==================== design 1
==> src/rtl/uart_probe_dump.sv <==
// Periodic/triggered probe dumper. It snapshots NUM_CH channels and prints them as one ASCII line over 8N1 UART.
// Optional macro UART_PROBE_DUMP_CHANGE_EN: a periodic tick dumps only when the probes differ from the last snapshot.
module uart_probe_dump #(
  parameter int CLK_HZ     = 27000000,
  parameter int BAUD       = 115200,
  parameter int NUM_CH     = 8,
  parameter int CH_W       = 16,
  parameter int PERIOD_CYC = 27000000
) (
  input  logic                     clk,
  input  logic                     rst,
  input  logic [NUM_CH*CH_W-1:0]   probe_bus,
  input  logic [NUM_CH*8-1:0]      probe_tag,
  input  logic                     period_en,
  input  logic                     trigger,
  output logic                     tx_pin,
  output logic                     dumping,
  output logic [15:0]              frame_cnt
);

  localparam int DIV = (CLK_HZ + BAUD / 2) / BAUD;
  localparam int D   = (CH_W + 3) / 4;
  localparam int DW  = 4 * D;
  localparam int BCW = $clog2(DIV + 1);
  localparam int TW  = $clog2(PERIOD_CYC);
  localparam int CIW = $clog2(NUM_CH + 1);

  typedef enum logic [1:0] {IDLE, LOAD, SEND, DONE} state_t;
  typedef enum logic [3:0] {F_HASH, F_SEQ, F_SP0, F_TAG, F_COLON, F_DIG, F_SP, F_CR, F_LF} field_t;

  state_t                   state;
  field_t                   field;
  logic [TW-1:0]            timer;
  logic                     pending;
  logic [NUM_CH*CH_W-1:0]   snap_data;
  logic [15:0]              snap_cnt;
  logic [CIW-1:0]           ch_idx;
  logic [2:0]               dig_idx;
  logic                     last_char;
  logic [7:0]               shreg;
  logic [3:0]               bit_cnt;
  logic [BCW-1:0]           baud_cnt;

  logic                     tick_raw;
  logic                     tick;
  logic                     req;
  logic [CH_W-1:0]          ch_val;
  logic [DW-1:0]            ch_pad;
  logic [7:0]               tag_sel;
  logic [3:0]               ch_nib;
  logic [3:0]               seq_nib;
  logic [7:0]               cur_char;

  function automatic logic [7:0] hex_ascii(input logic [3:0] n);
    return (n < 4'd10) ? (8'h30 + {4'h0, n}) : (8'h37 + {4'h0, n});
  endfunction

  assign tick_raw = (timer == TW'(PERIOD_CYC - 1)) && period_en;
`ifdef UART_PROBE_DUMP_CHANGE_EN
  // snap_data doubles as the copy of the last dumped snapshot
  assign tick = tick_raw && (probe_bus != snap_data);
`else
  assign tick = tick_raw;
`endif
  assign req = tick | trigger;

  always_comb begin
    ch_val  = '0;
    tag_sel = 8'h00;
    for (int i = 0; i < NUM_CH; i++) begin
      if (ch_idx == CIW'(i)) begin
        ch_val  = snap_data[i*CH_W +: CH_W];
        tag_sel = probe_tag[i*8 +: 8];
      end
    end
    ch_pad = DW'(ch_val);
    ch_nib = 4'h0;
    for (int d = 0; d < D; d++) begin
      if (dig_idx == 3'(d)) ch_nib = ch_pad[(D-1-d)*4 +: 4];
    end
    case (dig_idx[1:0])
      2'd0:    seq_nib = snap_cnt[15:12];
      2'd1:    seq_nib = snap_cnt[11:8];
      2'd2:    seq_nib = snap_cnt[7:4];
      default: seq_nib = snap_cnt[3:0];
    endcase
    case (field)
      F_HASH:  cur_char = 8'h23;
      F_SEQ:   cur_char = hex_ascii(seq_nib);
      F_TAG:   cur_char = tag_sel;
      F_COLON: cur_char = 8'h3A;
      F_DIG:   cur_char = hex_ascii(ch_nib);
      F_CR:    cur_char = 8'h0D;
      F_LF:    cur_char = 8'h0A;
      default: cur_char = 8'h20;
    endcase
  end

  always_ff @(posedge clk) begin
    if (rst) begin
      state     <= IDLE;
      field     <= F_HASH;
      timer     <= '0;
      pending   <= 1'b0;
      snap_data <= '0;
      snap_cnt  <= '0;
      ch_idx    <= '0;
      dig_idx   <= '0;
      last_char <= 1'b0;
      shreg     <= '0;
      bit_cnt   <= '0;
      baud_cnt  <= '0;
      tx_pin    <= 1'b1;
      dumping   <= 1'b0;
      frame_cnt <= '0;
    end else begin
      if (!period_en || timer == TW'(PERIOD_CYC - 1)) timer <= '0;
      else                                            timer <= timer + 1'b1;

      case (state)
        IDLE, DONE: begin
          if (req || (state == DONE && pending)) begin
            // snapshot cycle: probes and sequence number captured together
            pending   <= 1'b0;
            snap_data <= probe_bus;
            snap_cnt  <= frame_cnt;
            dumping   <= 1'b1;
            field     <= F_HASH;
            ch_idx    <= '0;
            dig_idx   <= '0;
            last_char <= 1'b0;
            state     <= LOAD;
          end else begin
            state <= IDLE;
          end
        end
        LOAD: begin
          if (req) pending <= 1'b1;
          shreg    <= cur_char;
          tx_pin   <= 1'b0;
          bit_cnt  <= '0;
          baud_cnt <= '0;
          state    <= SEND;
          case (field)
            F_HASH:  begin field <= F_SEQ; dig_idx <= '0; end
            F_SEQ:   if (dig_idx == 3'd3) field <= F_SP0; else dig_idx <= dig_idx + 1'b1;
            F_SP0:   field <= F_TAG;
            F_TAG:   field <= F_COLON;
            F_COLON: begin field <= F_DIG; dig_idx <= '0; end
            F_DIG: begin
              if (dig_idx == 3'(D - 1))
                field <= (ch_idx == CIW'(NUM_CH - 1)) ? F_CR : F_SP;
              else
                dig_idx <= dig_idx + 1'b1;
            end
            F_SP:    begin field <= F_TAG; ch_idx <= ch_idx + 1'b1; end
            F_CR:    field <= F_LF;
            default: last_char <= 1'b1;
          endcase
        end
        default: begin
          if (req) pending <= 1'b1;
          if (baud_cnt == BCW'(DIV - 1)) begin
            baud_cnt <= '0;
            if (bit_cnt == 4'd9) begin
              if (last_char) begin
                state     <= DONE;
                dumping   <= 1'b0;
                frame_cnt <= frame_cnt + 1'b1;
              end else begin
                state <= LOAD;
              end
            end else begin
              bit_cnt <= bit_cnt + 1'b1;
              tx_pin  <= (bit_cnt == 4'd8) ? 1'b1 : shreg[0];
              shreg   <= {1'b0, shreg[7:1]};
            end
          end else begin
            baud_cnt <= baud_cnt + 1'b1;
          end
        end
      endcase
    end
  end

endmodule

==> config.mk <==
export PLATFORM = sky130hd
export DESIGN_NAME = uart_probe_dump
export DESIGN_NICKNAME = d
export VERILOG_FILES = /design/src/rtl/uart_probe_dump.sv
export SDC_FILE = /design/constraint.sdc
export NUM_CORES = 1
export LEC_CHECK = 0
export CAP_MARGIN = 25
export CORE_MARGIN = 2
export CORE_UTILIZATION = 45
export CTS_CLUSTER_SIZE = 14
export DETAILED_ROUTE_END_ITERATION = 7
export DONT_BUFFER_PORTS = 1
export SLEW_MARGIN = 10
export SYNTH_ARGS = -nofsm -noshare
export SYNTH_HDL_FRONTEND = slang
export SYNTH_SLANG_ARGS = --single-unit
==> constraint.sdc <==
create_clock -name clk -period 6.6 [get_ports clk]
set_clock_uncertainty 0.15 [all_clocks]
set_input_delay 1.32 -clock clk [delete_from_list [all_inputs] [get_ports clk]]
set_output_delay 1.32 -clock clk [all_outputs]
set_load 0.01 [all_outputs]
==> out/metrics.csv <==
metric,value,unit
insertedDiodeCount,1,
status,"complete, no violations",
dr.pass1.iters,5,
core,25000,um^2
ys_warn_count,0,
cts_max_level,1,
rows,58,
timing.final.ws_setup,2450,ps
die_x,163,um
totalNegativeSetupSlack,0,ps
die_area,26500,um^2
hp-start,snap_data[39]$_SDFFE_PP0P_,
pg_seq,1.73,mW
ir_drop,189,uV
final_core_util,0.489,
adder_share,0.0243,
worstRegToRegCells,10,
viasPerCell,5.87,
syn_area_per_cell,7.51,um^2
fp_nets,1728,
wl,35800,um
worstPathArrival,4430,ps
==> registers in the layout, summed over array words and instances, names as in the netlist <==
register	cells
baud_cnt	8
bit_cnt	4
ch_idx	4
dig_idx	3
dumping	1
field	4
frame_cnt	16
last_char	1
pending	1
shreg	8
snap_cnt	16
snap_data	128
state	2
timer	25
tx_pin	1
==> worst min-delay path, cell delays in order, from the launching register on <==
cell,delay [ps]
dfxtp_1,310
nand2_1,50
a21oi_1,50
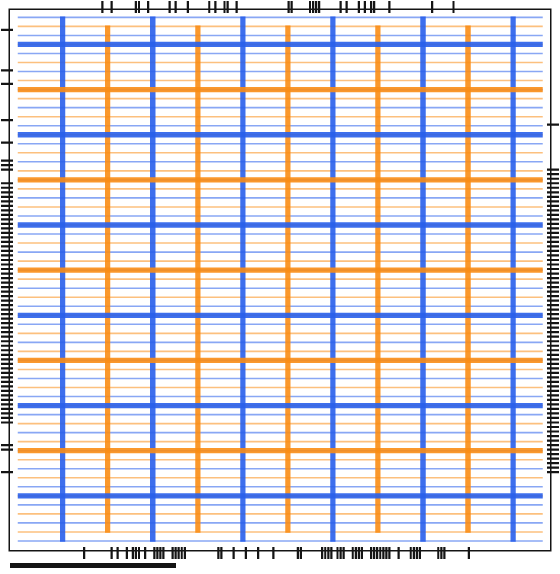
design_1/pdn.png
The bar under the picture is 50 um long. Pins as bars on the die edge.
color	net
orange	VDD
blue	VSS
signal pins	214
met4 straps	11
met1 rails	59

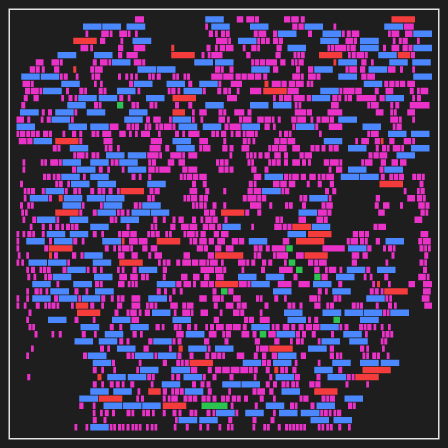
design_1/cell_classes.png
color	class	cells	share of their area
green	other buffers and delay cells	9	0.74%
blue	flip-flops	222	38%
magenta	all other logic	1180	54%
red	clock drivers and dummy loads	45	7.1%


==================== design 2
design_2/clock_map.png
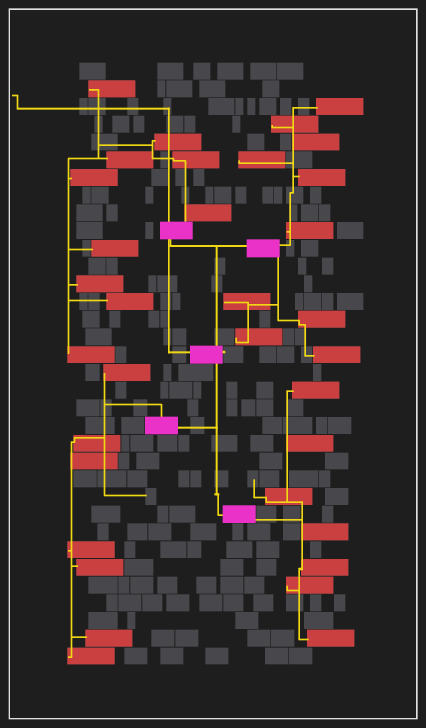
design_2/pdn.png
The bar under the picture is 20 um long. Pins as bars on the die edge.
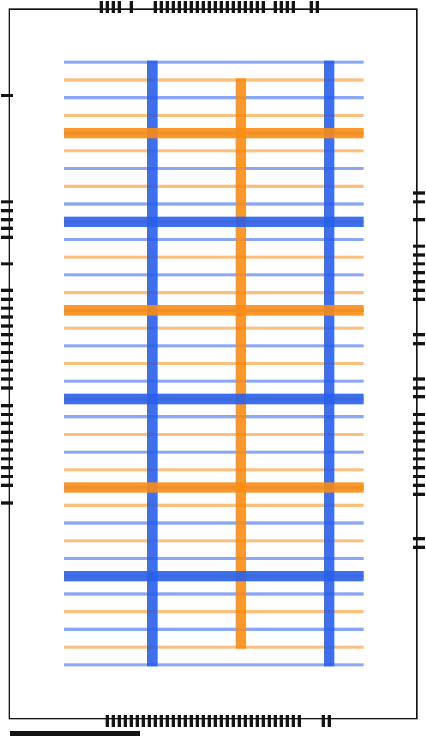
design_2/final_congestion.png
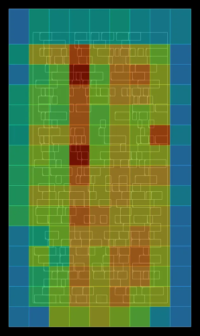
===== src/rtl/alu_src_b_pkg.sv =====
// Shared constants for the ALU B-operand stage: source indices and output-register state encoding.
package alu_src_b_pkg;

    localparam int unsigned SRC_B       = 0;
    localparam int unsigned SRC_CONST   = 1;
    localparam int unsigned SRC_SEXT    = 2;
    localparam int unsigned SRC_SEXT_SH = 3;
    localparam int unsigned SRC_EXT0    = 4;

    typedef enum logic {
        ST_EMPTY = 1'b0,
        ST_FULL  = 1'b1
    } state_t;

endpackage


===== src/rtl/alu_src_b_stage_imm_ext.sv =====
// Combinational immediate extender: sign-extended immediate and its left-shifted copy.
module imm_ext #(
    parameter int unsigned IMM_W     = 16,
    parameter int unsigned DATA_W    = 32,
    parameter int unsigned SHIFT_AMT = 2
) (
    input  logic [IMM_W-1:0]  imm,
    output logic [DATA_W-1:0] sext,
    output logic [DATA_W-1:0] sext_sh
);

    // Signed size cast handles IMM_W == DATA_W without a zero-width replication.
    assign sext    = DATA_W'($signed(imm));
    assign sext_sh = sext << SHIFT_AMT;

endmodule


===== src/rtl/alu_src_b_stage.sv =====
// Registered ALU B-operand selector with valid/ready handshake and illegal-select flagging.
// Optional illegal-select counter port err_cnt enabled by `ALU_SRC_B_ERR_CNT_EN.
module alu_src_b_stage
    import alu_src_b_pkg::*;
#(
    parameter int unsigned DATA_W    = 32,
    parameter int unsigned IMM_W     = 16,
    parameter logic [31:0] CONST_VAL = 32'd4,
    parameter int unsigned SHIFT_AMT = 2,
    parameter int unsigned NUM_EXT   = 1,
    parameter int unsigned SEL_W     = $clog2(4 + NUM_EXT)
) (
    input  logic                      clk,
    input  logic                      reset,
    input  logic                      in_valid,
    output logic                      in_ready,
    input  logic [SEL_W-1:0]          sel,
    input  logic [DATA_W-1:0]         b_data,
    input  logic [IMM_W-1:0]          imm,
    input  logic [NUM_EXT*DATA_W-1:0] ext_data,
    output logic                      out_valid,
    input  logic                      out_ready,
    output logic [DATA_W-1:0]         out_data,
    output logic                      out_err
`ifdef ALU_SRC_B_ERR_CNT_EN
    ,
    output logic [7:0]                err_cnt
`endif
);

    localparam logic [DATA_W-1:0] CONST_W = DATA_W'(CONST_VAL);

    state_t              state;
    logic                accept;
    logic [31:0]         sel_idx;
    logic                sel_illegal;
    logic [DATA_W-1:0]   sel_data;
    logic [DATA_W-1:0]   imm_sext;
    logic [DATA_W-1:0]   imm_sext_sh;

    imm_ext #(
        .IMM_W     (IMM_W),
        .DATA_W    (DATA_W),
        .SHIFT_AMT (SHIFT_AMT)
    ) u_imm_ext (
        .imm     (imm),
        .sext    (imm_sext),
        .sext_sh (imm_sext_sh)
    );

    assign sel_idx = 32'(sel);

    always_comb begin
        sel_data    = '0;
        sel_illegal = (sel_idx >= SRC_EXT0 + NUM_EXT);
        case (sel_idx)
            SRC_B:       sel_data = b_data;
            SRC_CONST:   sel_data = CONST_W;
            SRC_SEXT:    sel_data = imm_sext;
            SRC_SEXT_SH: sel_data = imm_sext_sh;
            default: begin
                for (int unsigned k = 0; k < NUM_EXT; k++) begin
                    if (sel_idx == SRC_EXT0 + k)
                        sel_data = ext_data[k*DATA_W +: DATA_W];
                end
            end
        endcase
    end

    assign in_ready  = (state == ST_EMPTY) || out_ready;
    assign accept    = in_valid && in_ready;
    assign out_valid = (state == ST_FULL);

    always_ff @(posedge clk) begin
        if (reset) begin
            state    <= ST_EMPTY;
            out_data <= '0;
            out_err  <= 1'b0;
        end else if (accept) begin
            state    <= ST_FULL;
            out_data <= sel_data;
            out_err  <= sel_illegal;
        end else if (out_ready) begin
            state    <= ST_EMPTY;
        end
    end

`ifdef ALU_SRC_B_ERR_CNT_EN
    always_ff @(posedge clk) begin
        if (reset)
            err_cnt <= '0;
        else if (accept && sel_illegal && (err_cnt != 8'hFF))
            err_cnt <= err_cnt + 8'd1;
    end
`endif

endmodule


===== config.mk =====
export PLATFORM = sky130hd
export DESIGN_NAME = alu_src_b_stage
export DESIGN_NICKNAME = d
export VERILOG_FILES = /design/src/rtl/alu_src_b_pkg.sv /design/src/rtl/alu_src_b_stage_imm_ext.sv /design/src/rtl/alu_src_b_stage.sv
export SDC_FILE = /design/constraint.sdc
export NUM_CORES = 1
export LEC_CHECK = 0
export CELL_PAD_IN_SITES_DETAIL_PLACEMENT = 0
export CELL_PAD_IN_SITES_GLOBAL_PLACEMENT = 1
export CORE_ASPECT_RATIO = 2
export CORE_MARGIN = 8
export CORE_UTILIZATION = 48
export DETAILED_ROUTE_END_ITERATION = 8
export DONT_BUFFER_PORTS = 1
export GPL_TIMING_DRIVEN = 0
export PLACE_DENSITY_LB_ADDON = 0.1
export SLEW_MARGIN = 5
export SYNTH_ARGS = -nofsm -noshare
export SYNTH_HDL_FRONTEND = slang
export SYNTH_SLANG_ARGS = --single-unit

===== constraint.sdc =====
create_clock -name clk -period 3.1 [get_ports clk]
set_input_delay 0.93 -clock clk [delete_from_list [all_inputs] [get_ports clk]]
set_output_delay 0.93 -clock clk [all_outputs]
set_load 0.005 [all_outputs]

==> out/metrics.csv <==
metric,value,unit
port_buffers,0,
num-nets-final,315,
maxPowerGroup,sequential cells,
globalRouteOverflowTotal,0,
core,4250,um^2
power_density,452,nW/um^2
warning_count,26,
pwr-share-seq,0.498,
wl_met3,674,um
holdPathEnd,out_err$_SDFFE_PP0P_,
inverters,5,
yosys_cells,221,
critical_path_depth,3,
top_usage_layer,met2,
wl_met1,2100,um
sw_frac_of_total,0.287,
hp-start,out_err$_SDFFE_PP0P_,
hold_depth,2,
status,"complete, no violations",
yosys.area.top_type,dfxtp_1,
wl_met2,3330,um
routabilityCongestion,0.854,
grt_pass1_vias,1842,
worstMarginPinSlew,571,ps
vias,1744,
netlist_logic_family_top,AND-OR/OR-AND gates,
combPwrFrac,0.199,
crit_family,buffers and inverters,
syn_area,2060,um^2
period_used_share,0.818,
drc_errors,0,
ys_ff,34,
max_stage_delay,270,ps
synth_seq_share,0.330,
end_kind,output pin,
max_cap_violations,0,
top_cells_by_count,"34 x a21oi_1, 34 x dfxtp_1, 27 x mux2i_1",
worstPathCellList,"nor2b_1, inv_2, clkbuf_1",
rsz0062_at_grt,false,
largest_register,out_data,
pg_seq,0.497,mW
p_leak,0.823,nW
grt_usage,0.172,
timing.final.ws_setup,563,ps
largest_register_ffs,32,
cts_setup_buffers,0,
About design_2/clock_map.png:
[red] flip-flops | count: 34
[magenta] cells driving clock nets | count: 5
[yellow] clock wires | length: 454 um
routed clock nets	6

About design_2/pdn.png:
color	net
orange	VDD
blue	VSS
signal pins	122
met4 straps	3
met5 straps	6

About design_2/final_congestion.png:
routed length per instance: 21.9 um
met1 usage: 0.164

## tightest hold or removal path: cells and delay by family, from the launching register on
kind | cells | cell delay, ps
flip-flops | 1 | 330
AND-OR/OR-AND | 2 | 140
## metrics by stage
step / instance area [um^2] / utilization / hold WS (ps)
after floorplan: 2060 / - / 466
after global placement: 2130 / 0.500 / 492
after CTS: 2210 / 0.519 / 515
after detailed placement: 2130 / 0.500 / 506
final: 2210 / 0.519 / 510
after global routing: 2210 / 0.519 / 537

==================== design 3
design_3/pdn.png
The bar under the picture is 20 um long. Pins as bars on the die edge.
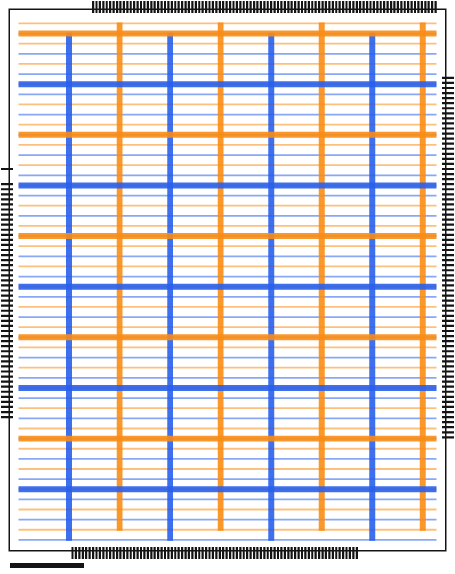
design_3/cell_classes.png
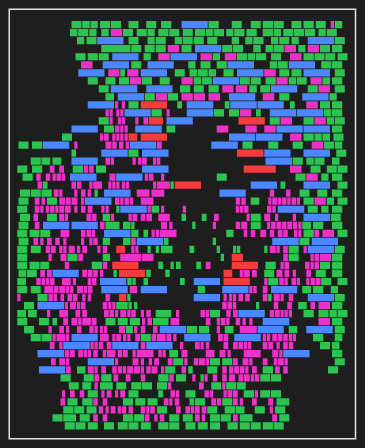
`src/rtl/dcp_master_if.sv`:
```
// Host command/response channel of the debug-control-port master.
// The master modport is the host side; the slave modport is dcp_master.
interface dcp_master_if;
    logic        cmd_valid;
    logic        cmd_ready;
    logic [3:0]  cmd_op;
    logic [7:0]  cmd_addr;
    logic [31:0] cmd_data;
    logic        rsp_valid;
    logic        rsp_ready;
    logic [31:0] rsp_data;
    logic        rsp_err;

    modport master (
        output cmd_valid, cmd_op, cmd_addr, cmd_data, rsp_ready,
        input  cmd_ready, rsp_valid, rsp_data, rsp_err
    );

    modport slave (
        input  cmd_valid, cmd_op, cmd_addr, cmd_data, rsp_ready,
        output cmd_ready, rsp_valid, rsp_data, rsp_err
    );
endinterface

```
`src/rtl/dcp_master.sv`:
```
// Debug-control-port master: sequences CPU debug strobes and gates the CPU clock enable.
// Optional PC breakpoint (SETBP/CLRBP) is built when DCP_BREAKPOINT_EN is defined.
module dcp_master (
    input  logic         clk,
    input  logic         rstn,
    dcp_master_if.slave  bus,
    output logic         inst_we,
    output logic [7:0]   inst_addr,
    output logic [31:0]  inst_in,
    input  logic [31:0]  inst_out,
    output logic         data_we,
    output logic [7:0]   data_addr,
    output logic [31:0]  data_in,
    input  logic [31:0]  data_out,
    output logic         rf_dcp_rd,
    output logic         rf_dcp_we,
    output logic [4:0]   rf_addr,
    input  logic [31:0]  rf_out,
    input  logic [31:0]  pc,
    input  logic         stop,
    output logic         cpu_ce,
    output logic         running,
    output logic [1:0]   halt_cause
);
    localparam logic [3:0] OP_WINST = 4'd0, OP_RINST = 4'd1, OP_WDATA = 4'd2,
                           OP_RDATA = 4'd3, OP_RRF   = 4'd4, OP_RUN   = 4'd5,
                           OP_STEP  = 4'd6, OP_HALT  = 4'd7, OP_SETBP = 4'd8,
                           OP_CLRBP = 4'd9;
`ifdef DCP_BREAKPOINT_EN
    localparam logic BP_EN = 1'b1;
`else
    localparam logic BP_EN = 1'b0;
`endif

    typedef enum logic [1:0] {IDLE, ACCESS, RESP} state_t;

    state_t      state;
    logic [3:0]  op_q;
    logic        err_q;
    logic        step_pulse;
    logic        pc_pend;
    logic [31:0] rsp_q;
    logic        legal;
    logic        bp_hit;

`ifdef DCP_BREAKPOINT_EN
    logic [31:0] bp_pc;
    logic        bp_valid;
    logic        first_run_cycle;
    // The first cycle after RUN is masked so a resume from the breakpoint PC moves on.
    assign bp_hit = running & bp_valid & (pc == bp_pc) & ~first_run_cycle;
`else
    assign bp_hit = 1'b0;
`endif

    assign rf_dcp_we     = 1'b0;
    assign bus.cmd_ready = (state == IDLE);
    // STEP reports the PC the CPU holds after the stepped edge, visible from RESP entry.
    assign bus.rsp_data  = pc_pend ? pc : rsp_q;
    assign cpu_ce        = (running & ~stop & ~bp_hit) | step_pulse;

    always_comb begin
        legal = 1'b0;
        case (bus.cmd_op)
            OP_WINST, OP_RINST, OP_WDATA,
            OP_RDATA, OP_RRF, OP_STEP:   legal = ~running;
            OP_RUN, OP_HALT:             legal = 1'b1;
            OP_SETBP, OP_CLRBP:          legal = BP_EN;
            default:                     legal = 1'b0;
        endcase
    end

    always_ff @(posedge clk or negedge rstn) begin
        if (!rstn) begin
            state         <= IDLE;
            op_q          <= 4'd0;
            err_q         <= 1'b0;
            inst_we       <= 1'b0;
            data_we       <= 1'b0;
            rf_dcp_rd     <= 1'b0;
            step_pulse    <= 1'b0;
            inst_addr     <= 8'd0;
            data_addr     <= 8'd0;
            rf_addr       <= 5'd0;
            inst_in       <= 32'd0;
            data_in       <= 32'd0;
            rsp_q         <= 32'd0;
            pc_pend       <= 1'b0;
            bus.rsp_valid <= 1'b0;
            bus.rsp_err   <= 1'b0;
            running       <= 1'b0;
            halt_cause    <= 2'd0;
`ifdef DCP_BREAKPOINT_EN
            bp_pc           <= 32'd0;
            bp_valid        <= 1'b0;
            first_run_cycle <= 1'b0;
`endif
        end else begin
            // Strobes are registered at accept so they cover exactly the ACCESS cycle.
            inst_we    <= 1'b0;
            data_we    <= 1'b0;
            rf_dcp_rd  <= 1'b0;
            step_pulse <= 1'b0;
`ifdef DCP_BREAKPOINT_EN
            first_run_cycle <= 1'b0;
`endif
            case (state)
                IDLE: if (bus.cmd_valid) begin
                    op_q       <= bus.cmd_op;
                    err_q      <= ~legal;
                    inst_addr  <= bus.cmd_addr;
                    data_addr  <= bus.cmd_addr;
                    rf_addr    <= bus.cmd_addr[4:0];
                    inst_in    <= bus.cmd_data;
                    data_in    <= bus.cmd_data;
                    inst_we    <= legal & (bus.cmd_op == OP_WINST);
                    data_we    <= legal & (bus.cmd_op == OP_WDATA);
                    rf_dcp_rd  <= legal & (bus.cmd_op == OP_RRF);
                    step_pulse <= legal & (bus.cmd_op == OP_STEP);
                    state      <= ACCESS;
                end
                ACCESS: begin
                    state         <= RESP;
                    bus.rsp_valid <= 1'b1;
                    bus.rsp_err   <= err_q;
                    rsp_q         <= 32'd0;
                    if (!err_q) begin
                        case (op_q)
                            OP_RINST:        rsp_q <= inst_out;
                            OP_RDATA:        rsp_q <= data_out;
                            OP_RRF:          rsp_q <= rf_out;
                            OP_RUN, OP_HALT: rsp_q <= pc;
                            OP_STEP:         pc_pend <= 1'b1;
`ifdef DCP_BREAKPOINT_EN
                            OP_SETBP: begin
                                bp_pc    <= inst_in;
                                bp_valid <= 1'b1;
                            end
                            OP_CLRBP:        bp_valid <= 1'b0;
`endif
                            default:         rsp_q <= 32'd0;
                        endcase
                    end
                end
                RESP: begin
                    if (pc_pend) begin
                        rsp_q   <= pc;
                        pc_pend <= 1'b0;
                    end
                    if (bus.rsp_ready) begin
                        bus.rsp_valid <= 1'b0;
                        state         <= IDLE;
                    end
                end
                default: state <= IDLE;
            endcase

            // HALT outranks a coincident stop; RUN while running leaves the cause alone.
            if (state == ACCESS && !err_q && op_q == OP_HALT) begin
                running    <= 1'b0;
                halt_cause <= 2'd0;
            end else if (state == ACCESS && !err_q && op_q == OP_RUN && !running) begin
                running <= 1'b1;
`ifdef DCP_BREAKPOINT_EN
                first_run_cycle <= 1'b1;
`endif
            end else if (running && stop) begin
                running    <= 1'b0;
                halt_cause <= 2'd1;
            end else if (bp_hit) begin
                running    <= 1'b0;
                halt_cause <= 2'd2;
            end
        end
    end
endmodule

```
`src/flat_wrapper.sv`:
```
// flat-port wrapper written by rule: the top's interface ports become plain ports
module dcp_master_flat 
  (clk, rstn, inst_we, inst_addr, inst_in, inst_out, data_we, data_addr, data_in, data_out, rf_dcp_rd, rf_dcp_we, rf_addr, rf_out, pc, stop, cpu_ce, running, halt_cause, bus_cmd_valid, bus_cmd_op, bus_cmd_addr, bus_cmd_data, bus_rsp_ready, bus_cmd_ready, bus_rsp_valid, bus_rsp_data, bus_rsp_err);
  dcp_master_if bus_i ();
  input  logic clk;
  input  logic rstn;
  output logic inst_we;
  output logic [7:0] inst_addr;
  output logic [31:0] inst_in;
  input  logic [31:0] inst_out;
  output logic data_we;
  output logic [7:0] data_addr;
  output logic [31:0] data_in;
  input  logic [31:0] data_out;
  output logic rf_dcp_rd;
  output logic rf_dcp_we;
  output logic [4:0] rf_addr;
  input  logic [31:0] rf_out;
  input  logic [31:0] pc;
  input  logic stop;
  output logic cpu_ce;
  output logic running;
  output logic [1:0] halt_cause;
  input wire logic [$bits(bus_i.cmd_valid)-1:0] bus_cmd_valid;
  input wire logic [$bits(bus_i.cmd_op)-1:0] bus_cmd_op;
  input wire logic [$bits(bus_i.cmd_addr)-1:0] bus_cmd_addr;
  input wire logic [$bits(bus_i.cmd_data)-1:0] bus_cmd_data;
  input wire logic [$bits(bus_i.rsp_ready)-1:0] bus_rsp_ready;
  output wire logic [$bits(bus_i.cmd_ready)-1:0] bus_cmd_ready;
  output wire logic [$bits(bus_i.rsp_valid)-1:0] bus_rsp_valid;
  output wire logic [$bits(bus_i.rsp_data)-1:0] bus_rsp_data;
  output wire logic [$bits(bus_i.rsp_err)-1:0] bus_rsp_err;
  assign bus_i.cmd_valid = bus_cmd_valid;
  assign bus_i.cmd_op = bus_cmd_op;
  assign bus_i.cmd_addr = bus_cmd_addr;
  assign bus_i.cmd_data = bus_cmd_data;
  assign bus_i.rsp_ready = bus_rsp_ready;
  assign bus_cmd_ready = bus_i.cmd_ready;
  assign bus_rsp_valid = bus_i.rsp_valid;
  assign bus_rsp_data = bus_i.rsp_data;
  assign bus_rsp_err = bus_i.rsp_err;
  dcp_master u_core (.clk(clk), .rstn(rstn), .bus(bus_i), .inst_we(inst_we), .inst_addr(inst_addr), .inst_in(inst_in), .inst_out(inst_out), .data_we(data_we), .data_addr(data_addr), .data_in(data_in), .data_out(data_out), .rf_dcp_rd(rf_dcp_rd), .rf_dcp_we(rf_dcp_we), .rf_addr(rf_addr), .rf_out(rf_out), .pc(pc), .stop(stop), .cpu_ce(cpu_ce), .running(running), .halt_cause(halt_cause));
endmodule
```
`config.mk`:
```
export PLATFORM = sky130hd
export DESIGN_NAME = dcp_master_flat
export DESIGN_NICKNAME = d
export VERILOG_FILES = /design/src/rtl/dcp_master_if.sv /design/src/rtl/dcp_master.sv /design/src/flat_wrapper.sv
export SDC_FILE = /design/constraint.sdc
export NUM_CORES = 1
export LEC_CHECK = 0
export ABC_AREA = 1
export CAP_MARGIN = 20
export CORE_ASPECT_RATIO = 1.25
export CORE_MARGIN = 2
export CORE_UTILIZATION = 35
export CTS_CLUSTER_SIZE = 16
export DETAILED_ROUTE_END_ITERATION = 6
export GPL_TIMING_DRIVEN = 0
export PLACE_DENSITY = 0.82
export SYNTH_ARGS = -nofsm -noshare
export SYNTH_HDL_FRONTEND = slang
export SYNTH_SLANG_ARGS = --single-unit
```
`constraint.sdc`:
```
create_clock -name clk -period 2.2 [get_ports clk]
set_input_delay 0.55 -clock clk [delete_from_list [all_inputs] [get_ports clk]]
set_output_delay 0.55 -clock clk [all_outputs]
set_load 0.005 [all_outputs]
```
==> out/metrics.csv <==
metric,value,unit
status,"complete, but fails checks",
violations,negative setup slack,
p_leak,4.26,nW
pg_seq,3.04,mW
period_used_share,1.01,
antenna_left,0,
hold_buffers,0,
sw_frac_of_total,0.432,
warning_count,31,
simple_gate_area_frac,0.243,
timing.final.ws_setup,-13.2,ps
relSlewSlack,0.534,
pwr-share-seq,0.221,
viasPerCell,5.13,
vias,6449,
fmax,452,MHz
crit_path_start,u_core.pc_pend$_DFFE_PN0P_,
power_density,1470,nW/um^2
setup_violations,1,
ys_area,5570,um^2
grt_usage,0.271,
syn_area_per_cell,7.72,um^2
synthTopCellsByArea,"dfrtp_1 40%, nand3_1 8.8%, mux2_2 8.1%, nand2_1 7.6%, buf_4 7.0%",
layout.cells.most_common_list,"267 x clkdlybuf4s50_1, 113 x nand2_1, 98 x nand3_1",
place_ws,-215,ps
globalRouteOverflowTotal,0,
final_area,9330,um^2
worstPathCellList,"buf_6, buf_4, buf_6, nand2_1, o21ai_0, dlygate4sd2_1",
cts_tree,built,
maxPowerGroup,combinational cells,
critical_path_depth,6,
insertedDiodeCount,0,
numClockSinks,88,
drt_iter0_markers,552,
cp_slowest_cell,dfrtp_1,
worstPathRequired,1650,ps
grt_pass1_wl,35300,um
clockBufferDepth,2,
comb_cells,486,
mux_area_frac,0.0809,
core,15600,um^2
period_needed,2210,ps
rr_endpoint,u_core.rsp_q[7]$_DFFE_PN0P_,
worstPathArrival,1660,ps
slew_viol_final,0,
die_height,145,um
clk_latency,340,ps
synthToLayoutAreaGrowth,67.5,%
routedWlPerCell,18.5,um
rows,51,
clock_area_frac,0.0337,
top_cells_by_count,"113 x nand2_1, 98 x nand3_1, 88 x dfrtp_1",
regArea,2200,um^2
top_regs,"u_core.inst_in x32, u_core.rsp_q x32",
port_buffers,302,
lay_top_count,clkdlybuf4s50_1,
fillCellCount,1440,
drive_gt1_frac,0.162,
syn_inst,722,
## Picture notes: design_3/pdn.png
color	net
blue	VSS
orange	VDD
met5 straps	10
signal pins	305
met1 rails	52
rows	51
met4 straps	8

## Picture notes: design_3/cell_classes.png
color	class	cells	share of their area
green	other buffers and delay cells	408	41%
blue	flip-flops	88	24%
red	clock drivers and dummy loads	16	3.5%
magenta	all other logic	533	31%

[per-stage QoR]
stage	TNS, ps	utilization	hold WS (ps)
final	-13.2	0.599	165
after global routing	-251	0.599	190
after CTS	-644	0.595	176
after detailed placement	-4750	0.571	500
after global placement	-251240	0.569	496
after floorplan	0	-	254
[per-layer routing]
layer / GRT usage / vias up / part of all wire
li1: - / 3026 / -
met1: 0.348 / 2993 / 0.39
met5: 0 / - / 0
met2: 0.449 / 369 / 0.48
met4: 0.113 / 0 / 0.039
met3: 0.0401 / 61 / 0.086
[repair_timing]
action,in CTS,in global routing
gates resized,82,28
buffers inserted,0,4
endpoints found under the setup margin,34,33

==================== design 4
### src/rtl/dc_tag_pkg.sv
// Shared types and constants for the dcache tag-bank write dispatch block.
// Holds default widths, bank count, the request record and the dispatch state enum.
package dc_tag_pkg;

  localparam int IDX_W_DEF = 6;
  localparam int TAG_W_DEF = 20;
  localparam int NUM_BANKS = 4;
  localparam int BANK_W    = $clog2(NUM_BANKS);

  typedef enum logic {
    IDLE = 1'b0,
    SEND = 1'b1
  } state_t;

  typedef struct packed {
    logic [BANK_W-1:0]    bank;
    logic [IDX_W_DEF-1:0] index;
    logic [TAG_W_DEF-1:0] tag;
  } req_t;

  function automatic logic [NUM_BANKS-1:0] bank_onehot(input logic [BANK_W-1:0] bank);
    logic [NUM_BANKS-1:0] oh;
    oh       = '0;
    oh[bank] = 1'b1;
    return oh;
  endfunction

endpackage

### src/rtl/dc_tag_bank_write_dispatch_if.sv
// Controller-side request port and shared bank-side write port of the tag dispatch.
// With DC_TAG_WR_PARITY_EN defined, bank_tag carries an extra even-parity bit at TAG_W.
interface dc_tag_bank_write_dispatch_if #(
  parameter int IDX_W = dc_tag_pkg::IDX_W_DEF,
  parameter int TAG_W = dc_tag_pkg::TAG_W_DEF
);

`ifdef DC_TAG_WR_PARITY_EN
  localparam int BANK_TAG_W = TAG_W + 1;
`else
  localparam int BANK_TAG_W = TAG_W;
`endif

  logic                                 req_valid;
  logic                                 req_ready;
  logic [dc_tag_pkg::BANK_W-1:0]        req_bank;
  logic [IDX_W-1:0]                     req_index;
  logic [TAG_W-1:0]                     req_tag;

  logic [dc_tag_pkg::NUM_BANKS-1:0]     bank_valid;
  logic [dc_tag_pkg::NUM_BANKS-1:0]     bank_ready;
  logic [IDX_W-1:0]                     bank_index;
  logic [BANK_TAG_W-1:0]                bank_tag;

  logic                                 busy;

  // master = surrounding environment (controller + banks), slave = dispatch block
  modport master (
    output req_valid, req_bank, req_index, req_tag, bank_ready,
    input  req_ready, bank_valid, bank_index, bank_tag, busy
  );

  modport slave (
    input  req_valid, req_bank, req_index, req_tag, bank_ready,
    output req_ready, bank_valid, bank_index, bank_tag, busy
  );

endinterface

### src/rtl/dc_tag_wr_fifo.sv
// Generic synchronous FIFO with full/empty flags; DEPTH must be a power of 2, >= 2.
// Pointers carry one extra wrap bit so full and empty are distinguishable.
module dc_tag_wr_fifo #(
  parameter int WIDTH = 8,
  parameter int DEPTH = 2
) (
  input  logic             clk,
  input  logic             rst_n,
  input  logic             push,
  input  logic [WIDTH-1:0] wr_data,
  input  logic             pop,
  output logic [WIDTH-1:0] rd_data,
  output logic             full,
  output logic             empty
);

  localparam int AW = $clog2(DEPTH);

  logic [WIDTH-1:0] mem [DEPTH];
  logic [AW:0]      wr_ptr;
  logic [AW:0]      rd_ptr;
  logic             do_push;
  logic             do_pop;

  assign empty   = (wr_ptr == rd_ptr);
  assign full    = (wr_ptr[AW] != rd_ptr[AW]) && (wr_ptr[AW-1:0] == rd_ptr[AW-1:0]);
  assign do_push = push && !full;
  assign do_pop  = pop && !empty;
  assign rd_data = mem[rd_ptr[AW-1:0]];

  // NOTE: sequential state uses non-blocking (<=) so every register samples pre-edge values.
  always_ff @(posedge clk or negedge rst_n) begin
    if (!rst_n) begin
      wr_ptr <= '0;
      rd_ptr <= '0;
    end else begin
      if (do_push) wr_ptr <= wr_ptr + 1'b1;
      if (do_pop)  rd_ptr <= rd_ptr + 1'b1;
    end
  end

  // NOTE: storage is not reset; an entry is only read after it was written, and skipping
  // reset lets the array map onto plain flops or RAM without a reset tree.
  always_ff @(posedge clk) begin
    if (do_push) mem[wr_ptr[AW-1:0]] <= wr_data;
  end

endmodule

### src/rtl/dc_tag_bank_write_dispatch.sv
// Routes tag-write requests in order through a small FIFO to one of four tag banks.
// Define DC_TAG_WR_PARITY_EN to append an even-parity bit to the tag at push time.
module dc_tag_bank_write_dispatch
  import dc_tag_pkg::*;
#(
  parameter int IDX_W = IDX_W_DEF,
  parameter int TAG_W = TAG_W_DEF,
  parameter int DEPTH = 2
) (
  input  logic                           clk,
  input  logic                           reset,
  dc_tag_bank_write_dispatch_if.slave    bus
);

`ifdef DC_TAG_WR_PARITY_EN
  localparam int TW = TAG_W + 1;
`else
  localparam int TW = TAG_W;
`endif

  typedef struct packed {
    logic [BANK_W-1:0] bank;
    logic [IDX_W-1:0]  index;
    logic [TW-1:0]     tag;
  } entry_t;

  entry_t               wr_entry;
  entry_t               head;
  logic                 full;
  logic                 empty;
  logic                 push;
  logic                 pop;
  logic                 handshake;

  state_t               state;
  logic [BANK_W-1:0]    sel;
  logic [NUM_BANKS-1:0] bank_valid_q;
  logic [IDX_W-1:0]     bank_index_q;
  logic [TW-1:0]        bank_tag_q;

  assign push          = bus.req_valid && !full;
  assign bus.req_ready = !full;

  // NOTE: default every always_comb output first so no path can infer a latch.
  always_comb begin
    wr_entry       = '0;
    wr_entry.bank  = bus.req_bank;
    wr_entry.index = bus.req_index;
`ifdef DC_TAG_WR_PARITY_EN
    wr_entry.tag   = {^bus.req_tag, bus.req_tag};
`else
    wr_entry.tag   = bus.req_tag;
`endif
  end

  dc_tag_wr_fifo #(
    .WIDTH ($bits(entry_t)),
    .DEPTH (DEPTH)
  ) u_fifo (
    .clk     (clk),
    .rst_n   (reset),
    .push    (push),
    .wr_data (wr_entry),
    .pop     (pop),
    .rd_data (head),
    .full    (full),
    .empty   (empty)
  );

  // Only the selected bank's ready completes a write; the others are don't-care.
  assign handshake = (state == SEND) && bus.bank_ready[sel];
  assign pop       = !empty && ((state == IDLE) || handshake);

  always_ff @(posedge clk or negedge reset) begin
    if (!reset) begin
      state        <= IDLE;
      sel          <= '0;
      bank_valid_q <= '0;
      bank_index_q <= '0;
      bank_tag_q   <= '0;
    end else begin
      case (state)
        IDLE: begin
          if (pop) begin
            state        <= SEND;
            sel          <= head.bank;
            bank_valid_q <= bank_onehot(head.bank);
            bank_index_q <= head.index;
            bank_tag_q   <= head.tag;
          end
        end
        SEND: begin
          if (handshake) begin
            if (pop) begin
              sel          <= head.bank;
              bank_valid_q <= bank_onehot(head.bank);
              bank_index_q <= head.index;
              bank_tag_q   <= head.tag;
            end else begin
              state        <= IDLE;
              bank_valid_q <= '0;
            end
          end
        end
        default: begin
          state        <= IDLE;
          bank_valid_q <= '0;
        end
      endcase
    end
  end

  assign bus.bank_valid = bank_valid_q;
  assign bus.bank_index = bank_index_q;
  assign bus.bank_tag   = bank_tag_q;
  assign bus.busy       = (state == SEND) || !empty;

endmodule

### src/flat_wrapper.sv
// flat-port wrapper written by rule: the top's interface ports become plain ports
module dc_tag_bank_write_dispatch_flat import dc_tag_pkg::*;
#(
  parameter int IDX_W = IDX_W_DEF,
  parameter int TAG_W = TAG_W_DEF,
  parameter int DEPTH = 2
)
  (clk, reset, bus_req_valid, bus_req_bank, bus_req_index, bus_req_tag, bus_bank_ready, bus_req_ready, bus_bank_valid, bus_bank_index, bus_bank_tag, bus_busy);
  dc_tag_bank_write_dispatch_if #(.IDX_W(IDX_W), .TAG_W(TAG_W)) bus_i ();
  input  logic clk;
  input  logic reset;
  input wire logic [$bits(bus_i.req_valid)-1:0] bus_req_valid;
  input wire logic [$bits(bus_i.req_bank)-1:0] bus_req_bank;
  input wire logic [$bits(bus_i.req_index)-1:0] bus_req_index;
  input wire logic [$bits(bus_i.req_tag)-1:0] bus_req_tag;
  input wire logic [$bits(bus_i.bank_ready)-1:0] bus_bank_ready;
  output wire logic [$bits(bus_i.req_ready)-1:0] bus_req_ready;
  output wire logic [$bits(bus_i.bank_valid)-1:0] bus_bank_valid;
  output wire logic [$bits(bus_i.bank_index)-1:0] bus_bank_index;
  output wire logic [$bits(bus_i.bank_tag)-1:0] bus_bank_tag;
  output wire logic [$bits(bus_i.busy)-1:0] bus_busy;
  assign bus_i.req_valid = bus_req_valid;
  assign bus_i.req_bank = bus_req_bank;
  assign bus_i.req_index = bus_req_index;
  assign bus_i.req_tag = bus_req_tag;
  assign bus_i.bank_ready = bus_bank_ready;
  assign bus_req_ready = bus_i.req_ready;
  assign bus_bank_valid = bus_i.bank_valid;
  assign bus_bank_index = bus_i.bank_index;
  assign bus_bank_tag = bus_i.bank_tag;
  assign bus_busy = bus_i.busy;
  dc_tag_bank_write_dispatch #(.IDX_W(IDX_W), .TAG_W(TAG_W), .DEPTH(DEPTH)) u_core (.clk(clk), .reset(reset), .bus(bus_i));
endmodule
### config.mk
export PLATFORM = sky130hd
export DESIGN_NAME = dc_tag_bank_write_dispatch_flat
export DESIGN_NICKNAME = d
export VERILOG_FILES = /design/src/rtl/dc_tag_pkg.sv /design/src/rtl/dc_tag_bank_write_dispatch_if.sv /design/src/rtl/dc_tag_wr_fifo.sv /design/src/rtl/dc_tag_bank_write_dispatch.sv /design/src/flat_wrapper.sv
export SDC_FILE = /design/constraint.sdc
export NUM_CORES = 1
export LEC_CHECK = 0
export ABC_AREA = 0
export CAP_MARGIN = 20
export CORE_MARGIN = 5
export CORE_UTILIZATION = 55
export DETAILED_ROUTE_END_ITERATION = 8
export GPL_TIMING_DRIVEN = 0
export PLACE_DENSITY = 0.85
export RECOVER_POWER = 50
export SLEW_MARGIN = 20
export SYNTH_ARGS = -nofsm -noshare
export SYNTH_HDL_FRONTEND = slang
export SYNTH_SLANG_ARGS = --single-unit
### constraint.sdc
create_clock -name clk -period 3.95 [get_ports clk]
set_input_delay 0.79 -clock clk [delete_from_list [all_inputs] [get_ports clk]]
set_output_delay 0.79 -clock clk [all_outputs]
set_load 0.1 [all_outputs]
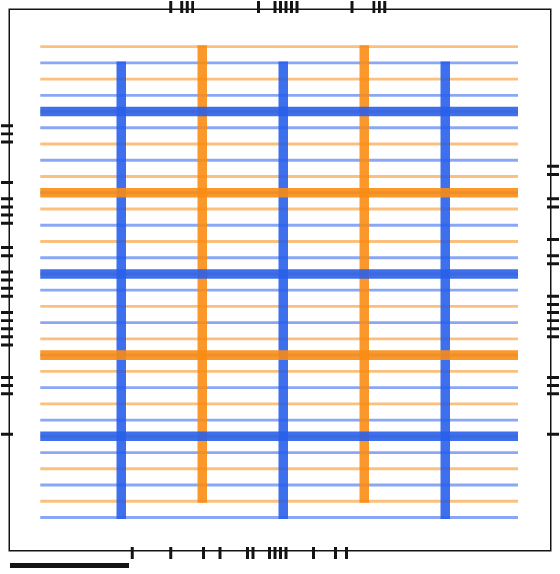
design_4/pdn.png
The bar under the picture is 20 um long. Pins as bars on the die edge.
color	net
blue	VSS
orange	VDD
met1 rails	30
signal pins	67
met5 straps	5

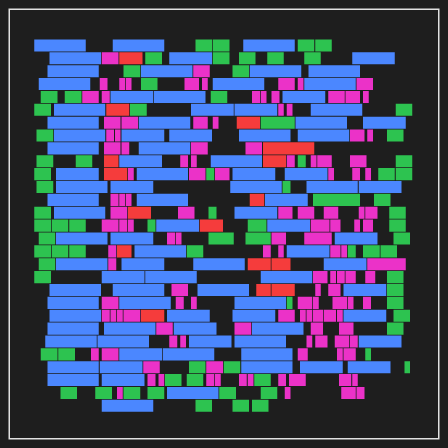
design_4/cell_classes.png
color	class	cells	share of their area
green	other buffers and delay cells	79	18%
red	clock drivers and dummy loads	16	4.8%
blue	flip-flops	93	59%
magenta	all other logic	129	19%

==> out/metrics.csv <==
metric,value,unit
drc_errors,0,
yosys.cell_types.count,32,
crit_path_start,u_core.u_fifo.rd_ptr[0]$_DFFE_PN0P_,
fillCellCount,443,
ios,67,
cts_inserted_buffers,9,
postCtsResizedCells,0,
rr_endpoint,u_core.u_fifo.mem[0][0]$_DFFE_PP_,
ys_area,3560,um^2
fp_util,0.564,
grt_pass1_vias,2306,
instances_no_fill,394,
slew_viol_final,0,
clock_area_frac,0.0471,
warning_count,26,
netlist_logic_family_top,multiplexers,
adder_share,0,
reg2reg_from,u_core.u_fifo.rd_ptr[0]$_DFFE_PN0P_,
rsz0062_at_grt,false,
routedWlPerCell,17.2,um
grt_pass1_wl,11000,um
rows,29,
hp-start,u_core.bus.bank_index[4]$_DFFE_PN0P_,
vias,2089,
grt_usage,0.172,
placedInstanceArea,4380,um^2
crit_fanout,8,
place_ws,951,ps
critPathLaunchType,register,
largest_register_ffs,56,
core,6310,um^2
async_flop_share,0.398,
wl,6760,um
grt_max_degree,30,
flop_cell,edfxtp_1,
max_cap_violations,0,
cts_setup_buffers,0,
setup_violations,0,
worstPathCellList,"buf_2, xor2_1, nand2b_1, clkdlybuf4s50_1",
drive_gt1_frac,0.117,
compound_area_frac,0.0731,
critical_path_depth,4,
syn_area_per_cell,15.3,um^2
period_needed,3490,ps
globalRouteOverflowTotal,0,
worstHoldPathType,register to register,
fmax,287,MHz
mux_area_frac,0.0854,
fp_nets,268,
routabilityCongestion,0.837,
ff2ff_setup_slack,1230,ps
die_height,90.5,um
cts_root_buf,clkbuf_8,
ys_sh_xor,0.0190,
final_core_util,0.720,
worstRegToRegCells,6,
dr.pass1.iters,5,
yosysMostFrequentCell,edfxtp_1,
antenna_left,0,
synthTopCellsByArea,"edfxtp_1 47%, dfrtp_1 26%, mux2i_1 7.6%, nand2_1 3.7%, o21ai_0 3.2%",
taps,77,
status,"complete, no violations",
worstPathArrival,2700,ps
period_used_share,0.883,
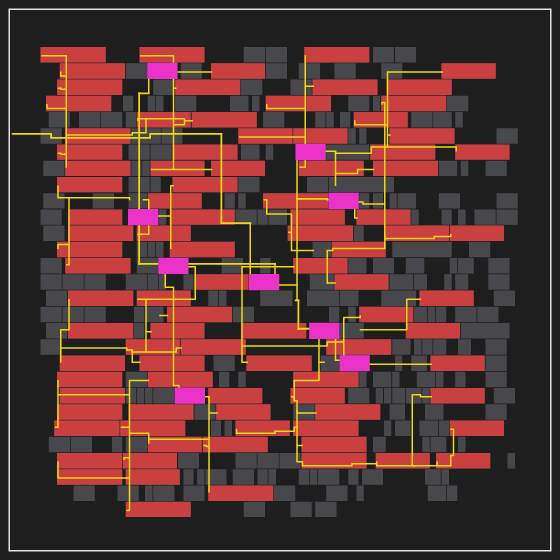
design_4/clock_map.png
[magenta] cells driving clock nets | count: 9
[red] flip-flops | count: 93
[yellow] clock wires | length: 892 um
routed clock nets	10
flops lie	widely spread

## per-layer routing
layer / up-vias / GRT usage / wire [um] / share of wire
met4: 0 / 0.0620 / 48 / 0.0071
met2: 74 / 0.302 / 3620 / 0.54
met5: - / 0 / 0 / 0
li1: 1006 / - / - / -
met3: 7 / 0.0525 / 444 / 0.066
met1: 1002 / 0.197 / 2650 / 0.39

==================== design 5
$ cat config.mk
export PLATFORM = sky130hd
export DESIGN_NAME = pipeline_hazard_ctrl
export DESIGN_NICKNAME = d
export VERILOG_FILES = /design/src/rtl/pipeline_hazard_ctrl.sv
export SDC_FILE = /design/constraint.sdc
export NUM_CORES = 1
export LEC_CHECK = 0
export ABC_CLOCK_PERIOD_IN_PS = 3200
export CAP_MARGIN = 20
export CORE_AREA = 2 2 65 74
export CTS_BUF_LIST = sky130_fd_sc_hd__clkbuf_16
export CTS_CLUSTER_DIAMETER = 200
export DETAILED_ROUTE_END_ITERATION = 8
export DIE_AREA = 0 0 67 76
export PLACE_DENSITY = 0.91
export SLEW_MARGIN = 30
export SYNTH_ARGS = -nofsm -noshare
export SYNTH_HDL_FRONTEND = slang
export SYNTH_SLANG_ARGS = --single-unit
$ cat constraint.sdc
create_clock -name CLK -period 3.2 [get_ports CLK]
set_input_delay 0.64 -clock CLK [delete_from_list [all_inputs] [get_ports CLK]]
set_output_delay 0.64 -clock CLK [all_outputs]
set_load 0.02 [all_outputs]
$ cat src/rtl/pipeline_hazard_ctrl.sv
// ---------------------------------------------------------------------------
// pipeline_hazard_ctrl
//
// Purpose:
//   Hazard and sequencing controller for a 5-stage pipeline. It decides, every
//   cycle, which pipeline latches (FD, DE, EM, MW) and the PC may advance and
//   which latches are cleared to a bubble. Inputs are cache handshakes,
//   load-use operands, branch/jump resolution and the halt instruction.
//   It also provides:
//     - a startup flush: one IDLE cycle after reset with every latch cleared
//     - a halt drain: MEM/WB keeps writing back DRAIN_CYCLES more cycles
//       after halt reaches MEM, then the core freezes in HALTED
//     - a data-memory wait watchdog that raises a sticky mem_timeout flag
//
// Parameters:
//   DRAIN_CYCLES : cycles MW keeps advancing after halt reaches MEM
//   WAIT_LIMIT   : consecutive dmem wait cycles before mem_timeout sets
//
// Ports:
//   CLK, nRST              clock (rising edge), async active-low reset
//   ihit, dhit             instruction / data access completed this cycle
//   mem_dren, mem_dwen     MEM-stage instruction reads / writes dmem
//   mem_halt               halt instruction in MEM
//   branching, jumping     taken branch / jump resolved in EX
//   ex_dren, ex_rd         EX-stage load and its destination register
//   id_rs, id_rt           ID-stage source registers
//   pc_en                  PC update enable
//   FDen..MWen             latch enables
//   FDflush..MWflush       latch flushes (effective only with the enable)
//   halt                   sticky halted flag
//   mem_timeout            sticky dmem watchdog flag
//   perf_stall, perf_flush performance counters
//
// Optional feature (macro HAZARD_PERF_EN):
//   When defined, perf_stall counts RUN/MEMWAIT cycles with pc_en low and
//   perf_flush counts non-IDLE cycles with FDflush or DEflush asserted.
//   When undefined both outputs are tied to zero and no counters exist.
// ---------------------------------------------------------------------------
module pipeline_hazard_ctrl #(
  parameter int DRAIN_CYCLES = 2,
  parameter int WAIT_LIMIT   = 255
) (
  input  logic        CLK,
  input  logic        nRST,
  input  logic        ihit,
  input  logic        dhit,
  input  logic        mem_dren,
  input  logic        mem_dwen,
  input  logic        mem_halt,
  input  logic        branching,
  input  logic        jumping,
  input  logic        ex_dren,
  input  logic [4:0]  ex_rd,
  input  logic [4:0]  id_rs,
  input  logic [4:0]  id_rt,
  output logic        pc_en,
  output logic        FDen,
  output logic        DEen,
  output logic        EMen,
  output logic        MWen,
  output logic        FDflush,
  output logic        DEflush,
  output logic        EMflush,
  output logic        MWflush,
  output logic        halt,
  output logic        mem_timeout,
  output logic [31:0] perf_stall,
  output logic [31:0] perf_flush
);

  // Counter widths. The drain counter only ever holds 0..DRAIN_CYCLES-1.
  localparam int WAIT_W  = (WAIT_LIMIT > 0) ? $clog2(WAIT_LIMIT + 1) : 1;
  localparam int DRAIN_W = (DRAIN_CYCLES > 1) ? $clog2(DRAIN_CYCLES) : 1;

  localparam logic [WAIT_W-1:0]  WAIT_MAX   = WAIT_W'(WAIT_LIMIT);
  localparam logic [WAIT_W-1:0]  WAIT_ONE   = WAIT_W'(1);
  localparam logic [DRAIN_W-1:0] DRAIN_LAST = DRAIN_W'((DRAIN_CYCLES > 1) ? DRAIN_CYCLES - 1 : 0);
  localparam logic [DRAIN_W-1:0] DRAIN_ONE  = DRAIN_W'(1);

  typedef enum logic [2:0] {
    IDLE    = 3'd0,
    RUN     = 3'd1,
    MEMWAIT = 3'd2,
    DRAIN   = 3'd3,
    HALTED  = 3'd4
  } state_t;

  state_t              state_q, state_d;
  logic [DRAIN_W-1:0]  drain_cnt_q, drain_cnt_d;
  logic [WAIT_W-1:0]   wait_cnt_q, wait_cnt_d;
  logic                halt_q, halt_d;
  logic                mem_timeout_q, mem_timeout_d;

  // Combinational decode results. Latch vectors are ordered {FD, DE, EM, MW}.
  logic                pc_en_c;
  logic [3:0]          en_c;
  logic [3:0]          flush_c;
  logic                use_flow;

  logic                load_use;
  logic                dmem_stall;
  logic                redirect;

  // A load into r0 never creates a hazard since r0 is hardwired to zero.
  assign load_use   = ex_dren & (ex_rd != 5'd0) & ((ex_rd == id_rs) | (ex_rd == id_rt));
  assign dmem_stall = (mem_dren | mem_dwen) & ~dhit;
  assign redirect   = branching | jumping;

  // -------------------------------------------------------------------------
  // Next-state and output decode
  // -------------------------------------------------------------------------
  always_comb begin
    state_d     = state_q;
    drain_cnt_d = drain_cnt_q;
    wait_cnt_d  = wait_cnt_q;
    pc_en_c     = 1'b0;
    en_c        = 4'b0000;
    flush_c     = 4'b0000;
    use_flow    = 1'b0;

    case (state_q)
      IDLE: begin
        // Clear every latch once so the pipeline starts from bubbles.
        en_c    = 4'b1111;
        flush_c = 4'b1111;
        state_d = RUN;
      end

      RUN: begin
        if (mem_halt) begin
          // Let the halt move into WB; EM gets a bubble behind it.
          en_c        = 4'b0011;
          flush_c     = 4'b0010;
          state_d     = DRAIN;
          drain_cnt_d = '0;
        end else if (dmem_stall) begin
          // Whole pipe frozen; this cycle already counts as the first wait.
          state_d    = MEMWAIT;
          wait_cnt_d = WAIT_ONE;
        end else begin
          use_flow = 1'b1;
        end
      end

      MEMWAIT: begin
        if (!dhit) begin
          if (wait_cnt_q != WAIT_MAX) begin
            wait_cnt_d = wait_cnt_q + WAIT_ONE;
          end
        end else begin
          // Access finished: resume with normal control-flow rules this cycle.
          use_flow   = 1'b1;
          state_d    = RUN;
          wait_cnt_d = '0;
        end
      end

      DRAIN: begin
        en_c = 4'b0001;
        if (drain_cnt_q >= DRAIN_LAST) begin
          state_d     = HALTED;
          drain_cnt_d = '0;
        end else begin
          drain_cnt_d = drain_cnt_q + DRAIN_ONE;
        end
      end

      HALTED: begin
        // Frozen until reset; all inputs ignored.
      end

      default: begin
        state_d = IDLE;
      end
    endcase

    // Control-flow rules shared by RUN and the dhit cycle of MEMWAIT.
    if (use_flow) begin
      if (redirect) begin
        // Fetch the target even on an icache miss; squash wrong-path FD/DE.
        pc_en_c = 1'b1;
        en_c    = 4'b1111;
        flush_c = 4'b1100;
      end else if (load_use) begin
        // Hold the dependent instruction in ID, inject a bubble into EX.
        en_c    = 4'b0111;
        flush_c = 4'b0100;
      end else if (!ihit) begin
        // No instruction arrived: feed a bubble into FD, keep the rest moving.
        en_c    = 4'b1111;
        flush_c = 4'b1000;
      end else begin
        pc_en_c = 1'b1;
        en_c    = 4'b1111;
      end
    end
  end

  // Sticky flags. The watchdog fires on the cycle the counter reaches the
  // limit, whether that is on entry from RUN or while waiting.
  always_comb begin
    halt_d        = halt_q | (state_d == HALTED);
    mem_timeout_d = mem_timeout_q | ((wait_cnt_d == WAIT_MAX) && (wait_cnt_d != '0));
  end

  always_ff @(posedge CLK or negedge nRST) begin
    if (!nRST) begin
      state_q       <= IDLE;
      drain_cnt_q   <= '0;
      wait_cnt_q    <= '0;
      halt_q        <= 1'b0;
      mem_timeout_q <= 1'b0;
    end else begin
      state_q       <= state_d;
      drain_cnt_q   <= drain_cnt_d;
      wait_cnt_q    <= wait_cnt_d;
      halt_q        <= halt_d;
      mem_timeout_q <= mem_timeout_d;
    end
  end

  assign pc_en       = pc_en_c;
  assign FDen        = en_c[3];
  assign DEen        = en_c[2];
  assign EMen        = en_c[1];
  assign MWen        = en_c[0];
  assign FDflush     = flush_c[3];
  assign DEflush     = flush_c[2];
  assign EMflush     = flush_c[1];
  assign MWflush     = flush_c[0];
  assign halt        = halt_q;
  assign mem_timeout = mem_timeout_q;

  // -------------------------------------------------------------------------
  // Performance counters
  // -------------------------------------------------------------------------
`ifdef HAZARD_PERF_EN
  logic [31:0] perf_stall_q, perf_stall_d;
  logic [31:0] perf_flush_q, perf_flush_d;

  // Neither condition can be true in HALTED, so both counters hold there.
  always_comb begin
    perf_stall_d = perf_stall_q;
    perf_flush_d = perf_flush_q;
    if (((state_q == RUN) || (state_q == MEMWAIT)) && !pc_en_c) begin
      perf_stall_d = perf_stall_q + 32'd1;
    end
    if ((state_q != IDLE) && (flush_c[3] || flush_c[2])) begin
      perf_flush_d = perf_flush_q + 32'd1;
    end
  end

  always_ff @(posedge CLK or negedge nRST) begin
    if (!nRST) begin
      perf_stall_q <= '0;
      perf_flush_q <= '0;
    end else begin
      perf_stall_q <= perf_stall_d;
      perf_flush_q <= perf_flush_d;
    end
  end

  assign perf_stall = perf_stall_q;
  assign perf_flush = perf_flush_q;
`else
  assign perf_stall = '0;
  assign perf_flush = '0;
`endif

endmodule

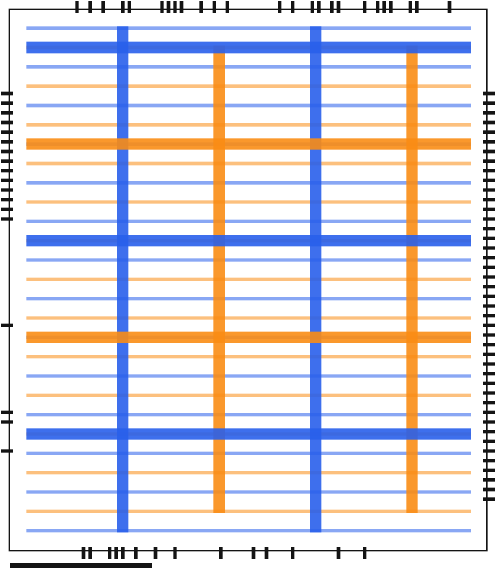
design_5/pdn.png
The bar under the picture is 20 um long. Pins as bars on the die edge.
color	net
blue	VSS
orange	VDD
met5 straps	5
met1 rails	27
met4 straps	4
rows	26

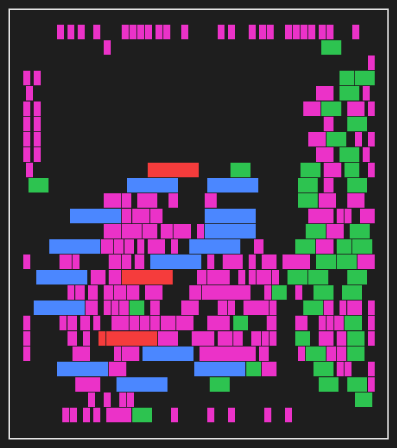
design_5/cell_classes.png
color	class	cells	share of their area
blue	flip-flops	14	19%
magenta	all other logic	186	56%
red	clock drivers and dummy loads	4	4.2%
green	other buffers and delay cells	43	21%

==> out/metrics.csv <==
metric,value,unit
status,"complete, no violations",
rsz0062_at_grt,false,
clockBufferDepth,2,
synth_seq_share,0.208,
fp_util,0.381,
hpwl,2820,um
cts_inserted_buffers,3,
top_usage_layer,met2,
cts_root_buf,clkbuf_16,
viasPerCell,4.89,
seq_share,0.179,
grt_use_met2,0.229,
nFlopsAndLatches,14,
warning_count,26,
synthTopCellsByArea,"buf_4 29%, dfrtp_1 21%, xor2_1 5.2%, a21oi_1 4.2%, nand2_1 3.1%",
instances_no_fill,303,
met1_usage,0.137,
cp_common_cell,clkdlybuf4s50_1,
die_height,76,um
postCtsResizedCells,7,
powerClk,0.238,mW
worstPathRequired,2560,ps
ff2ff_setup_slack,1200,ps
worstPathCellList,"clkdlybuf4s50_1, nor2_1, o21a_1, a22oi_1, nor2b_4, nand2_1, clkdlybuf4s50_1",
timing.final.ws_setup,114,ps
core,4420,um^2
async_flop_share,1.00,
final_area,1960,um^2
worst-path-buf-inv,2,
worstHoldPathType,register to register,
routabilityCongestion,0.889,
grt_antenna_before_repair,0,
wl_met3,444,um
synth.top_cell.area_share,0.285,
numClockSinks,14,
crit_family,buffers and inverters,
syn_area,1690,um^2
hold_buffers,0,
yosys.cell_types.count,49,
lay_top_count,conb_1,
flop_cell,dfrtp_1,
port_buffers,35,
maxUsedRoutingLayer,met4,
rr_endpoint,mem_timeout$_DFF_PN0_,
relSlewSlack,0.580,
p_leak,0.924,nW
ys_area,1690,um^2
regArea,350,um^2
reg2reg_from,wait_cnt_q[0]$_DFF_PN0_,
die_x,67,um
path_class,primary input to output pin,
antenna_left,0,
comb_cells,181,
end_kind,output pin,
num-nets-final,274,
power_density,651,nW/um^2
cts_setup_buffers,0,
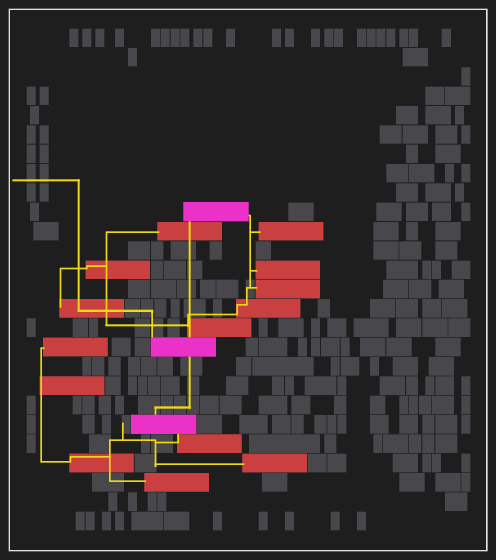
design_5/clock_map.png
[red] flip-flops | count: 14
[magenta] cells driving clock nets | count: 3
[yellow] clock wires | length: 222 um
routed clock nets	4

## cell families (layout without fill, tap and decap cells)
group                      after synthesis  after routing  synth area share
AOI/OAI and AO/OA                       51             51             0.221
xor gates and xnor gates                10             10            0.0520
adders and majority gates                1              1           0.00742
buffers and inverters                   77             52             0.326
DFF                                     14             14             0.208
other                                    1             64           0.00223
and+or+nand+nor                         55             55             0.183
## through the flow
stage               utilization  total power, mW
floorplan                     -            0.866
global placement          0.423             1.02
detailed placement        0.423             1.05
CTS                       0.442             1.27
global route              0.443             1.36
finish                    0.443             1.28

==================== design 6
design_6/pdn.png
The bar under the picture is 50 um long. Pins as bars on the die edge.
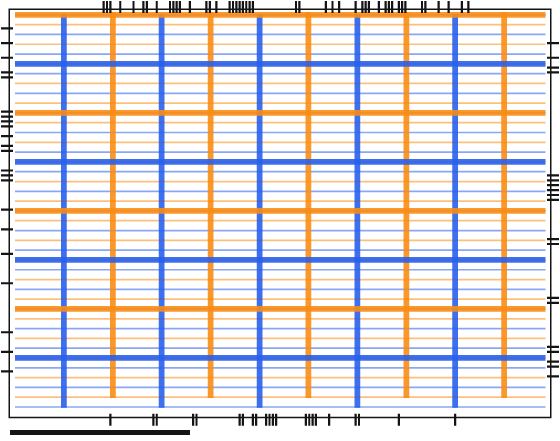
===== src/rtl/alu_pkg.sv =====
// Shared definitions for the ALU execute stage: widths, ALUctl codes,
// FSM state encoding, request payload and small decode/step helpers.
package alu_pkg;

  localparam int unsigned XLEN    = 32;
  localparam int unsigned CTL_W   = 5;
  localparam int unsigned OP_W    = 4;
  localparam int unsigned SHAMT_W = 5;
  // Wide enough to hold the 32 multiplier steps as well as any shift amount.
  localparam int unsigned CNT_W   = 6;

  // ALUctl[3:0] operation codes; ALUctl[4] only inverts the branch decision.
  localparam logic [OP_W-1:0] OP_ADD  = 4'd0;
  localparam logic [OP_W-1:0] OP_SLL  = 4'd1;
  localparam logic [OP_W-1:0] OP_SLT  = 4'd2;
  localparam logic [OP_W-1:0] OP_SLTU = 4'd3;
  localparam logic [OP_W-1:0] OP_XOR  = 4'd4;
  localparam logic [OP_W-1:0] OP_SRL  = 4'd5;
  localparam logic [OP_W-1:0] OP_OR   = 4'd6;
  localparam logic [OP_W-1:0] OP_AND  = 4'd7;
  localparam logic [OP_W-1:0] OP_SUB  = 4'd8;
  localparam logic [OP_W-1:0] OP_SRA  = 4'd13;

  // Full 5-bit code reserved for the iterative multiplier.
  localparam logic [CTL_W-1:0] CTL_MUL = 5'b10000;

  typedef enum logic [1:0] {
    IDLE  = 2'd0,
    SHIFT = 2'd1,
    DONE  = 2'd2,
    MUL   = 2'd3
  } state_t;

  // Which execution path an ALUctl code takes.
  typedef enum logic [1:0] {
    K_COMB  = 2'd0,
    K_SHIFT = 2'd1,
    K_MUL   = 2'd2
  } kind_t;

  // Request payload as presented on the input handshake.
  typedef struct packed {
    logic [CTL_W-1:0] ctl;
    logic [XLEN-1:0]  a;
    logic [XLEN-1:0]  b;
  } alu_req_t;

  // Classify an ALUctl code; the MUL code is special-cased before the low-bit decode.
  function automatic kind_t op_kind(input logic [CTL_W-1:0] ctl);
    kind_t k;
    k = K_COMB;
    if (ctl == CTL_MUL) begin
      k = K_MUL;
    end else begin
      case (ctl[OP_W-1:0])
        OP_SLL, OP_SRL, OP_SRA: k = K_SHIFT;
        default:                k = K_COMB;
      endcase
    end
    return k;
  endfunction

  // One-bit shift step; SRA keeps the sign bit, SLL/SRL fill with zero.
  function automatic logic [XLEN-1:0] shift_step(input logic [OP_W-1:0] op,
                                                 input logic [XLEN-1:0] v);
    logic [XLEN-1:0] r;
    case (op)
      OP_SLL:  r = {v[XLEN-2:0], 1'b0};
      OP_SRA:  r = {v[XLEN-1], v[XLEN-1:1]};
      default: r = {1'b0, v[XLEN-1:1]};
    endcase
    return r;
  endfunction

endpackage


===== src/rtl/alu_comb.sv =====
// Single-cycle ALU operations (add/sub/compare/logic). Shift and multiply
// codes, and every undefined code, produce zero here; the iterative
// paths are handled by alu_exec.
module alu_comb (
  input  alu_pkg::alu_req_t          req_i,
  output logic [alu_pkg::XLEN-1:0]   res_o
);

  import alu_pkg::*;

  logic [OP_W-1:0] op;

  // Decode the low opcode bits; the reserved MUL code is never treated as ADD.
  always_comb begin
    res_o = '0;
    op    = req_i.ctl[OP_W-1:0];
    if (req_i.ctl != CTL_MUL) begin
      case (op)
        OP_ADD:  res_o = req_i.a + req_i.b;
        OP_SUB:  res_o = req_i.a - req_i.b;
        OP_SLT:  res_o = XLEN'($signed(req_i.a) < $signed(req_i.b));
        OP_SLTU: res_o = XLEN'(req_i.a < req_i.b);
        OP_XOR:  res_o = req_i.a ^ req_i.b;
        OP_OR:   res_o = req_i.a | req_i.b;
        OP_AND:  res_o = req_i.a & req_i.b;
        default: res_o = '0;
      endcase
    end
  end

endmodule


===== src/rtl/alu_exec.sv =====
// ALU execute stage with valid/ready handshakes on both sides.
// Single-cycle ops finish one cycle after acceptance; shifts walk one bit
// per cycle (latency shamt+1). Defining ALU_EXEC_MUL_EN adds a 32-step
// shift-add multiplier on ALUctl 5'b10000 (latency 33); otherwise that
// code behaves as undefined (result 0).
module alu_exec #(
  parameter int unsigned XLEN = 32
) (
  input  logic            clk,
  input  logic            reset,
  input  logic            in_valid,
  output logic            in_ready,
  input  logic [4:0]      ALUctl,
  input  logic [XLEN-1:0] op_a,
  input  logic [XLEN-1:0] op_b,
  output logic            out_valid,
  input  logic            out_ready,
  output logic [XLEN-1:0] result,
  output logic            zero,
  output logic            taken
);

  import alu_pkg::*;

  state_t            state_q, state_d;
  logic              ready_q, ready_d;
  logic              valid_q, valid_d;
  logic [CTL_W-1:0]  ctl_q, ctl_d;
  logic [XLEN-1:0]   work_q, work_d;
  logic [CNT_W-1:0]  count_q, count_d;
  logic [XLEN-1:0]   result_q, result_d;
  logic              zero_q, zero_d;
  logic              taken_q, taken_d;

`ifdef ALU_EXEC_MUL_EN
  logic [XLEN-1:0]   acc_q, acc_d;
  logic [XLEN-1:0]   mplr_q, mplr_d;
  logic [XLEN-1:0]   acc_sum;
`endif

  alu_req_t          req_c;
  logic [XLEN-1:0]   comb_res_c;
  kind_t             kind_c;
  logic              fin_c;
  logic [XLEN-1:0]   fin_val_c;

  assign req_c = '{ctl: ALUctl, a: op_a, b: op_b};

  alu_comb u_comb (
    .req_i (req_c),
    .res_o (comb_res_c)
  );

  // Next-state, datapath and output-register inputs.
  always_comb begin
    state_d   = state_q;
    ctl_d     = ctl_q;
    work_d    = work_q;
    count_d   = count_q;
    result_d  = result_q;
    zero_d    = zero_q;
    taken_d   = taken_q;
    kind_c    = op_kind(ALUctl);
    fin_c     = 1'b0;
    fin_val_c = '0;
`ifdef ALU_EXEC_MUL_EN
    acc_d     = acc_q;
    mplr_d    = mplr_q;
    acc_sum   = acc_q + (mplr_q[0] ? work_q : '0);
`endif

    case (state_q)
      IDLE: begin
        if (in_valid && ready_q) begin
          ctl_d = ALUctl;
          if (kind_c == K_SHIFT) begin
            if (op_b[SHAMT_W-1:0] == '0) begin
              fin_c     = 1'b1;
              fin_val_c = op_a;
            end else begin
              state_d = SHIFT;
              work_d  = op_a;
              count_d = CNT_W'(op_b[SHAMT_W-1:0]);
            end
`ifdef ALU_EXEC_MUL_EN
          end else if (kind_c == K_MUL) begin
            state_d = MUL;
            work_d  = op_a;
            mplr_d  = op_b;
            acc_d   = '0;
            count_d = CNT_W'(XLEN);
`endif
          end else begin
            fin_c     = 1'b1;
            fin_val_c = comb_res_c;
          end
        end
      end

      SHIFT: begin
        work_d  = shift_step(ctl_q[OP_W-1:0], work_q);
        count_d = count_q - CNT_W'(1);
        if (count_q == CNT_W'(1)) begin
          fin_c     = 1'b1;
          fin_val_c = work_d;
        end
      end

`ifdef ALU_EXEC_MUL_EN
      MUL: begin
        acc_d   = acc_sum;
        work_d  = {work_q[XLEN-2:0], 1'b0};
        mplr_d  = {1'b0, mplr_q[XLEN-1:1]};
        count_d = count_q - CNT_W'(1);
        if (count_q == CNT_W'(1)) begin
          fin_c     = 1'b1;
          fin_val_c = acc_sum;
        end
      end
`endif

      DONE: begin
        // Result is held until the consumer takes it; no accept this cycle.
        if (out_ready) begin
          state_d = IDLE;
        end
      end

      default: begin
        state_d = IDLE;
      end
    endcase

    // Every path finishes here so zero/taken are always derived the same way.
    if (fin_c) begin
      state_d  = DONE;
      result_d = fin_val_c;
      zero_d   = (fin_val_c == '0);
      taken_d  = (fin_val_c == '0) ^ ctl_d[CTL_W-1];
    end

    ready_d = (state_d == IDLE);
    valid_d = (state_d == DONE);
  end

  // State and output registers with synchronous reset; reset discards any op in flight.
  always_ff @(posedge clk) begin
    if (reset) begin
      state_q  <= IDLE;
      ready_q  <= 1'b1;
      valid_q  <= 1'b0;
      ctl_q    <= '0;
      work_q   <= '0;
      count_q  <= '0;
      result_q <= '0;
      zero_q   <= 1'b0;
      taken_q  <= 1'b0;
`ifdef ALU_EXEC_MUL_EN
      acc_q    <= '0;
      mplr_q   <= '0;
`endif
    end else begin
      state_q  <= state_d;
      ready_q  <= ready_d;
      valid_q  <= valid_d;
      ctl_q    <= ctl_d;
      work_q   <= work_d;
      count_q  <= count_d;
      result_q <= result_d;
      zero_q   <= zero_d;
      taken_q  <= taken_d;
`ifdef ALU_EXEC_MUL_EN
      acc_q    <= acc_d;
      mplr_q   <= mplr_d;
`endif
    end
  end

  assign in_ready  = ready_q;
  assign out_valid = valid_q;
  assign result    = result_q;
  assign zero      = zero_q;
  assign taken     = taken_q;

endmodule

===== config.mk =====
export PLATFORM = sky130hd
export DESIGN_NAME = alu_exec
export DESIGN_NICKNAME = d
export VERILOG_FILES = /design/src/rtl/alu_pkg.sv /design/src/rtl/alu_comb.sv /design/src/rtl/alu_exec.sv
export SDC_FILE = /design/constraint.sdc
export NUM_CORES = 1
export LEC_CHECK = 0
export CORE_ASPECT_RATIO = 0.75
export CORE_UTILIZATION = 59
export CTS_CLUSTER_DIAMETER = 80
export CTS_CLUSTER_SIZE = 28
export DETAILED_ROUTE_END_ITERATION = 6
export HOLD_SLACK_MARGIN = 0.06
export PLACE_DENSITY_LB_ADDON = 0.1
export RECOVER_POWER = 100
export SETUP_SLACK_MARGIN = 0.3
export SLEW_MARGIN = 20
export SYNTH_ARGS = -nofsm -noshare
export SYNTH_HDL_FRONTEND = slang
export SYNTH_SLANG_ARGS = --single-unit

===== constraint.sdc =====
create_clock -name clk -period 5.6 [get_ports clk]
set_input_delay 0.56 -clock clk [delete_from_list [all_inputs] [get_ports clk]]
set_output_delay 0.56 -clock clk [all_outputs]
set_load 0.01 [all_outputs]

==> out/metrics.csv <==
metric,value,unit
edf_count,0,
max_cap_violations,2,
hpwl,30700,um
routabilityCongestion,1.06,
rr_endpoint,taken$_SDFFE_PP0P_,
path_class,primary input to register,
status,"complete, but fails checks",
clkTransAtPathRegs,80,ps
clkPwrFrac,0.284,
numClockSinks,81,
layout.cells.most_common_list,"174 x a21oi_1, 163 x nand2_1, 124 x nor2_1",
slew_viol_final,56,
period_needed,5200,ps
fillCellCount,1331,
hold_viol_final,0,
synthTopCellsByArea,"dfxtp_1 17%, ha_1 14%, a21oi_1 9.0%, nand2_1 6.3%, nor2_1 4.8%",
instances_no_fill,1667,
drt_iter0_markers,1624,
violations,"design-rule violations, max-capacitance violations, max-slew violations",
regArea,1620,um^2
wl,40500,um
synth_seq_share,0.168,
ios,109,
crit_family,AND-OR/OR-AND gates,
nonClockBufferCount,151,
grt_max_degree,83,
postCtsResizedCells,0,
synth.top_cell.area_share,0.168,
routedWlPerCell,24.3,um
yosys.area.top_type,dfxtp_1,
comb_area,7340,um^2
cts_root_buf,clkbuf_16,
p_sw,0.898,mW
cts_tree,built,
layout.nonclk_buf_frac,0.124,
p_comb,0.903,mW
drc_errors,13,
synthToLayoutAreaGrowth,16.7,%
setup_violations,0,
hold_buffers,0,
ys_area,9670,um^2
grt_pass1_wl,61800,um
timing.final.ws_setup,403,ps
comb_share,0.650,
worst-path-buf-inv,2,
About design_6/pdn.png:
color	net
blue	VSS
orange	VDD
met4 straps	10
signal pins	109
met1 rails	41
rows	40
met5 straps	8

==> logic make-up after synthesis <==
logic type / share of synthesized area
AOI/OAI and AO/OA: 0.346
xor gates and xnor gates: 0.00543
adders and majority gates: 0.140
buffers and inverters: 0.0763
DFF: 0.168
muxes: 0.0435
and+or+nand+nor: 0.221
==> per-layer routing <==
metal,vias up,share of wire,GRT usage
li1,5213,-,-
met1,5502,0.39,0.634
met2,973,0.41,0.698
met3,195,0.14,0.130
met4,0,0.057,0.257
met5,-,0,0

==================== design 7
[src/rtl/regfile_pkg.sv]
// Shared defaults and address type for the multi-port register file.
package regfile_pkg;
    localparam int DEF_DATA_W = 32;
    localparam int DEF_ADDR_W = 5;

    typedef logic [DEF_ADDR_W-1:0] reg_addr_t;
endpackage

[src/rtl/regfile_scoreboard.sv]
// Pending-result scoreboard: one bit per register, set by a reservation and
// cleared when a write to that register commits.
module regfile_scoreboard
    import regfile_pkg::*;
#(
    parameter int ADDR_W   = DEF_ADDR_W,
    parameter int ZERO_REG = 1
) (
    input  logic                 clk,
    input  logic                 rst,
    input  logic                 rsv_en,
    input  logic [ADDR_W-1:0]    rsv_addr,
    input  logic [2**ADDR_W-1:0] clr_mask,
    output logic [2**ADDR_W-1:0] pending
);
    localparam int DEPTH   = 2**ADDR_W;
    localparam bit ZERO_EN = (ZERO_REG != 0);

    logic [DEPTH-1:0] pending_reg;
    logic [DEPTH-1:0] pending_next;
    logic [DEPTH-1:0] set_mask;

    // Set is applied after clear so a new producer outranks the finishing one.
    always_comb begin
        set_mask = '0;
        if (rsv_en && !(ZERO_EN && (rsv_addr == '0))) begin
            set_mask[rsv_addr] = 1'b1;
        end
        pending_next = (pending_reg & ~clr_mask) | set_mask;
        if (ZERO_EN) begin
            pending_next[0] = 1'b0;
        end
    end

    always_ff @(posedge clk or negedge rst) begin
        if (!rst) begin
            pending_reg <= '0;
        end else begin
            pending_reg <= pending_next;
        end
    end

    assign pending = pending_reg;
endmodule

[src/rtl/regfile_mp.sv]
// Multi-port register file with optional write-to-read bypass, hardwired
// zero register, write-collision flag and a per-register pending scoreboard.
module regfile_mp
    import regfile_pkg::*;
#(
    parameter int DATA_W   = DEF_DATA_W,
    parameter int ADDR_W   = DEF_ADDR_W,
    parameter int NRD      = 2,
    parameter int NWR      = 2,
    parameter int BYPASS   = 1,
    parameter int ZERO_REG = 1
) (
    input  logic                  clk,
    input  logic                  rst,
    input  logic [NRD*ADDR_W-1:0] rd_addr,
    output logic [NRD*DATA_W-1:0] rd_data,
    output logic [NRD-1:0]        rd_busy,
    input  logic [NWR-1:0]        wr_en,
    input  logic [NWR*ADDR_W-1:0] wr_addr,
    input  logic [NWR*DATA_W-1:0] wr_data,
    input  logic                  rsv_en,
    input  logic [ADDR_W-1:0]     rsv_addr,
    output logic                  wr_collide
);
    localparam int DEPTH   = 2**ADDR_W;
    localparam bit ZERO_EN = (ZERO_REG != 0);
    localparam bit BYP_EN  = (BYPASS != 0);

    logic [DATA_W-1:0] regs_reg [DEPTH];
    logic [DEPTH-1:0]  pending;
    logic [DEPTH-1:0]  clr_mask;
    logic              collide_next;
    logic              wr_collide_reg;

    // Later ports are visited last, so the highest-index port wins a collision.
    always_ff @(posedge clk or negedge rst) begin
        if (!rst) begin
            for (int k = 0; k < DEPTH; k++) begin
                regs_reg[k] <= '0;
            end
        end else begin
            for (int w = 0; w < NWR; w++) begin
                if (wr_en[w] && !(ZERO_EN && (wr_addr[w*ADDR_W +: ADDR_W] == '0))) begin
                    regs_reg[wr_addr[w*ADDR_W +: ADDR_W]] <= wr_data[w*DATA_W +: DATA_W];
                end
            end
        end
    end

    always_comb begin
        clr_mask = '0;
        for (int w = 0; w < NWR; w++) begin
            if (wr_en[w]) begin
                clr_mask[wr_addr[w*ADDR_W +: ADDR_W]] = 1'b1;
            end
        end
    end

    regfile_scoreboard #(
        .ADDR_W   (ADDR_W),
        .ZERO_REG (ZERO_REG)
    ) u_scoreboard (
        .clk      (clk),
        .rst      (rst),
        .rsv_en   (rsv_en),
        .rsv_addr (rsv_addr),
        .clr_mask (clr_mask),
        .pending  (pending)
    );

    generate
        if (NWR >= 2) begin : g_collide
            assign collide_next = wr_en[0] && wr_en[1]
                && (wr_addr[0 +: ADDR_W] == wr_addr[ADDR_W +: ADDR_W])
                && !(ZERO_EN && (wr_addr[0 +: ADDR_W] == '0));
        end else begin : g_no_collide
            assign collide_next = 1'b0;
        end
    endgenerate

    always_ff @(posedge clk or negedge rst) begin
        if (!rst) begin
            wr_collide_reg <= 1'b0;
        end else begin
            wr_collide_reg <= collide_next;
        end
    end

    assign wr_collide = wr_collide_reg;

    genvar gi;
    generate
        for (gi = 0; gi < NRD; gi++) begin : g_rd
            logic [ADDR_W-1:0] ra;
            logic [DATA_W-1:0] rdata_next;
            logic              busy_next;
            logic              wr_hit;

            assign ra = rd_addr[gi*ADDR_W +: ADDR_W];

            // A same-cycle write satisfies the reader unless a reservation re-arms it.
            always_comb begin
                rdata_next = regs_reg[ra];
                wr_hit     = 1'b0;
                if (BYP_EN) begin
                    for (int w = 0; w < NWR; w++) begin
                        if (wr_en[w] && (wr_addr[w*ADDR_W +: ADDR_W] == ra)) begin
                            rdata_next = wr_data[w*DATA_W +: DATA_W];
                            wr_hit     = 1'b1;
                        end
                    end
                end
                if (ZERO_EN && (ra == '0)) begin
                    rdata_next = '0;
                end
                busy_next = pending[ra];
                if (BYP_EN && wr_hit && !(rsv_en && (rsv_addr == ra))) begin
                    busy_next = 1'b0;
                end
                if (!rst) begin
                    rdata_next = '0;
                    busy_next  = 1'b0;
                end
            end

            assign rd_data[gi*DATA_W +: DATA_W] = rdata_next;
            assign rd_busy[gi]                  = busy_next;
        end
    endgenerate
endmodule

[config.mk]
export PLATFORM = sky130hd
export DESIGN_NAME = regfile_mp
export DESIGN_NICKNAME = d
export VERILOG_FILES = /design/src/rtl/regfile_pkg.sv /design/src/rtl/regfile_scoreboard.sv /design/src/rtl/regfile_mp.sv
export SDC_FILE = /design/constraint.sdc
export NUM_CORES = 2
export LEC_CHECK = 0
export CORE_MARGIN = 3
export CORE_UTILIZATION = 26
export DETAILED_ROUTE_END_ITERATION = 10
export HOLD_SLACK_MARGIN = 0.02
export PLACE_DENSITY_LB_ADDON = 0.12
export SYNTH_ARGS = -nofsm -noshare
export SYNTH_HDL_FRONTEND = slang
export SYNTH_SLANG_ARGS = --single-unit
[constraint.sdc]
create_clock -name clk -period 4.85 [get_ports clk]
set_input_delay 0.97 -clock clk [delete_from_list [all_inputs] [get_ports clk]]
set_output_delay 0.97 -clock clk [all_outputs]
set_load 0.02 [all_outputs]
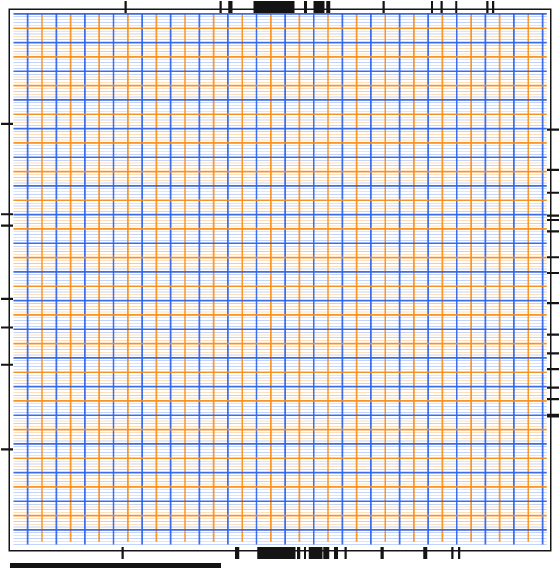
design_7/pdn.png
The bar under the picture is 200 um long. Pins as bars on the die edge.
color	net
blue	VSS
orange	VDD
signal pins	161
met4 straps	37
met5 straps	37
met1 rails	186
rows	185

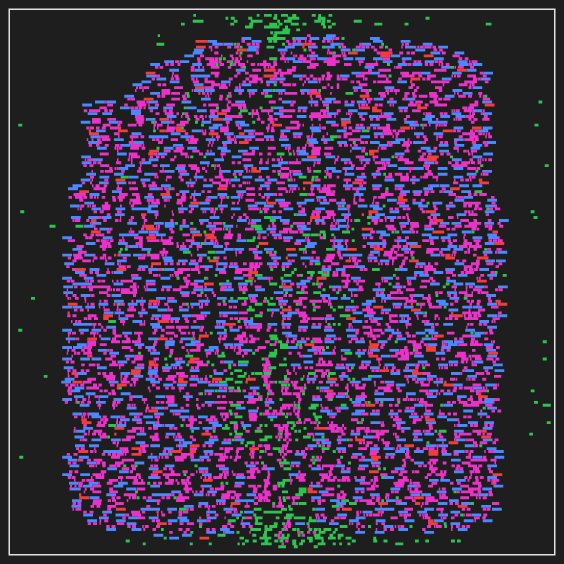
design_7/cell_classes.png
color	class	cells	share of their area
red	clock drivers and dummy loads	236	6.1%
green	other buffers and delay cells	630	8.8%
magenta	all other logic	4730	50%
blue	flip-flops	1056	35%

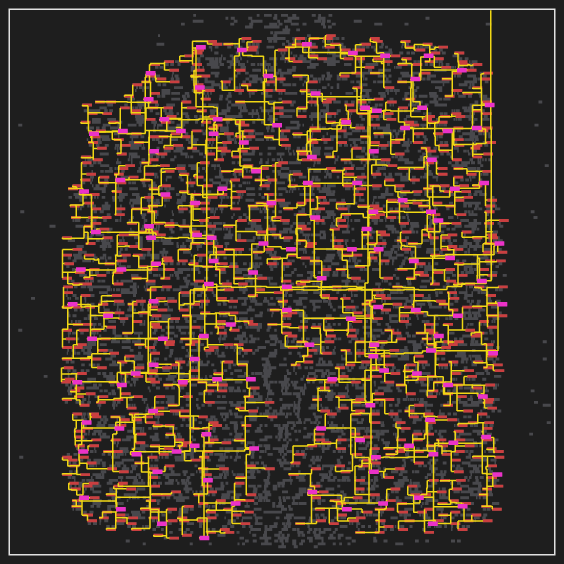
design_7/clock_map.png
[magenta] cells driving clock nets | count: 136
[red] flip-flops | count: 1056
[yellow] clock wires | length: 18800 um
flops lie	widely spread
routed clock nets	137

==> out/metrics.csv <==
metric,value,unit
met1_usage,0.347,
netlist_logic_family_top,multiplexers,
adder_share,0,
numClockSinks,1056,
clkPwrFrac,0.333,
reg2reg_from,regs_reg[991]$_DFF_PN0_,
dominant-cell-class,logic gates,
dp_cells,9781,
grt_pass1_wl,496000,um
ys_sh_xor,0.00460,
wl,364000,um
grt_pass1_vias,55300,
path_class,primary input to output pin,
combPwrFrac,0.259,
top_usage_layer,met2,
final_area,79000,um^2
vias,57000,
syn_area_per_cell,10.0,um^2
die_x,512,um
viasPerCell,5.69,
compound_area_frac,0.145,
end_kind,output pin,
placedInstanceArea,74300,um^2
globalRouteOverflowTotal,0,
hpwl,236000,um
pg_seq,13.0,mW
syn_area,66700,um^2
synth_seq_share,0.396,
cts_inserted_buffers,136,
rsz0062_at_grt,false,
status,"complete, no violations",
nonClockBufferCount,630,
worstPathRequired,3880,ps
==> final timing paths <==
| check | to | slack (ps) | cells past startpoint |
|---|---|---|---|
| worst min register to register | regs_reg[1015]$_DFF_PN0_ | 400 | 0 |
| worst min-delay path | regs_reg[241]$_DFF_PN0_ | 330 | 2 |
| worst max register to register | regs_reg[991]$_DFF_PN0_ | 3870 | 3 |
| min in group clk | regs_reg[1015]$_DFF_PN0_ | 400 | 0 |
| max in group asynchronous | regs_reg[264]$_DFF_PN0_ | 2220 | 4 |
| worst max-delay path | rd_data[50] | 20 | 9 |

==================== design 8
design_8/clock_map.png
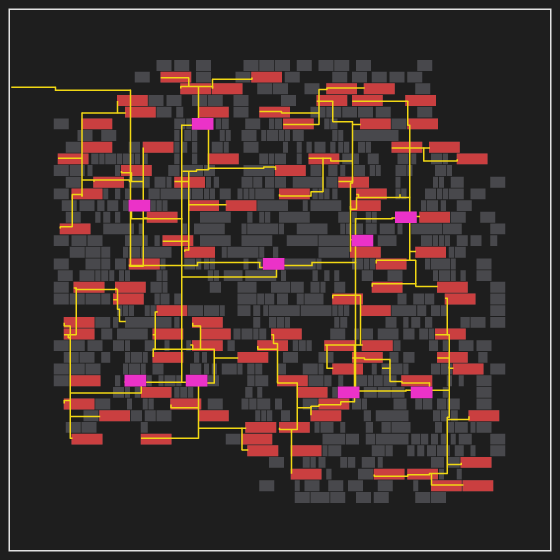
design_8/metal_stack.png
The bar under the picture is 50 um long.
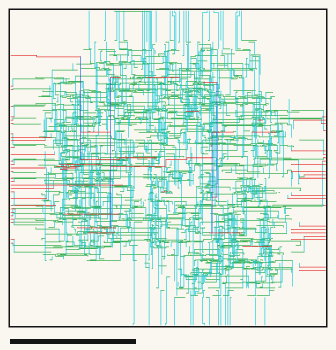
`config.mk`:
```
export PLATFORM = sky130hd
export DESIGN_NAME = alu_result_stage_flat
export DESIGN_NICKNAME = d
export VERILOG_FILES = /design/src/rtl/alu_result_stage_if.sv /design/src/rtl/alu_result_stage.sv /design/src/flat_wrapper.sv
export SDC_FILE = /design/constraint.sdc
export NUM_CORES = 1
export LEC_CHECK = 0
export ABC_CLOCK_PERIOD_IN_PS = 7400
export CORE_MARGIN = 10
export CORE_UTILIZATION = 45
export CTS_CLUSTER_DIAMETER = 80
export CTS_CLUSTER_SIZE = 14
export DETAILED_ROUTE_END_ITERATION = 7
export HOLD_SLACK_MARGIN = 0.02
export MAX_ROUTING_LAYER = met4
export PLACE_DENSITY = 0.71
export SETUP_SLACK_MARGIN = 0.2
export SKIP_CTS_REPAIR_TIMING = 1
export SYNTH_ARGS = -nofsm -noshare
export SYNTH_HDL_FRONTEND = slang
export SYNTH_SLANG_ARGS = --single-unit
```
`constraint.sdc`:
```
create_clock -name clk -period 7.4 [get_ports clk]
set_input_delay 1.85 -clock clk [delete_from_list [all_inputs] [get_ports clk]]
set_output_delay 1.85 -clock clk [all_outputs]
set_load 0.02 [all_outputs]
```
`src/rtl/alu_result_stage_if.sv`:
```
// Handshake bundle for alu_result_stage: upstream result in, flagged result out.
// Carries out_parity only when ALU_RESULT_PARITY_EN is defined.
interface alu_result_stage_if #(
    parameter int WIDTH = 32,
    parameter int PC_W  = 6
);
    logic [WIDTH-1:0] s;
    logic             in_valid;
    logic             in_ready;
    logic [WIDTH-1:0] out_result;
    logic             out_zero;
    logic             out_neg;
    logic [PC_W-1:0]  out_popcnt;
`ifdef ALU_RESULT_PARITY_EN
    logic             out_parity;
`endif
    logic             out_valid;
    logic             out_ready;

    modport master (
        output s, in_valid, out_ready,
`ifdef ALU_RESULT_PARITY_EN
        input  out_parity,
`endif
        input  in_ready, out_result, out_zero, out_neg, out_popcnt, out_valid
    );

    modport slave (
        input  s, in_valid, out_ready,
`ifdef ALU_RESULT_PARITY_EN
        output out_parity,
`endif
        output in_ready, out_result, out_zero, out_neg, out_popcnt, out_valid
    );
endinterface

```
`src/rtl/alu_result_stage.sv`:
```
// Registered result stage with 2-entry skid buffer, per-entry status flags and
// a saturating delivered-result counter. Define ALU_RESULT_PARITY_EN for out_parity.
module alu_result_stage #(
    parameter int WIDTH = 32,
    parameter int CNT_W = 16,
    parameter int PC_W  = 6
) (
    input  logic                     clk,
    input  logic                     rst_n,
    alu_result_stage_if.slave        bus,
    input  logic                     cnt_clr,
    output logic [CNT_W-1:0]         deliv_cnt
);
    localparam logic [1:0] ST_EMPTY = 2'd0;
    localparam logic [1:0] ST_ONE   = 2'd1;
    localparam logic [1:0] ST_FULL  = 2'd2;

    typedef struct packed {
        logic [WIDTH-1:0] result;
        logic             zero;
        logic             neg;
        logic [PC_W-1:0]  popcnt;
`ifdef ALU_RESULT_PARITY_EN
        logic             parity;
`endif
    } entry_t;

    logic [1:0] state;
    entry_t     head;
    entry_t     skid;
    logic       accept;
    logic       deliver;

    // Flags are computed once, as the value is written into an entry.
    function automatic entry_t make_entry(input logic [WIDTH-1:0] value);
        entry_t e;
        e.result = value;
        e.zero   = ~|value;
        e.neg    = value[WIDTH-1];
        e.popcnt = '0;
        for (int i = 0; i < WIDTH; i++) begin
            e.popcnt = e.popcnt + PC_W'(value[i]);
        end
`ifdef ALU_RESULT_PARITY_EN
        e.parity = ^value;
`endif
        return e;
    endfunction

    assign bus.in_ready   = (state != ST_FULL);
    assign bus.out_valid  = (state != ST_EMPTY);
    assign bus.out_result = head.result;
    assign bus.out_zero   = head.zero;
    assign bus.out_neg    = head.neg;
    assign bus.out_popcnt = head.popcnt;
`ifdef ALU_RESULT_PARITY_EN
    assign bus.out_parity = head.parity;
`endif

    assign accept  = bus.in_valid & bus.in_ready;
    assign deliver = bus.out_valid & bus.out_ready;

    // NOTE: non-blocking assignments so every register sees pre-edge values.
    always_ff @(posedge clk) begin
        if (!rst_n) begin
            // NOTE: entries are reset too, because their flags drive outputs directly.
            state     <= ST_EMPTY;
            head      <= '0;
            skid      <= '0;
            deliv_cnt <= '0;
        end else begin
            case (state)
                ST_EMPTY: begin
                    if (accept) begin
                        head  <= make_entry(bus.s);
                        state <= ST_ONE;
                    end
                end
                ST_ONE: begin
                    if (accept && deliver) begin
                        head <= make_entry(bus.s);
                    end else if (accept) begin
                        skid  <= make_entry(bus.s);
                        state <= ST_FULL;
                    end else if (deliver) begin
                        state <= ST_EMPTY;
                    end
                end
                ST_FULL: begin
                    if (deliver) begin
                        head  <= skid;
                        state <= ST_ONE;
                    end
                end
                default: state <= ST_EMPTY;
            endcase

            // Clear has priority over a same-edge delivery.
            if (cnt_clr) begin
                deliv_cnt <= '0;
            end else if (deliver && (deliv_cnt != '1)) begin
                deliv_cnt <= deliv_cnt + 1'b1;
            end
        end
    end
endmodule

```
`src/flat_wrapper.sv`:
```
// flat-port wrapper written by rule: the top's interface ports become plain ports
module alu_result_stage_flat 
#(
    parameter int WIDTH = 32,
    parameter int CNT_W = 16,
    parameter int PC_W  = 6
)
  (clk, rst_n, cnt_clr, deliv_cnt, bus_s, bus_in_valid, bus_out_ready, bus_in_ready, bus_out_result, bus_out_zero, bus_out_neg, bus_out_popcnt, bus_out_valid);
  alu_result_stage_if #(.WIDTH(WIDTH), .PC_W(PC_W)) bus_i ();
  input  logic clk;
  input  logic rst_n;
  input  logic cnt_clr;
  output logic [CNT_W-1:0] deliv_cnt;
  input wire logic [$bits(bus_i.s)-1:0] bus_s;
  input wire logic [$bits(bus_i.in_valid)-1:0] bus_in_valid;
  input wire logic [$bits(bus_i.out_ready)-1:0] bus_out_ready;
  output wire logic [$bits(bus_i.in_ready)-1:0] bus_in_ready;
  output wire logic [$bits(bus_i.out_result)-1:0] bus_out_result;
  output wire logic [$bits(bus_i.out_zero)-1:0] bus_out_zero;
  output wire logic [$bits(bus_i.out_neg)-1:0] bus_out_neg;
  output wire logic [$bits(bus_i.out_popcnt)-1:0] bus_out_popcnt;
  output wire logic [$bits(bus_i.out_valid)-1:0] bus_out_valid;
  assign bus_i.s = bus_s;
  assign bus_i.in_valid = bus_in_valid;
  assign bus_i.out_ready = bus_out_ready;
  assign bus_in_ready = bus_i.in_ready;
  assign bus_out_result = bus_i.out_result;
  assign bus_out_zero = bus_i.out_zero;
  assign bus_out_neg = bus_i.out_neg;
  assign bus_out_popcnt = bus_i.out_popcnt;
  assign bus_out_valid = bus_i.out_valid;
  alu_result_stage #(.WIDTH(WIDTH), .CNT_W(CNT_W), .PC_W(PC_W)) u_core (.clk(clk), .rst_n(rst_n), .bus(bus_i), .cnt_clr(cnt_clr), .deliv_cnt(deliv_cnt));
endmodule
```
==> out/metrics.csv <==
metric,value,unit
status,"complete, no violations",
cp_slowest_cell,fa_1,
clkPwrFrac,0.229,
numClockSinks,96,
clkbuf_count,14,
simple_gate_area_frac,0.207,
seq_share,0.308,
met1_usage,0.197,
core,10900,um^2
edf_count,0,
wl,12500,um
fmax,145,MHz
ios,95,
cts_inserted_buffers,9,
comb_cells,396,
die_height,126,um
port_buffers,94,
pg_seq,0.577,mW
totalNegativeSetupSlack,0,ps
warning_count,27,
compound_area_frac,0.188,
final_core_util,0.573,
dominant-cell-class,logic gates,
power_density,277,nW/um^2
adder_share,0.120,
use_met3,0.0415,
relSlewSlack,0.356,
yosys_cells,573,
combPwrFrac,0.436,
clockBufferDepth,2,
end_kind,register,
p_int,1.13,mW
wl_met1,5810,um
drive_gt1_frac,0.0460,
vias,4205,
grt_pass1_vias,4158,
top_usage_layer,met2,
setup_violations,0,
worstPathArrival,7110,ps
synth_seq_share,0.382,
clkTransAtPathRegs,80,ps
grt_use_met2,0.250,
maxPowerGroup,combinational cells,
placedInstanceArea,6000,um^2
grt_max_degree,86,
maxUsedRoutingLayer,met4,
yosysMostFrequentCell,nand2_1,
hold_viol_final,0,
dp_cells,776,
crit_fanout,3,
insertedDiodeCount,0,
hpwl,8950,um
ys_area,5040,um^2
About design_8/clock_map.png:
[magenta] cells driving clock nets | count: 9
[red] flip-flops | count: 96
[yellow] clock wires | length: 1200 um
flops lie	widely spread

About design_8/metal_stack.png:
color	layer	wire length
cyan	met2	5840 um
green	met1	5810 um
blue	met4	186 um
red	met3	630 um

[path summary, 6_finish.rpt]
kind / end / slack (ps) / cells past startpoint / startpoint
max: u_core.bus.out_popcnt[4]$_SDFFE_PN0P_ / 500 / 18 / bus_s[0]
min: u_core.skid[28]$_SDFFE_PN0P_ / 470 / 2 / u_core.skid[28]$_SDFFE_PN0P_
max reg2reg: u_core.bus.out_result[2]$_SDFFE_PN0P_ / 4990 / 5 / u_core.state[0]$_SDFFE_PN0P_
min reg2reg: u_core.skid[28]$_SDFFE_PN0P_ / 470 / 2 / u_core.skid[28]$_SDFFE_PN0P_

==================== design 9
design_9/pdn.png
The bar under the picture is 50 um long. Pins as bars on the die edge.
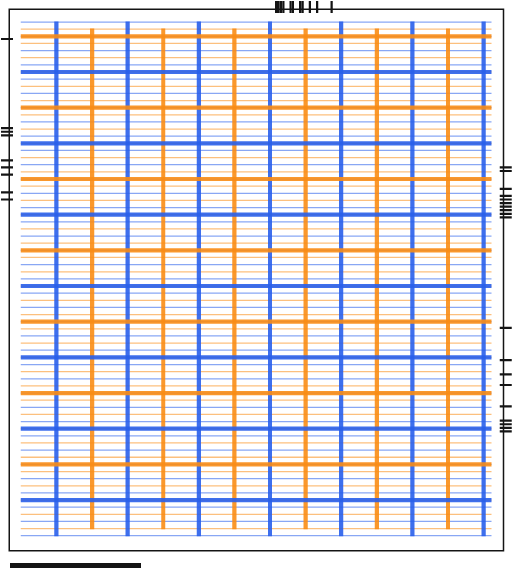
File: config.mk
export PLATFORM = sky130hd
export DESIGN_NAME = uart_link_flat
export DESIGN_NICKNAME = d
export VERILOG_FILES = /design/src/rtl/uart_link_if.sv /design/src/rtl/uart_link.sv /design/src/flat_wrapper.sv
export SDC_FILE = /design/constraint.sdc
export NUM_CORES = 1
export LEC_CHECK = 0
export CAP_MARGIN = 20
export CORE_ASPECT_RATIO = 1.1
export CORE_MARGIN = 4
export CORE_UTILIZATION = 41
export DETAILED_ROUTE_END_ITERATION = 8
export GPL_TIMING_DRIVEN = 0
export PLACE_DENSITY_LB_ADDON = 0.15
export SETUP_SLACK_MARGIN = 0.1
export SYNTH_ARGS = -nofsm -noshare
export SYNTH_HDL_FRONTEND = slang
export SYNTH_SLANG_ARGS = --single-unit
File: constraint.sdc
create_clock -name clk -period 3.2 [get_ports clk]
set_clock_uncertainty 0.15 [all_clocks]
set_input_delay 0.64 -clock clk [delete_from_list [all_inputs] [get_ports clk]]
set_output_delay 0.64 -clock clk [all_outputs]
set_load 0.01 [all_outputs]
File: src/rtl/uart_link_if.sv
// rtl/uart_link_if.sv - UART link bundle: serial lines, TX/RX FIFO access and error flags
//
// Purpose: groups every uart_link signal except clk/rst so the host side and
// the transceiver share one typed connection.
// Ports (slave = transceiver side):
//   rxIn, txOut              serial lines
//   txWrEn, txWrData         TX FIFO push
//   txFull, txLevel, txBusy  TX status
//   rxRdEn, rxRdData         RX FIFO pop / show-ahead head
//   rxEmpty, rxLevel         RX status
//   errClr                   clears sticky flags
//   frameErr, parityErr, overrunErr  sticky error flags
interface uart_link_if #(
    parameter int DATA_BITS = 8,
    parameter int TX_DEPTH  = 16,
    parameter int RX_DEPTH  = 16
);
    logic                        rxIn;
    logic                        txOut;
    logic                        txWrEn;
    logic [DATA_BITS-1:0]        txWrData;
    logic                        txFull;
    logic [$clog2(TX_DEPTH):0]   txLevel;
    logic                        txBusy;
    logic                        rxRdEn;
    logic [DATA_BITS-1:0]        rxRdData;
    logic                        rxEmpty;
    logic [$clog2(RX_DEPTH):0]   rxLevel;
    logic                        errClr;
    logic                        frameErr;
    logic                        parityErr;
    logic                        overrunErr;

    modport slave (
        input  rxIn, txWrEn, txWrData, rxRdEn, errClr,
        output txOut, txFull, txLevel, txBusy, rxRdData, rxEmpty, rxLevel,
               frameErr, parityErr, overrunErr
    );

    modport master (
        output rxIn, txWrEn, txWrData, rxRdEn, errClr,
        input  txOut, txFull, txLevel, txBusy, rxRdData, rxEmpty, rxLevel,
               frameErr, parityErr, overrunErr
    );
endinterface

File: src/rtl/uart_link.sv
// rtl/uart_link.sv - parametrised UART transceiver with TX/RX FIFOs and sticky error flags
//
// Purpose: 16x-oversampled UART, DATA_BITS 5..8, optional odd/even parity,
// 1 or 2 stop bits, show-ahead RX FIFO, framing/parity/overrun reporting.
// Ports:
//   clk  system clock
//   rst  asynchronous active-high reset
//   bus  uart_link_if.slave (serial lines, FIFO access, status, error flags)
module uart_link #(
    parameter int CLK_FREQ  = 100_000_000,
    parameter int BPS       = 9600,
    parameter int DATA_BITS = 8,
    parameter int PARITY    = 0,
    parameter int STOP_BITS = 1,
    parameter int TX_DEPTH  = 16,
    parameter int RX_DEPTH  = 16
) (
    input  logic       clk,
    input  logic       rst,
    uart_link_if.slave bus
);
    localparam int DIV_R = (CLK_FREQ + BPS * 8) / (BPS * 16);
    localparam int DIV   = (DIV_R < 1) ? 1 : DIV_R;
    localparam int DW    = (DIV > 1) ? $clog2(DIV) : 1;
    localparam int TAW   = $clog2(TX_DEPTH);
    localparam int RAW   = $clog2(RX_DEPTH);

    typedef enum logic [2:0] {S_IDLE, S_START, S_DATA, S_PARITY, S_STOP, S_BREAK} state_t;

    function automatic logic par_of(input logic [DATA_BITS-1:0] d);
        return (PARITY == 1) ? ~^d : ^d;
    endfunction

    // ---------------- TX FIFO ----------------
    logic [DATA_BITS-1:0] r_tx_mem [TX_DEPTH];
    logic [TAW-1:0]       r_tx_wp, r_tx_rp;
    logic [TAW:0]         r_tx_level;
    logic                 w_tx_full, w_tx_push, w_tx_pop;
    logic [DATA_BITS-1:0] w_tx_head;

    assign w_tx_full = (r_tx_level == (TAW+1)'(TX_DEPTH));
    assign w_tx_push = bus.txWrEn && !w_tx_full;
    assign w_tx_head = r_tx_mem[r_tx_rp];

    always_ff @(posedge clk) begin
        if (w_tx_push) r_tx_mem[r_tx_wp] <= bus.txWrData;
    end

    always_ff @(posedge clk or posedge rst) begin
        if (rst) begin
            r_tx_wp    <= '0;
            r_tx_rp    <= '0;
            r_tx_level <= '0;
        end else begin
            if (w_tx_push) r_tx_wp <= r_tx_wp + TAW'(1);
            if (w_tx_pop)  r_tx_rp <= r_tx_rp + TAW'(1);
            case ({w_tx_push, w_tx_pop})
                2'b10:   r_tx_level <= r_tx_level + (TAW+1)'(1);
                2'b01:   r_tx_level <= r_tx_level - (TAW+1)'(1);
                default: ;
            endcase
        end
    end

    // ---------------- TX FSM ----------------
    state_t               r_tx_state;
    logic [DW-1:0]        r_tx_div;
    logic [3:0]           r_tx_tcnt;
    logic [2:0]           r_tx_bcnt;
    logic [DATA_BITS-1:0] r_tx_shift;
    logic                 r_tx_par, r_tx_out, r_tx_busy;
    logic                 w_tx_tick, w_tx_bit_end, w_tx_last_stop;

    assign w_tx_tick      = (r_tx_div == DW'(DIV - 1));
    assign w_tx_bit_end   = w_tx_tick && (r_tx_tcnt == 4'd15);
    assign w_tx_last_stop = (r_tx_state == S_STOP) && w_tx_bit_end && (r_tx_bcnt == 3'(STOP_BITS - 1));
    // Popping at the end of the last stop bit gives back-to-back frames.
    assign w_tx_pop       = (r_tx_level != '0) && ((r_tx_state == S_IDLE) || w_tx_last_stop);

    always_ff @(posedge clk or posedge rst) begin
        if (rst) begin
            r_tx_state <= S_IDLE;
            r_tx_div   <= '0;
            r_tx_tcnt  <= '0;
            r_tx_bcnt  <= '0;
            r_tx_shift <= '0;
            r_tx_par   <= 1'b0;
            r_tx_out   <= 1'b1;
            r_tx_busy  <= 1'b0;
        end else begin
            if (r_tx_state == S_IDLE) begin
                r_tx_div  <= '0;
                r_tx_tcnt <= '0;
            end else if (w_tx_tick) begin
                r_tx_div  <= '0;
                r_tx_tcnt <= r_tx_tcnt + 4'd1;
            end else begin
                r_tx_div  <= r_tx_div + DW'(1);
            end

            if (w_tx_pop) begin
                r_tx_shift <= w_tx_head;
                r_tx_par   <= par_of(w_tx_head);
                r_tx_out   <= 1'b0;
                r_tx_busy  <= 1'b1;
                r_tx_state <= S_START;
            end else begin
                case (r_tx_state)
                    S_START: if (w_tx_bit_end) begin
                        r_tx_out   <= r_tx_shift[0];
                        r_tx_bcnt  <= '0;
                        r_tx_state <= S_DATA;
                    end
                    S_DATA: if (w_tx_bit_end) begin
                        if (r_tx_bcnt == 3'(DATA_BITS - 1)) begin
                            r_tx_bcnt <= '0;
                            if (PARITY != 0) begin
                                r_tx_out   <= r_tx_par;
                                r_tx_state <= S_PARITY;
                            end else begin
                                r_tx_out   <= 1'b1;
                                r_tx_state <= S_STOP;
                            end
                        end else begin
                            r_tx_bcnt  <= r_tx_bcnt + 3'd1;
                            r_tx_out   <= r_tx_shift[1];
                            r_tx_shift <= r_tx_shift >> 1;
                        end
                    end
                    S_PARITY: if (w_tx_bit_end) begin
                        r_tx_out   <= 1'b1;
                        r_tx_state <= S_STOP;
                    end
                    S_STOP: if (w_tx_bit_end) begin
                        if (w_tx_last_stop) begin
                            r_tx_busy  <= 1'b0;
                            r_tx_state <= S_IDLE;
                        end else begin
                            r_tx_bcnt  <= r_tx_bcnt + 3'd1;
                        end
                    end
                    default: r_tx_state <= S_IDLE;
                endcase
            end
        end
    end

    // ---------------- RX FIFO ----------------
    logic [DATA_BITS-1:0] r_rx_mem [RX_DEPTH];
    logic [RAW-1:0]       r_rx_wp, r_rx_rp;
    logic [RAW:0]         r_rx_level;
    logic [DATA_BITS-1:0] r_rx_shift;
    logic                 w_rx_full, w_rx_pop, w_rx_push, w_stop_sample;
    logic                 r_rx_s1, r_rx_s2, r_rx_s3;

    assign w_rx_full = (r_rx_level == (RAW+1)'(RX_DEPTH));
    assign w_rx_pop  = bus.rxRdEn && (r_rx_level != '0);
    // A pop in the stop-sample cycle frees the slot the new character needs.
    assign w_rx_push = w_stop_sample && r_rx_s2 && (!w_rx_full || w_rx_pop);

    always_ff @(posedge clk) begin
        if (w_rx_push) r_rx_mem[r_rx_wp] <= r_rx_shift;
    end

    always_ff @(posedge clk or posedge rst) begin
        if (rst) begin
            r_rx_wp    <= '0;
            r_rx_rp    <= '0;
            r_rx_level <= '0;
        end else begin
            if (w_rx_push) r_rx_wp <= r_rx_wp + RAW'(1);
            if (w_rx_pop)  r_rx_rp <= r_rx_rp + RAW'(1);
            case ({w_rx_push, w_rx_pop})
                2'b10:   r_rx_level <= r_rx_level + (RAW+1)'(1);
                2'b01:   r_rx_level <= r_rx_level - (RAW+1)'(1);
                default: ;
            endcase
        end
    end

    // ---------------- RX FSM ----------------
    state_t        r_rx_state;
    logic [DW-1:0] r_rx_div;
    logic [3:0]    r_rx_tcnt;
    logic [2:0]    r_rx_bcnt;
    logic          r_rx_par_bad, r_frame_err, r_parity_err, r_overrun_err;
    logic          w_rx_tick;

    assign w_rx_tick     = (r_rx_div == DW'(DIV - 1));
    assign w_stop_sample = (r_rx_state == S_STOP) && w_rx_tick && (r_rx_tcnt == 4'd15);

    // r_rx_s3 is the previous synchronized value, used only for falling-edge detection.
    always_ff @(posedge clk or posedge rst) begin
        if (rst) begin
            r_rx_s1       <= 1'b1;
            r_rx_s2       <= 1'b1;
            r_rx_s3       <= 1'b1;
            r_rx_state    <= S_IDLE;
            r_rx_div      <= '0;
            r_rx_tcnt     <= '0;
            r_rx_bcnt     <= '0;
            r_rx_shift    <= '0;
            r_rx_par_bad  <= 1'b0;
            r_frame_err   <= 1'b0;
            r_parity_err  <= 1'b0;
            r_overrun_err <= 1'b0;
        end else begin
            r_rx_s1 <= bus.rxIn;
            r_rx_s2 <= r_rx_s1;
            r_rx_s3 <= r_rx_s2;

            if (bus.errClr) begin
                r_frame_err   <= 1'b0;
                r_parity_err  <= 1'b0;
                r_overrun_err <= 1'b0;
            end

            if (r_rx_state == S_IDLE) begin
                r_rx_div  <= '0;
                r_rx_tcnt <= '0;
            end else if (w_rx_tick) begin
                r_rx_div  <= '0;
                r_rx_tcnt <= r_rx_tcnt + 4'd1;
            end else begin
                r_rx_div  <= r_rx_div + DW'(1);
            end

            // Start is checked half a bit in; afterwards every sample lands 16 ticks later.
            case (r_rx_state)
                S_IDLE: if (r_rx_s3 && !r_rx_s2) begin
                    r_rx_par_bad <= 1'b0;
                    r_rx_state   <= S_START;
                end
                S_START: if (w_rx_tick && r_rx_tcnt == 4'd7) begin
                    if (r_rx_s2) begin
                        r_rx_state <= S_IDLE;
                    end else begin
                        r_rx_tcnt  <= '0;
                        r_rx_bcnt  <= '0;
                        r_rx_state <= S_DATA;
                    end
                end
                S_DATA: if (w_rx_tick && r_rx_tcnt == 4'd15) begin
                    r_rx_shift <= {r_rx_s2, r_rx_shift[DATA_BITS-1:1]};
                    if (r_rx_bcnt == 3'(DATA_BITS - 1))
                        r_rx_state <= (PARITY != 0) ? S_PARITY : S_STOP;
                    else
                        r_rx_bcnt <= r_rx_bcnt + 3'd1;
                end
                S_PARITY: if (w_rx_tick && r_rx_tcnt == 4'd15) begin
                    r_rx_par_bad <= (PARITY == 1) ? ~(^r_rx_shift ^ r_rx_s2) : (^r_rx_shift ^ r_rx_s2);
                    r_rx_state   <= S_STOP;
                end
                S_STOP: if (w_stop_sample) begin
                    if (!r_rx_s2) begin
                        r_frame_err <= 1'b1;
                        r_rx_state  <= S_BREAK;
                    end else begin
                        if (r_rx_par_bad)           r_parity_err  <= 1'b1;
                        if (w_rx_full && !w_rx_pop) r_overrun_err <= 1'b1;
                        r_rx_state <= S_IDLE;
                    end
                end
                S_BREAK: if (r_rx_s2) r_rx_state <= S_IDLE;
                default: r_rx_state <= S_IDLE;
            endcase
        end
    end

    assign bus.txOut      = r_tx_out;
    assign bus.txBusy     = r_tx_busy;
    assign bus.txFull     = w_tx_full;
    assign bus.txLevel    = r_tx_level;
    assign bus.rxEmpty    = (r_rx_level == '0);
    assign bus.rxLevel    = r_rx_level;
    assign bus.rxRdData   = (r_rx_level == '0) ? '0 : r_rx_mem[r_rx_rp];
    assign bus.frameErr   = r_frame_err;
    assign bus.parityErr  = r_parity_err;
    assign bus.overrunErr = r_overrun_err;
endmodule

File: src/flat_wrapper.sv
// flat-port wrapper written by rule: the top's interface ports become plain ports
module uart_link_flat 
#(
    parameter int CLK_FREQ  = 100_000_000,
    parameter int BPS       = 9600,
    parameter int DATA_BITS = 8,
    parameter int PARITY    = 0,
    parameter int STOP_BITS = 1,
    parameter int TX_DEPTH  = 16,
    parameter int RX_DEPTH  = 16
)
  (clk, rst, bus_rxIn, bus_txWrEn, bus_txWrData, bus_rxRdEn, bus_errClr, bus_txOut, bus_txFull, bus_txLevel, bus_txBusy, bus_rxRdData, bus_rxEmpty, bus_rxLevel, bus_frameErr, bus_parityErr, bus_overrunErr);
  uart_link_if #(.DATA_BITS(DATA_BITS), .TX_DEPTH(TX_DEPTH), .RX_DEPTH(RX_DEPTH)) bus_i ();
  input  logic clk;
  input  logic rst;
  input wire logic [$bits(bus_i.rxIn)-1:0] bus_rxIn;
  input wire logic [$bits(bus_i.txWrEn)-1:0] bus_txWrEn;
  input wire logic [$bits(bus_i.txWrData)-1:0] bus_txWrData;
  input wire logic [$bits(bus_i.rxRdEn)-1:0] bus_rxRdEn;
  input wire logic [$bits(bus_i.errClr)-1:0] bus_errClr;
  output wire logic [$bits(bus_i.txOut)-1:0] bus_txOut;
  output wire logic [$bits(bus_i.txFull)-1:0] bus_txFull;
  output wire logic [$bits(bus_i.txLevel)-1:0] bus_txLevel;
  output wire logic [$bits(bus_i.txBusy)-1:0] bus_txBusy;
  output wire logic [$bits(bus_i.rxRdData)-1:0] bus_rxRdData;
  output wire logic [$bits(bus_i.rxEmpty)-1:0] bus_rxEmpty;
  output wire logic [$bits(bus_i.rxLevel)-1:0] bus_rxLevel;
  output wire logic [$bits(bus_i.frameErr)-1:0] bus_frameErr;
  output wire logic [$bits(bus_i.parityErr)-1:0] bus_parityErr;
  output wire logic [$bits(bus_i.overrunErr)-1:0] bus_overrunErr;
  assign bus_i.rxIn = bus_rxIn;
  assign bus_i.txWrEn = bus_txWrEn;
  assign bus_i.txWrData = bus_txWrData;
  assign bus_i.rxRdEn = bus_rxRdEn;
  assign bus_i.errClr = bus_errClr;
  assign bus_txOut = bus_i.txOut;
  assign bus_txFull = bus_i.txFull;
  assign bus_txLevel = bus_i.txLevel;
  assign bus_txBusy = bus_i.txBusy;
  assign bus_rxRdData = bus_i.rxRdData;
  assign bus_rxEmpty = bus_i.rxEmpty;
  assign bus_rxLevel = bus_i.rxLevel;
  assign bus_frameErr = bus_i.frameErr;
  assign bus_parityErr = bus_i.parityErr;
  assign bus_overrunErr = bus_i.overrunErr;
  uart_link #(.CLK_FREQ(CLK_FREQ), .BPS(BPS), .DATA_BITS(DATA_BITS), .PARITY(PARITY), .STOP_BITS(STOP_BITS), .TX_DEPTH(TX_DEPTH), .RX_DEPTH(RX_DEPTH)) u_core (.clk(clk), .rst(rst), .bus(bus_i));
endmodule
==> out/metrics.csv <==
metric,value,unit
status,"complete, but fails checks",
violations,negative setup slack,
warning_count,39,
fin_hold_ws,213,ps
hold_buffers,0,
instances_no_fill,1479,
dr.pass1.iters,4,
reg2reg_from,u_core.r_rx_div[6]$_DFF_PP0_,
die_x,188,um
crit_family,multiplexers,
timing.final.ws_setup,-153,ps
netlist_logic_family_top,multiplexers,
cts_tree,built,
syn_area,14600,um^2
cp-endpoint,bus_rxRdData[4],
yosysMostFrequentCell,edfxtp_1,
wl_met1,11900,um
period_used_share,1.05,
top_usage_layer,met2,
cts_inserted_buffers,37,
layout.cells.most_common_list,"256 x edfxtp_1, 86 x dfrtp_1, 72 x mux4_2",
drt_iter0_markers,599,
critPathLaunchType,register,
final_area,17600,um^2
dominant-cell-class,flip-flops and latches,
grt_use_met2,0.267,
nFlopsAndLatches,347,
globalRouteOverflowTotal,0,
top_cells_by_count,"256 x edfxtp_1, 87 x dfrtp_1, 81 x nor2_1",
setup_violations,8,
hold_viol_final,0,
grt_pass1_vias,8049,
met1_usage,0.199,
drc_errors,0,
fp_util,0.415,
wl,28600,um
comb_share,0.264,
Notes on design_9/pdn.png above:
color	net
orange	VDD
blue	VSS
met5 straps	14
signal pins	39
met1 rails	73

-- timing repair --
action / CTS / global route
resized: 110 / 25
pin swaps: 11 / 8
cloned: 2 / 0
endpoints found under the setup margin: 145 / 106
setup buffers: 24 / 16
-- where the power goes --
part	leakage, nW	internal (mW)	switching (mW)
clock	0.579	2.49	1.67
combinational	2.44	1.09	1.08
sequential	3.80	5.14	0.176

==================== design 10
==> src/rtl/seg7_scan_driver.sv <==
// Time-multiplexed scan driver for a common-anode 7-segment display, with frame-aligned double buffering.
// Optional leading-zero blanking is enabled by defining SEG7_LZ_BLANK_EN.
module seg7_scan_driver #(
  parameter int DIGITS = 4,
  parameter int DIV    = 50000
) (
  input  logic                  CLK,
  input  logic                  RST,
  input  logic [4*DIGITS-1:0]   VALUE,
  input  logic                  LOAD,
  output logic [3:0]            NIBBLE,
  output logic [DIGITS-1:0]     AN,
  output logic                  PENDING,
  output logic                  FRAME
);

  localparam int            PW        = (DIV > 1) ? $clog2(DIV) : 1;
  localparam int            IW        = (DIGITS > 1) ? $clog2(DIGITS) : 1;
  localparam logic [PW-1:0] PRESC_MAX = PW'(DIV - 1);
  localparam logic [IW-1:0] IDX_MAX   = IW'(DIGITS - 1);
  // With only one or two cycles per slot a blank cycle would eat most of the on-time.
  localparam bit            DEAD_EN   = (DIV > 2);

  logic [PW-1:0]       presc, presc_nxt;
  logic [IW-1:0]       idx, idx_nxt;
  logic [4*DIGITS-1:0] disp_reg, disp_nxt;
  logic [4*DIGITS-1:0] pend_reg, pend_nxt;
  logic                pending_nxt;
  logic                tick, boundary;
  logic [3:0]          nibble_nxt;
  logic [DIGITS-1:0]   an_nxt;
  logic [DIGITS-1:0]   lz_mask;

`ifdef SEG7_LZ_BLANK_EN
  // Digit k>0 is dark when it and every more-significant nibble are zero.
  always_comb begin
    logic zero_above;
    lz_mask    = '0;
    zero_above = 1'b1;
    for (int k = DIGITS - 1; k >= 1; k--) begin
      zero_above = zero_above && (disp_reg[4*k +: 4] == 4'h0);
      lz_mask[k] = zero_above;
    end
  end
`else
  assign lz_mask = '0;
`endif

  // LOAD is a single-cycle strobe with no ready: VALUE is taken on every cycle LOAD is high,
  // held in pend_reg until the frame boundary, or written straight to the display if LOAD
  // coincides with the boundary. VALUE is ignored whenever LOAD is low.
  always_comb begin
    tick        = (presc == PRESC_MAX);
    boundary    = tick && (idx == IDX_MAX);
    presc_nxt   = tick ? '0 : presc + PW'(1);
    idx_nxt     = idx;
    disp_nxt    = disp_reg;
    pend_nxt    = pend_reg;
    pending_nxt = PENDING;

    if (tick) begin
      idx_nxt = (idx == IDX_MAX) ? '0 : idx + IW'(1);
    end

    if (boundary) begin
      if (LOAD) begin
        disp_nxt = VALUE;
      end else if (PENDING) begin
        disp_nxt = pend_reg;
      end
      pending_nxt = 1'b0;
    end else if (LOAD) begin
      pend_nxt    = VALUE;
      pending_nxt = 1'b1;
    end

    nibble_nxt = disp_reg[4*idx +: 4];
    an_nxt     = ~(DIGITS'(1) << idx) | lz_mask;
    if (DEAD_EN && tick) begin
      an_nxt = '1;
    end
  end

  always_ff @(posedge CLK) begin
    if (RST) begin
      presc    <= '0;
      idx      <= '0;
      disp_reg <= '0;
      pend_reg <= '0;
      PENDING  <= 1'b0;
      FRAME    <= 1'b0;
      NIBBLE   <= 4'h0;
      AN       <= '1;
    end else begin
      presc    <= presc_nxt;
      idx      <= idx_nxt;
      disp_reg <= disp_nxt;
      pend_reg <= pend_nxt;
      PENDING  <= pending_nxt;
      FRAME    <= boundary;
      NIBBLE   <= nibble_nxt;
      AN       <= an_nxt;
    end
  end

endmodule

==> config.mk <==
export PLATFORM = sky130hd
export DESIGN_NAME = seg7_scan_driver
export DESIGN_NICKNAME = d
export VERILOG_FILES = /design/src/rtl/seg7_scan_driver.sv
export SDC_FILE = /design/constraint.sdc
export NUM_CORES = 1
export LEC_CHECK = 0
export CAP_MARGIN = 10
export CORE_ASPECT_RATIO = 1.25
export CORE_UTILIZATION = 50
export DETAILED_ROUTE_END_ITERATION = 8
export PLACE_DENSITY_LB_ADDON = 0.3
export SKIP_CTS_REPAIR_TIMING = 1
export SLEW_MARGIN = 20
export SYNTH_ARGS = -nofsm -noshare
export SYNTH_HDL_FRONTEND = slang
export SYNTH_SLANG_ARGS = --single-unit
==> constraint.sdc <==
create_clock -name CLK -period 2.5 [get_ports CLK]
set_clock_uncertainty 0.05 [all_clocks]
set_input_delay 0.5 -clock CLK [delete_from_list [all_inputs] [get_ports CLK]]
set_output_delay 0.5 -clock CLK [all_outputs]
set_load 0.02 [all_outputs]
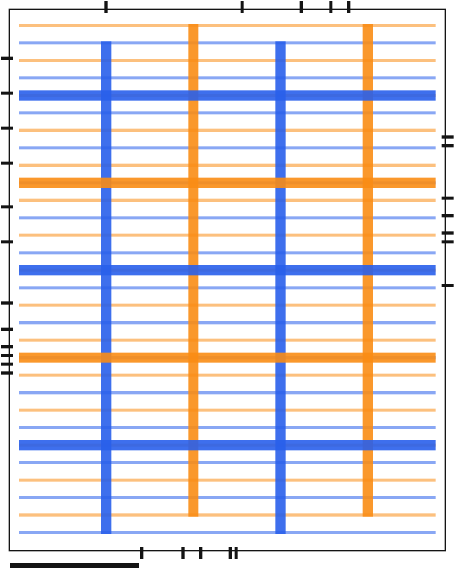
design_10/pdn.png
The bar under the picture is 20 um long. Pins as bars on the die edge.
color	net
orange	VDD
blue	VSS
met5 straps	5
met4 straps	4
met1 rails	30
rows	29
signal pins	29

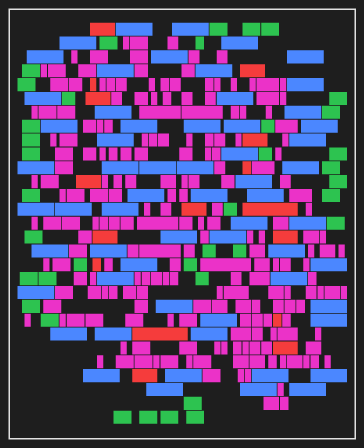
design_10/cell_classes.png
color	class	cells	share of their area
magenta	all other logic	206	44%
blue	flip-flops	60	38%
green	other buffers and delay cells	37	11%
red	clock drivers and dummy loads	16	6.8%

==> out/metrics.csv <==
metric,value,unit
top_cells_by_count,"60 x dfxtp_1, 36 x nor2_1, 32 x mux2i_1",
ys_ff,60,
core,5120,um^2
clkTransAtPathRegs,70,ps
yosys.area.top_type,dfxtp_1,
adder_share,0.0233,
die_x,67.6,um
num-nets-final,338,
dominant-cell-class,logic gates,
setup_violations,0,
edf_count,0,
hp-start,pend_reg[9]$_SDFFE_PP0P_,
fillCellCount,441,
syn_area,2690,um^2
cts_inserted_buffers,9,
yosys_cells,284,
hold_viol_final,0,
numClockSinks,60,
end_kind,register,
ir_drop,364,uV
dr.pass1.iters,4,
worstRegToRegCells,4,
period_used_share,0.966,
worstMarginPinSlew,753,ps
ios,29,
fp_util,0.526,
worstPathRequired,2730,ps
taps,62,
rsz0062_at_grt,false,
nonClockBufferCount,37,
slew_viol_final,0,
comb_cells,202,
clkbuf_count,11,
regArea,1200,um^2
worstHoldPathType,register to register,
period_needed,2420,ps
power_density,636,nW/um^2
total_power,2.06,mW
relSlewSlack,0.498,
clock_area_frac,0.0667,
status,"complete, no violations",
reg2reg_from,presc[5]$_SDFF_PP0_,
viasPerCell,5.41,
routedWlPerCell,13.5,um
mux_area_frac,0.153,
cp-endpoint,disp_reg[8]$_SDFFE_PP0P_,
final_core_util,0.635,
wl,5160,um
## routing by layer
layer / wire [um] / vias to the layer above / share of wire / track usage
li1: - / 1047 / - / -
met1: 2360 / 966 / 0.46 / 0.237
met2: 2510 / 37 / 0.49 / 0.305
met3: 149 / 11 / 0.029 / 0.0601
met4: 136 / 0 / 0.026 / 0.132
met5: 0 / - / 0 / 0
## power breakdown
| group | switching, mW | internal [mW] | leakage [nW] |
|---|---|---|---|
| combinational | 0.0590 | 0.0660 | 0.720 |
| clock | 0.366 | 0.583 | 0.113 |
| sequential | 0.0129 | 0.977 | 0.488 |


## Gallery

Routing congestion map.
Plate I
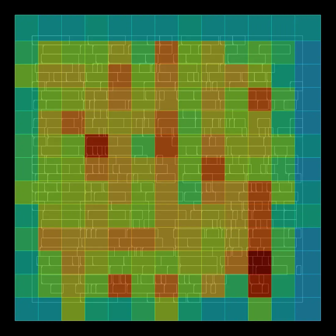
Plate II
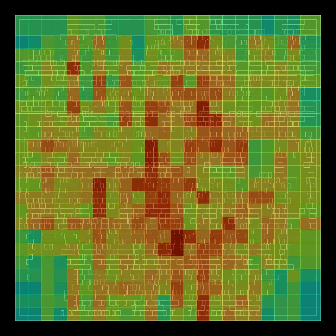
Plate III
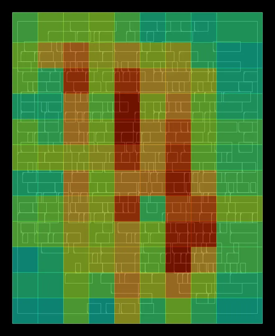
Plate IV
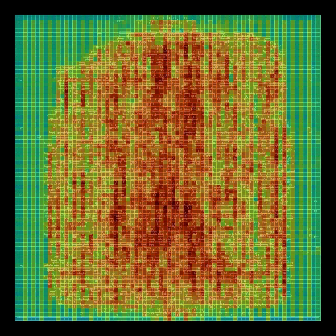
Plate V
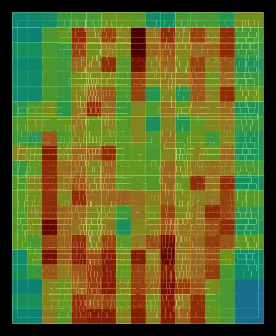
Plate VI
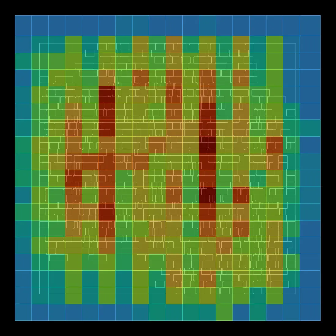
Plate V comes from design 3.
Plate I comes from design 4.
Plate VI comes from design 8.
Plate IV comes from design 7.
Plate III comes from design 10.
Plate II comes from design 1.


==> notes/layouts.md <==
Pictures saved along the way, in no particular order.

Placed cells, one color a class.
(a)
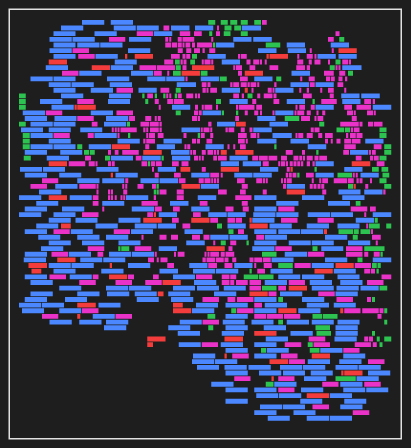
(b)
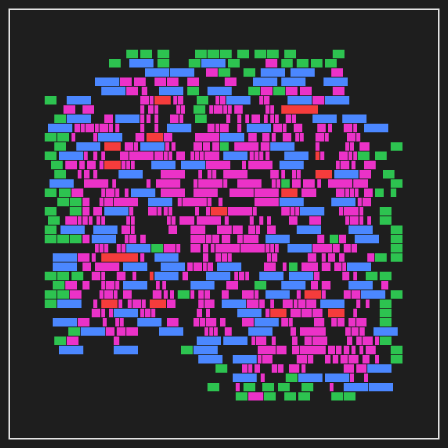
(c)
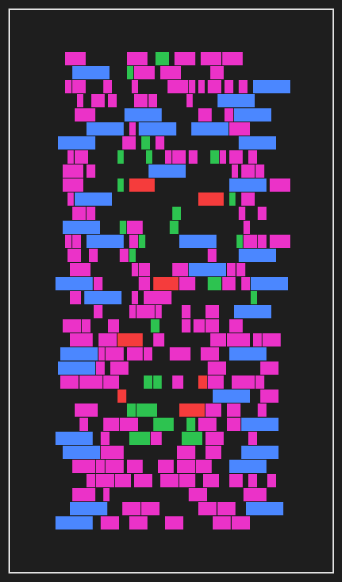
(d)
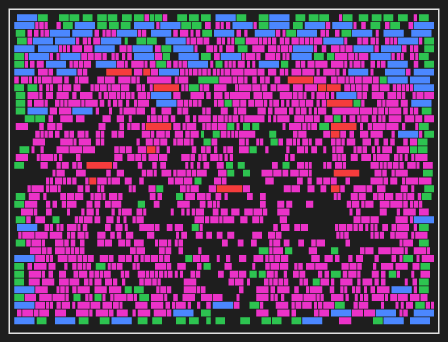
- fewest cells: (c)
- design 9 = (a)
- design 8 = (b)
- design 6 = (d)
- design 2 = (c)

Key to (c):
color	class	cells	share of their area
blue	flip-flops	34	32%
magenta	all other logic	162	58%
green	other buffers and delay cells	25	6.7%
red	clock drivers and dummy loads	7	3.7%

Power is estimated from default activity; no workload was simulated.
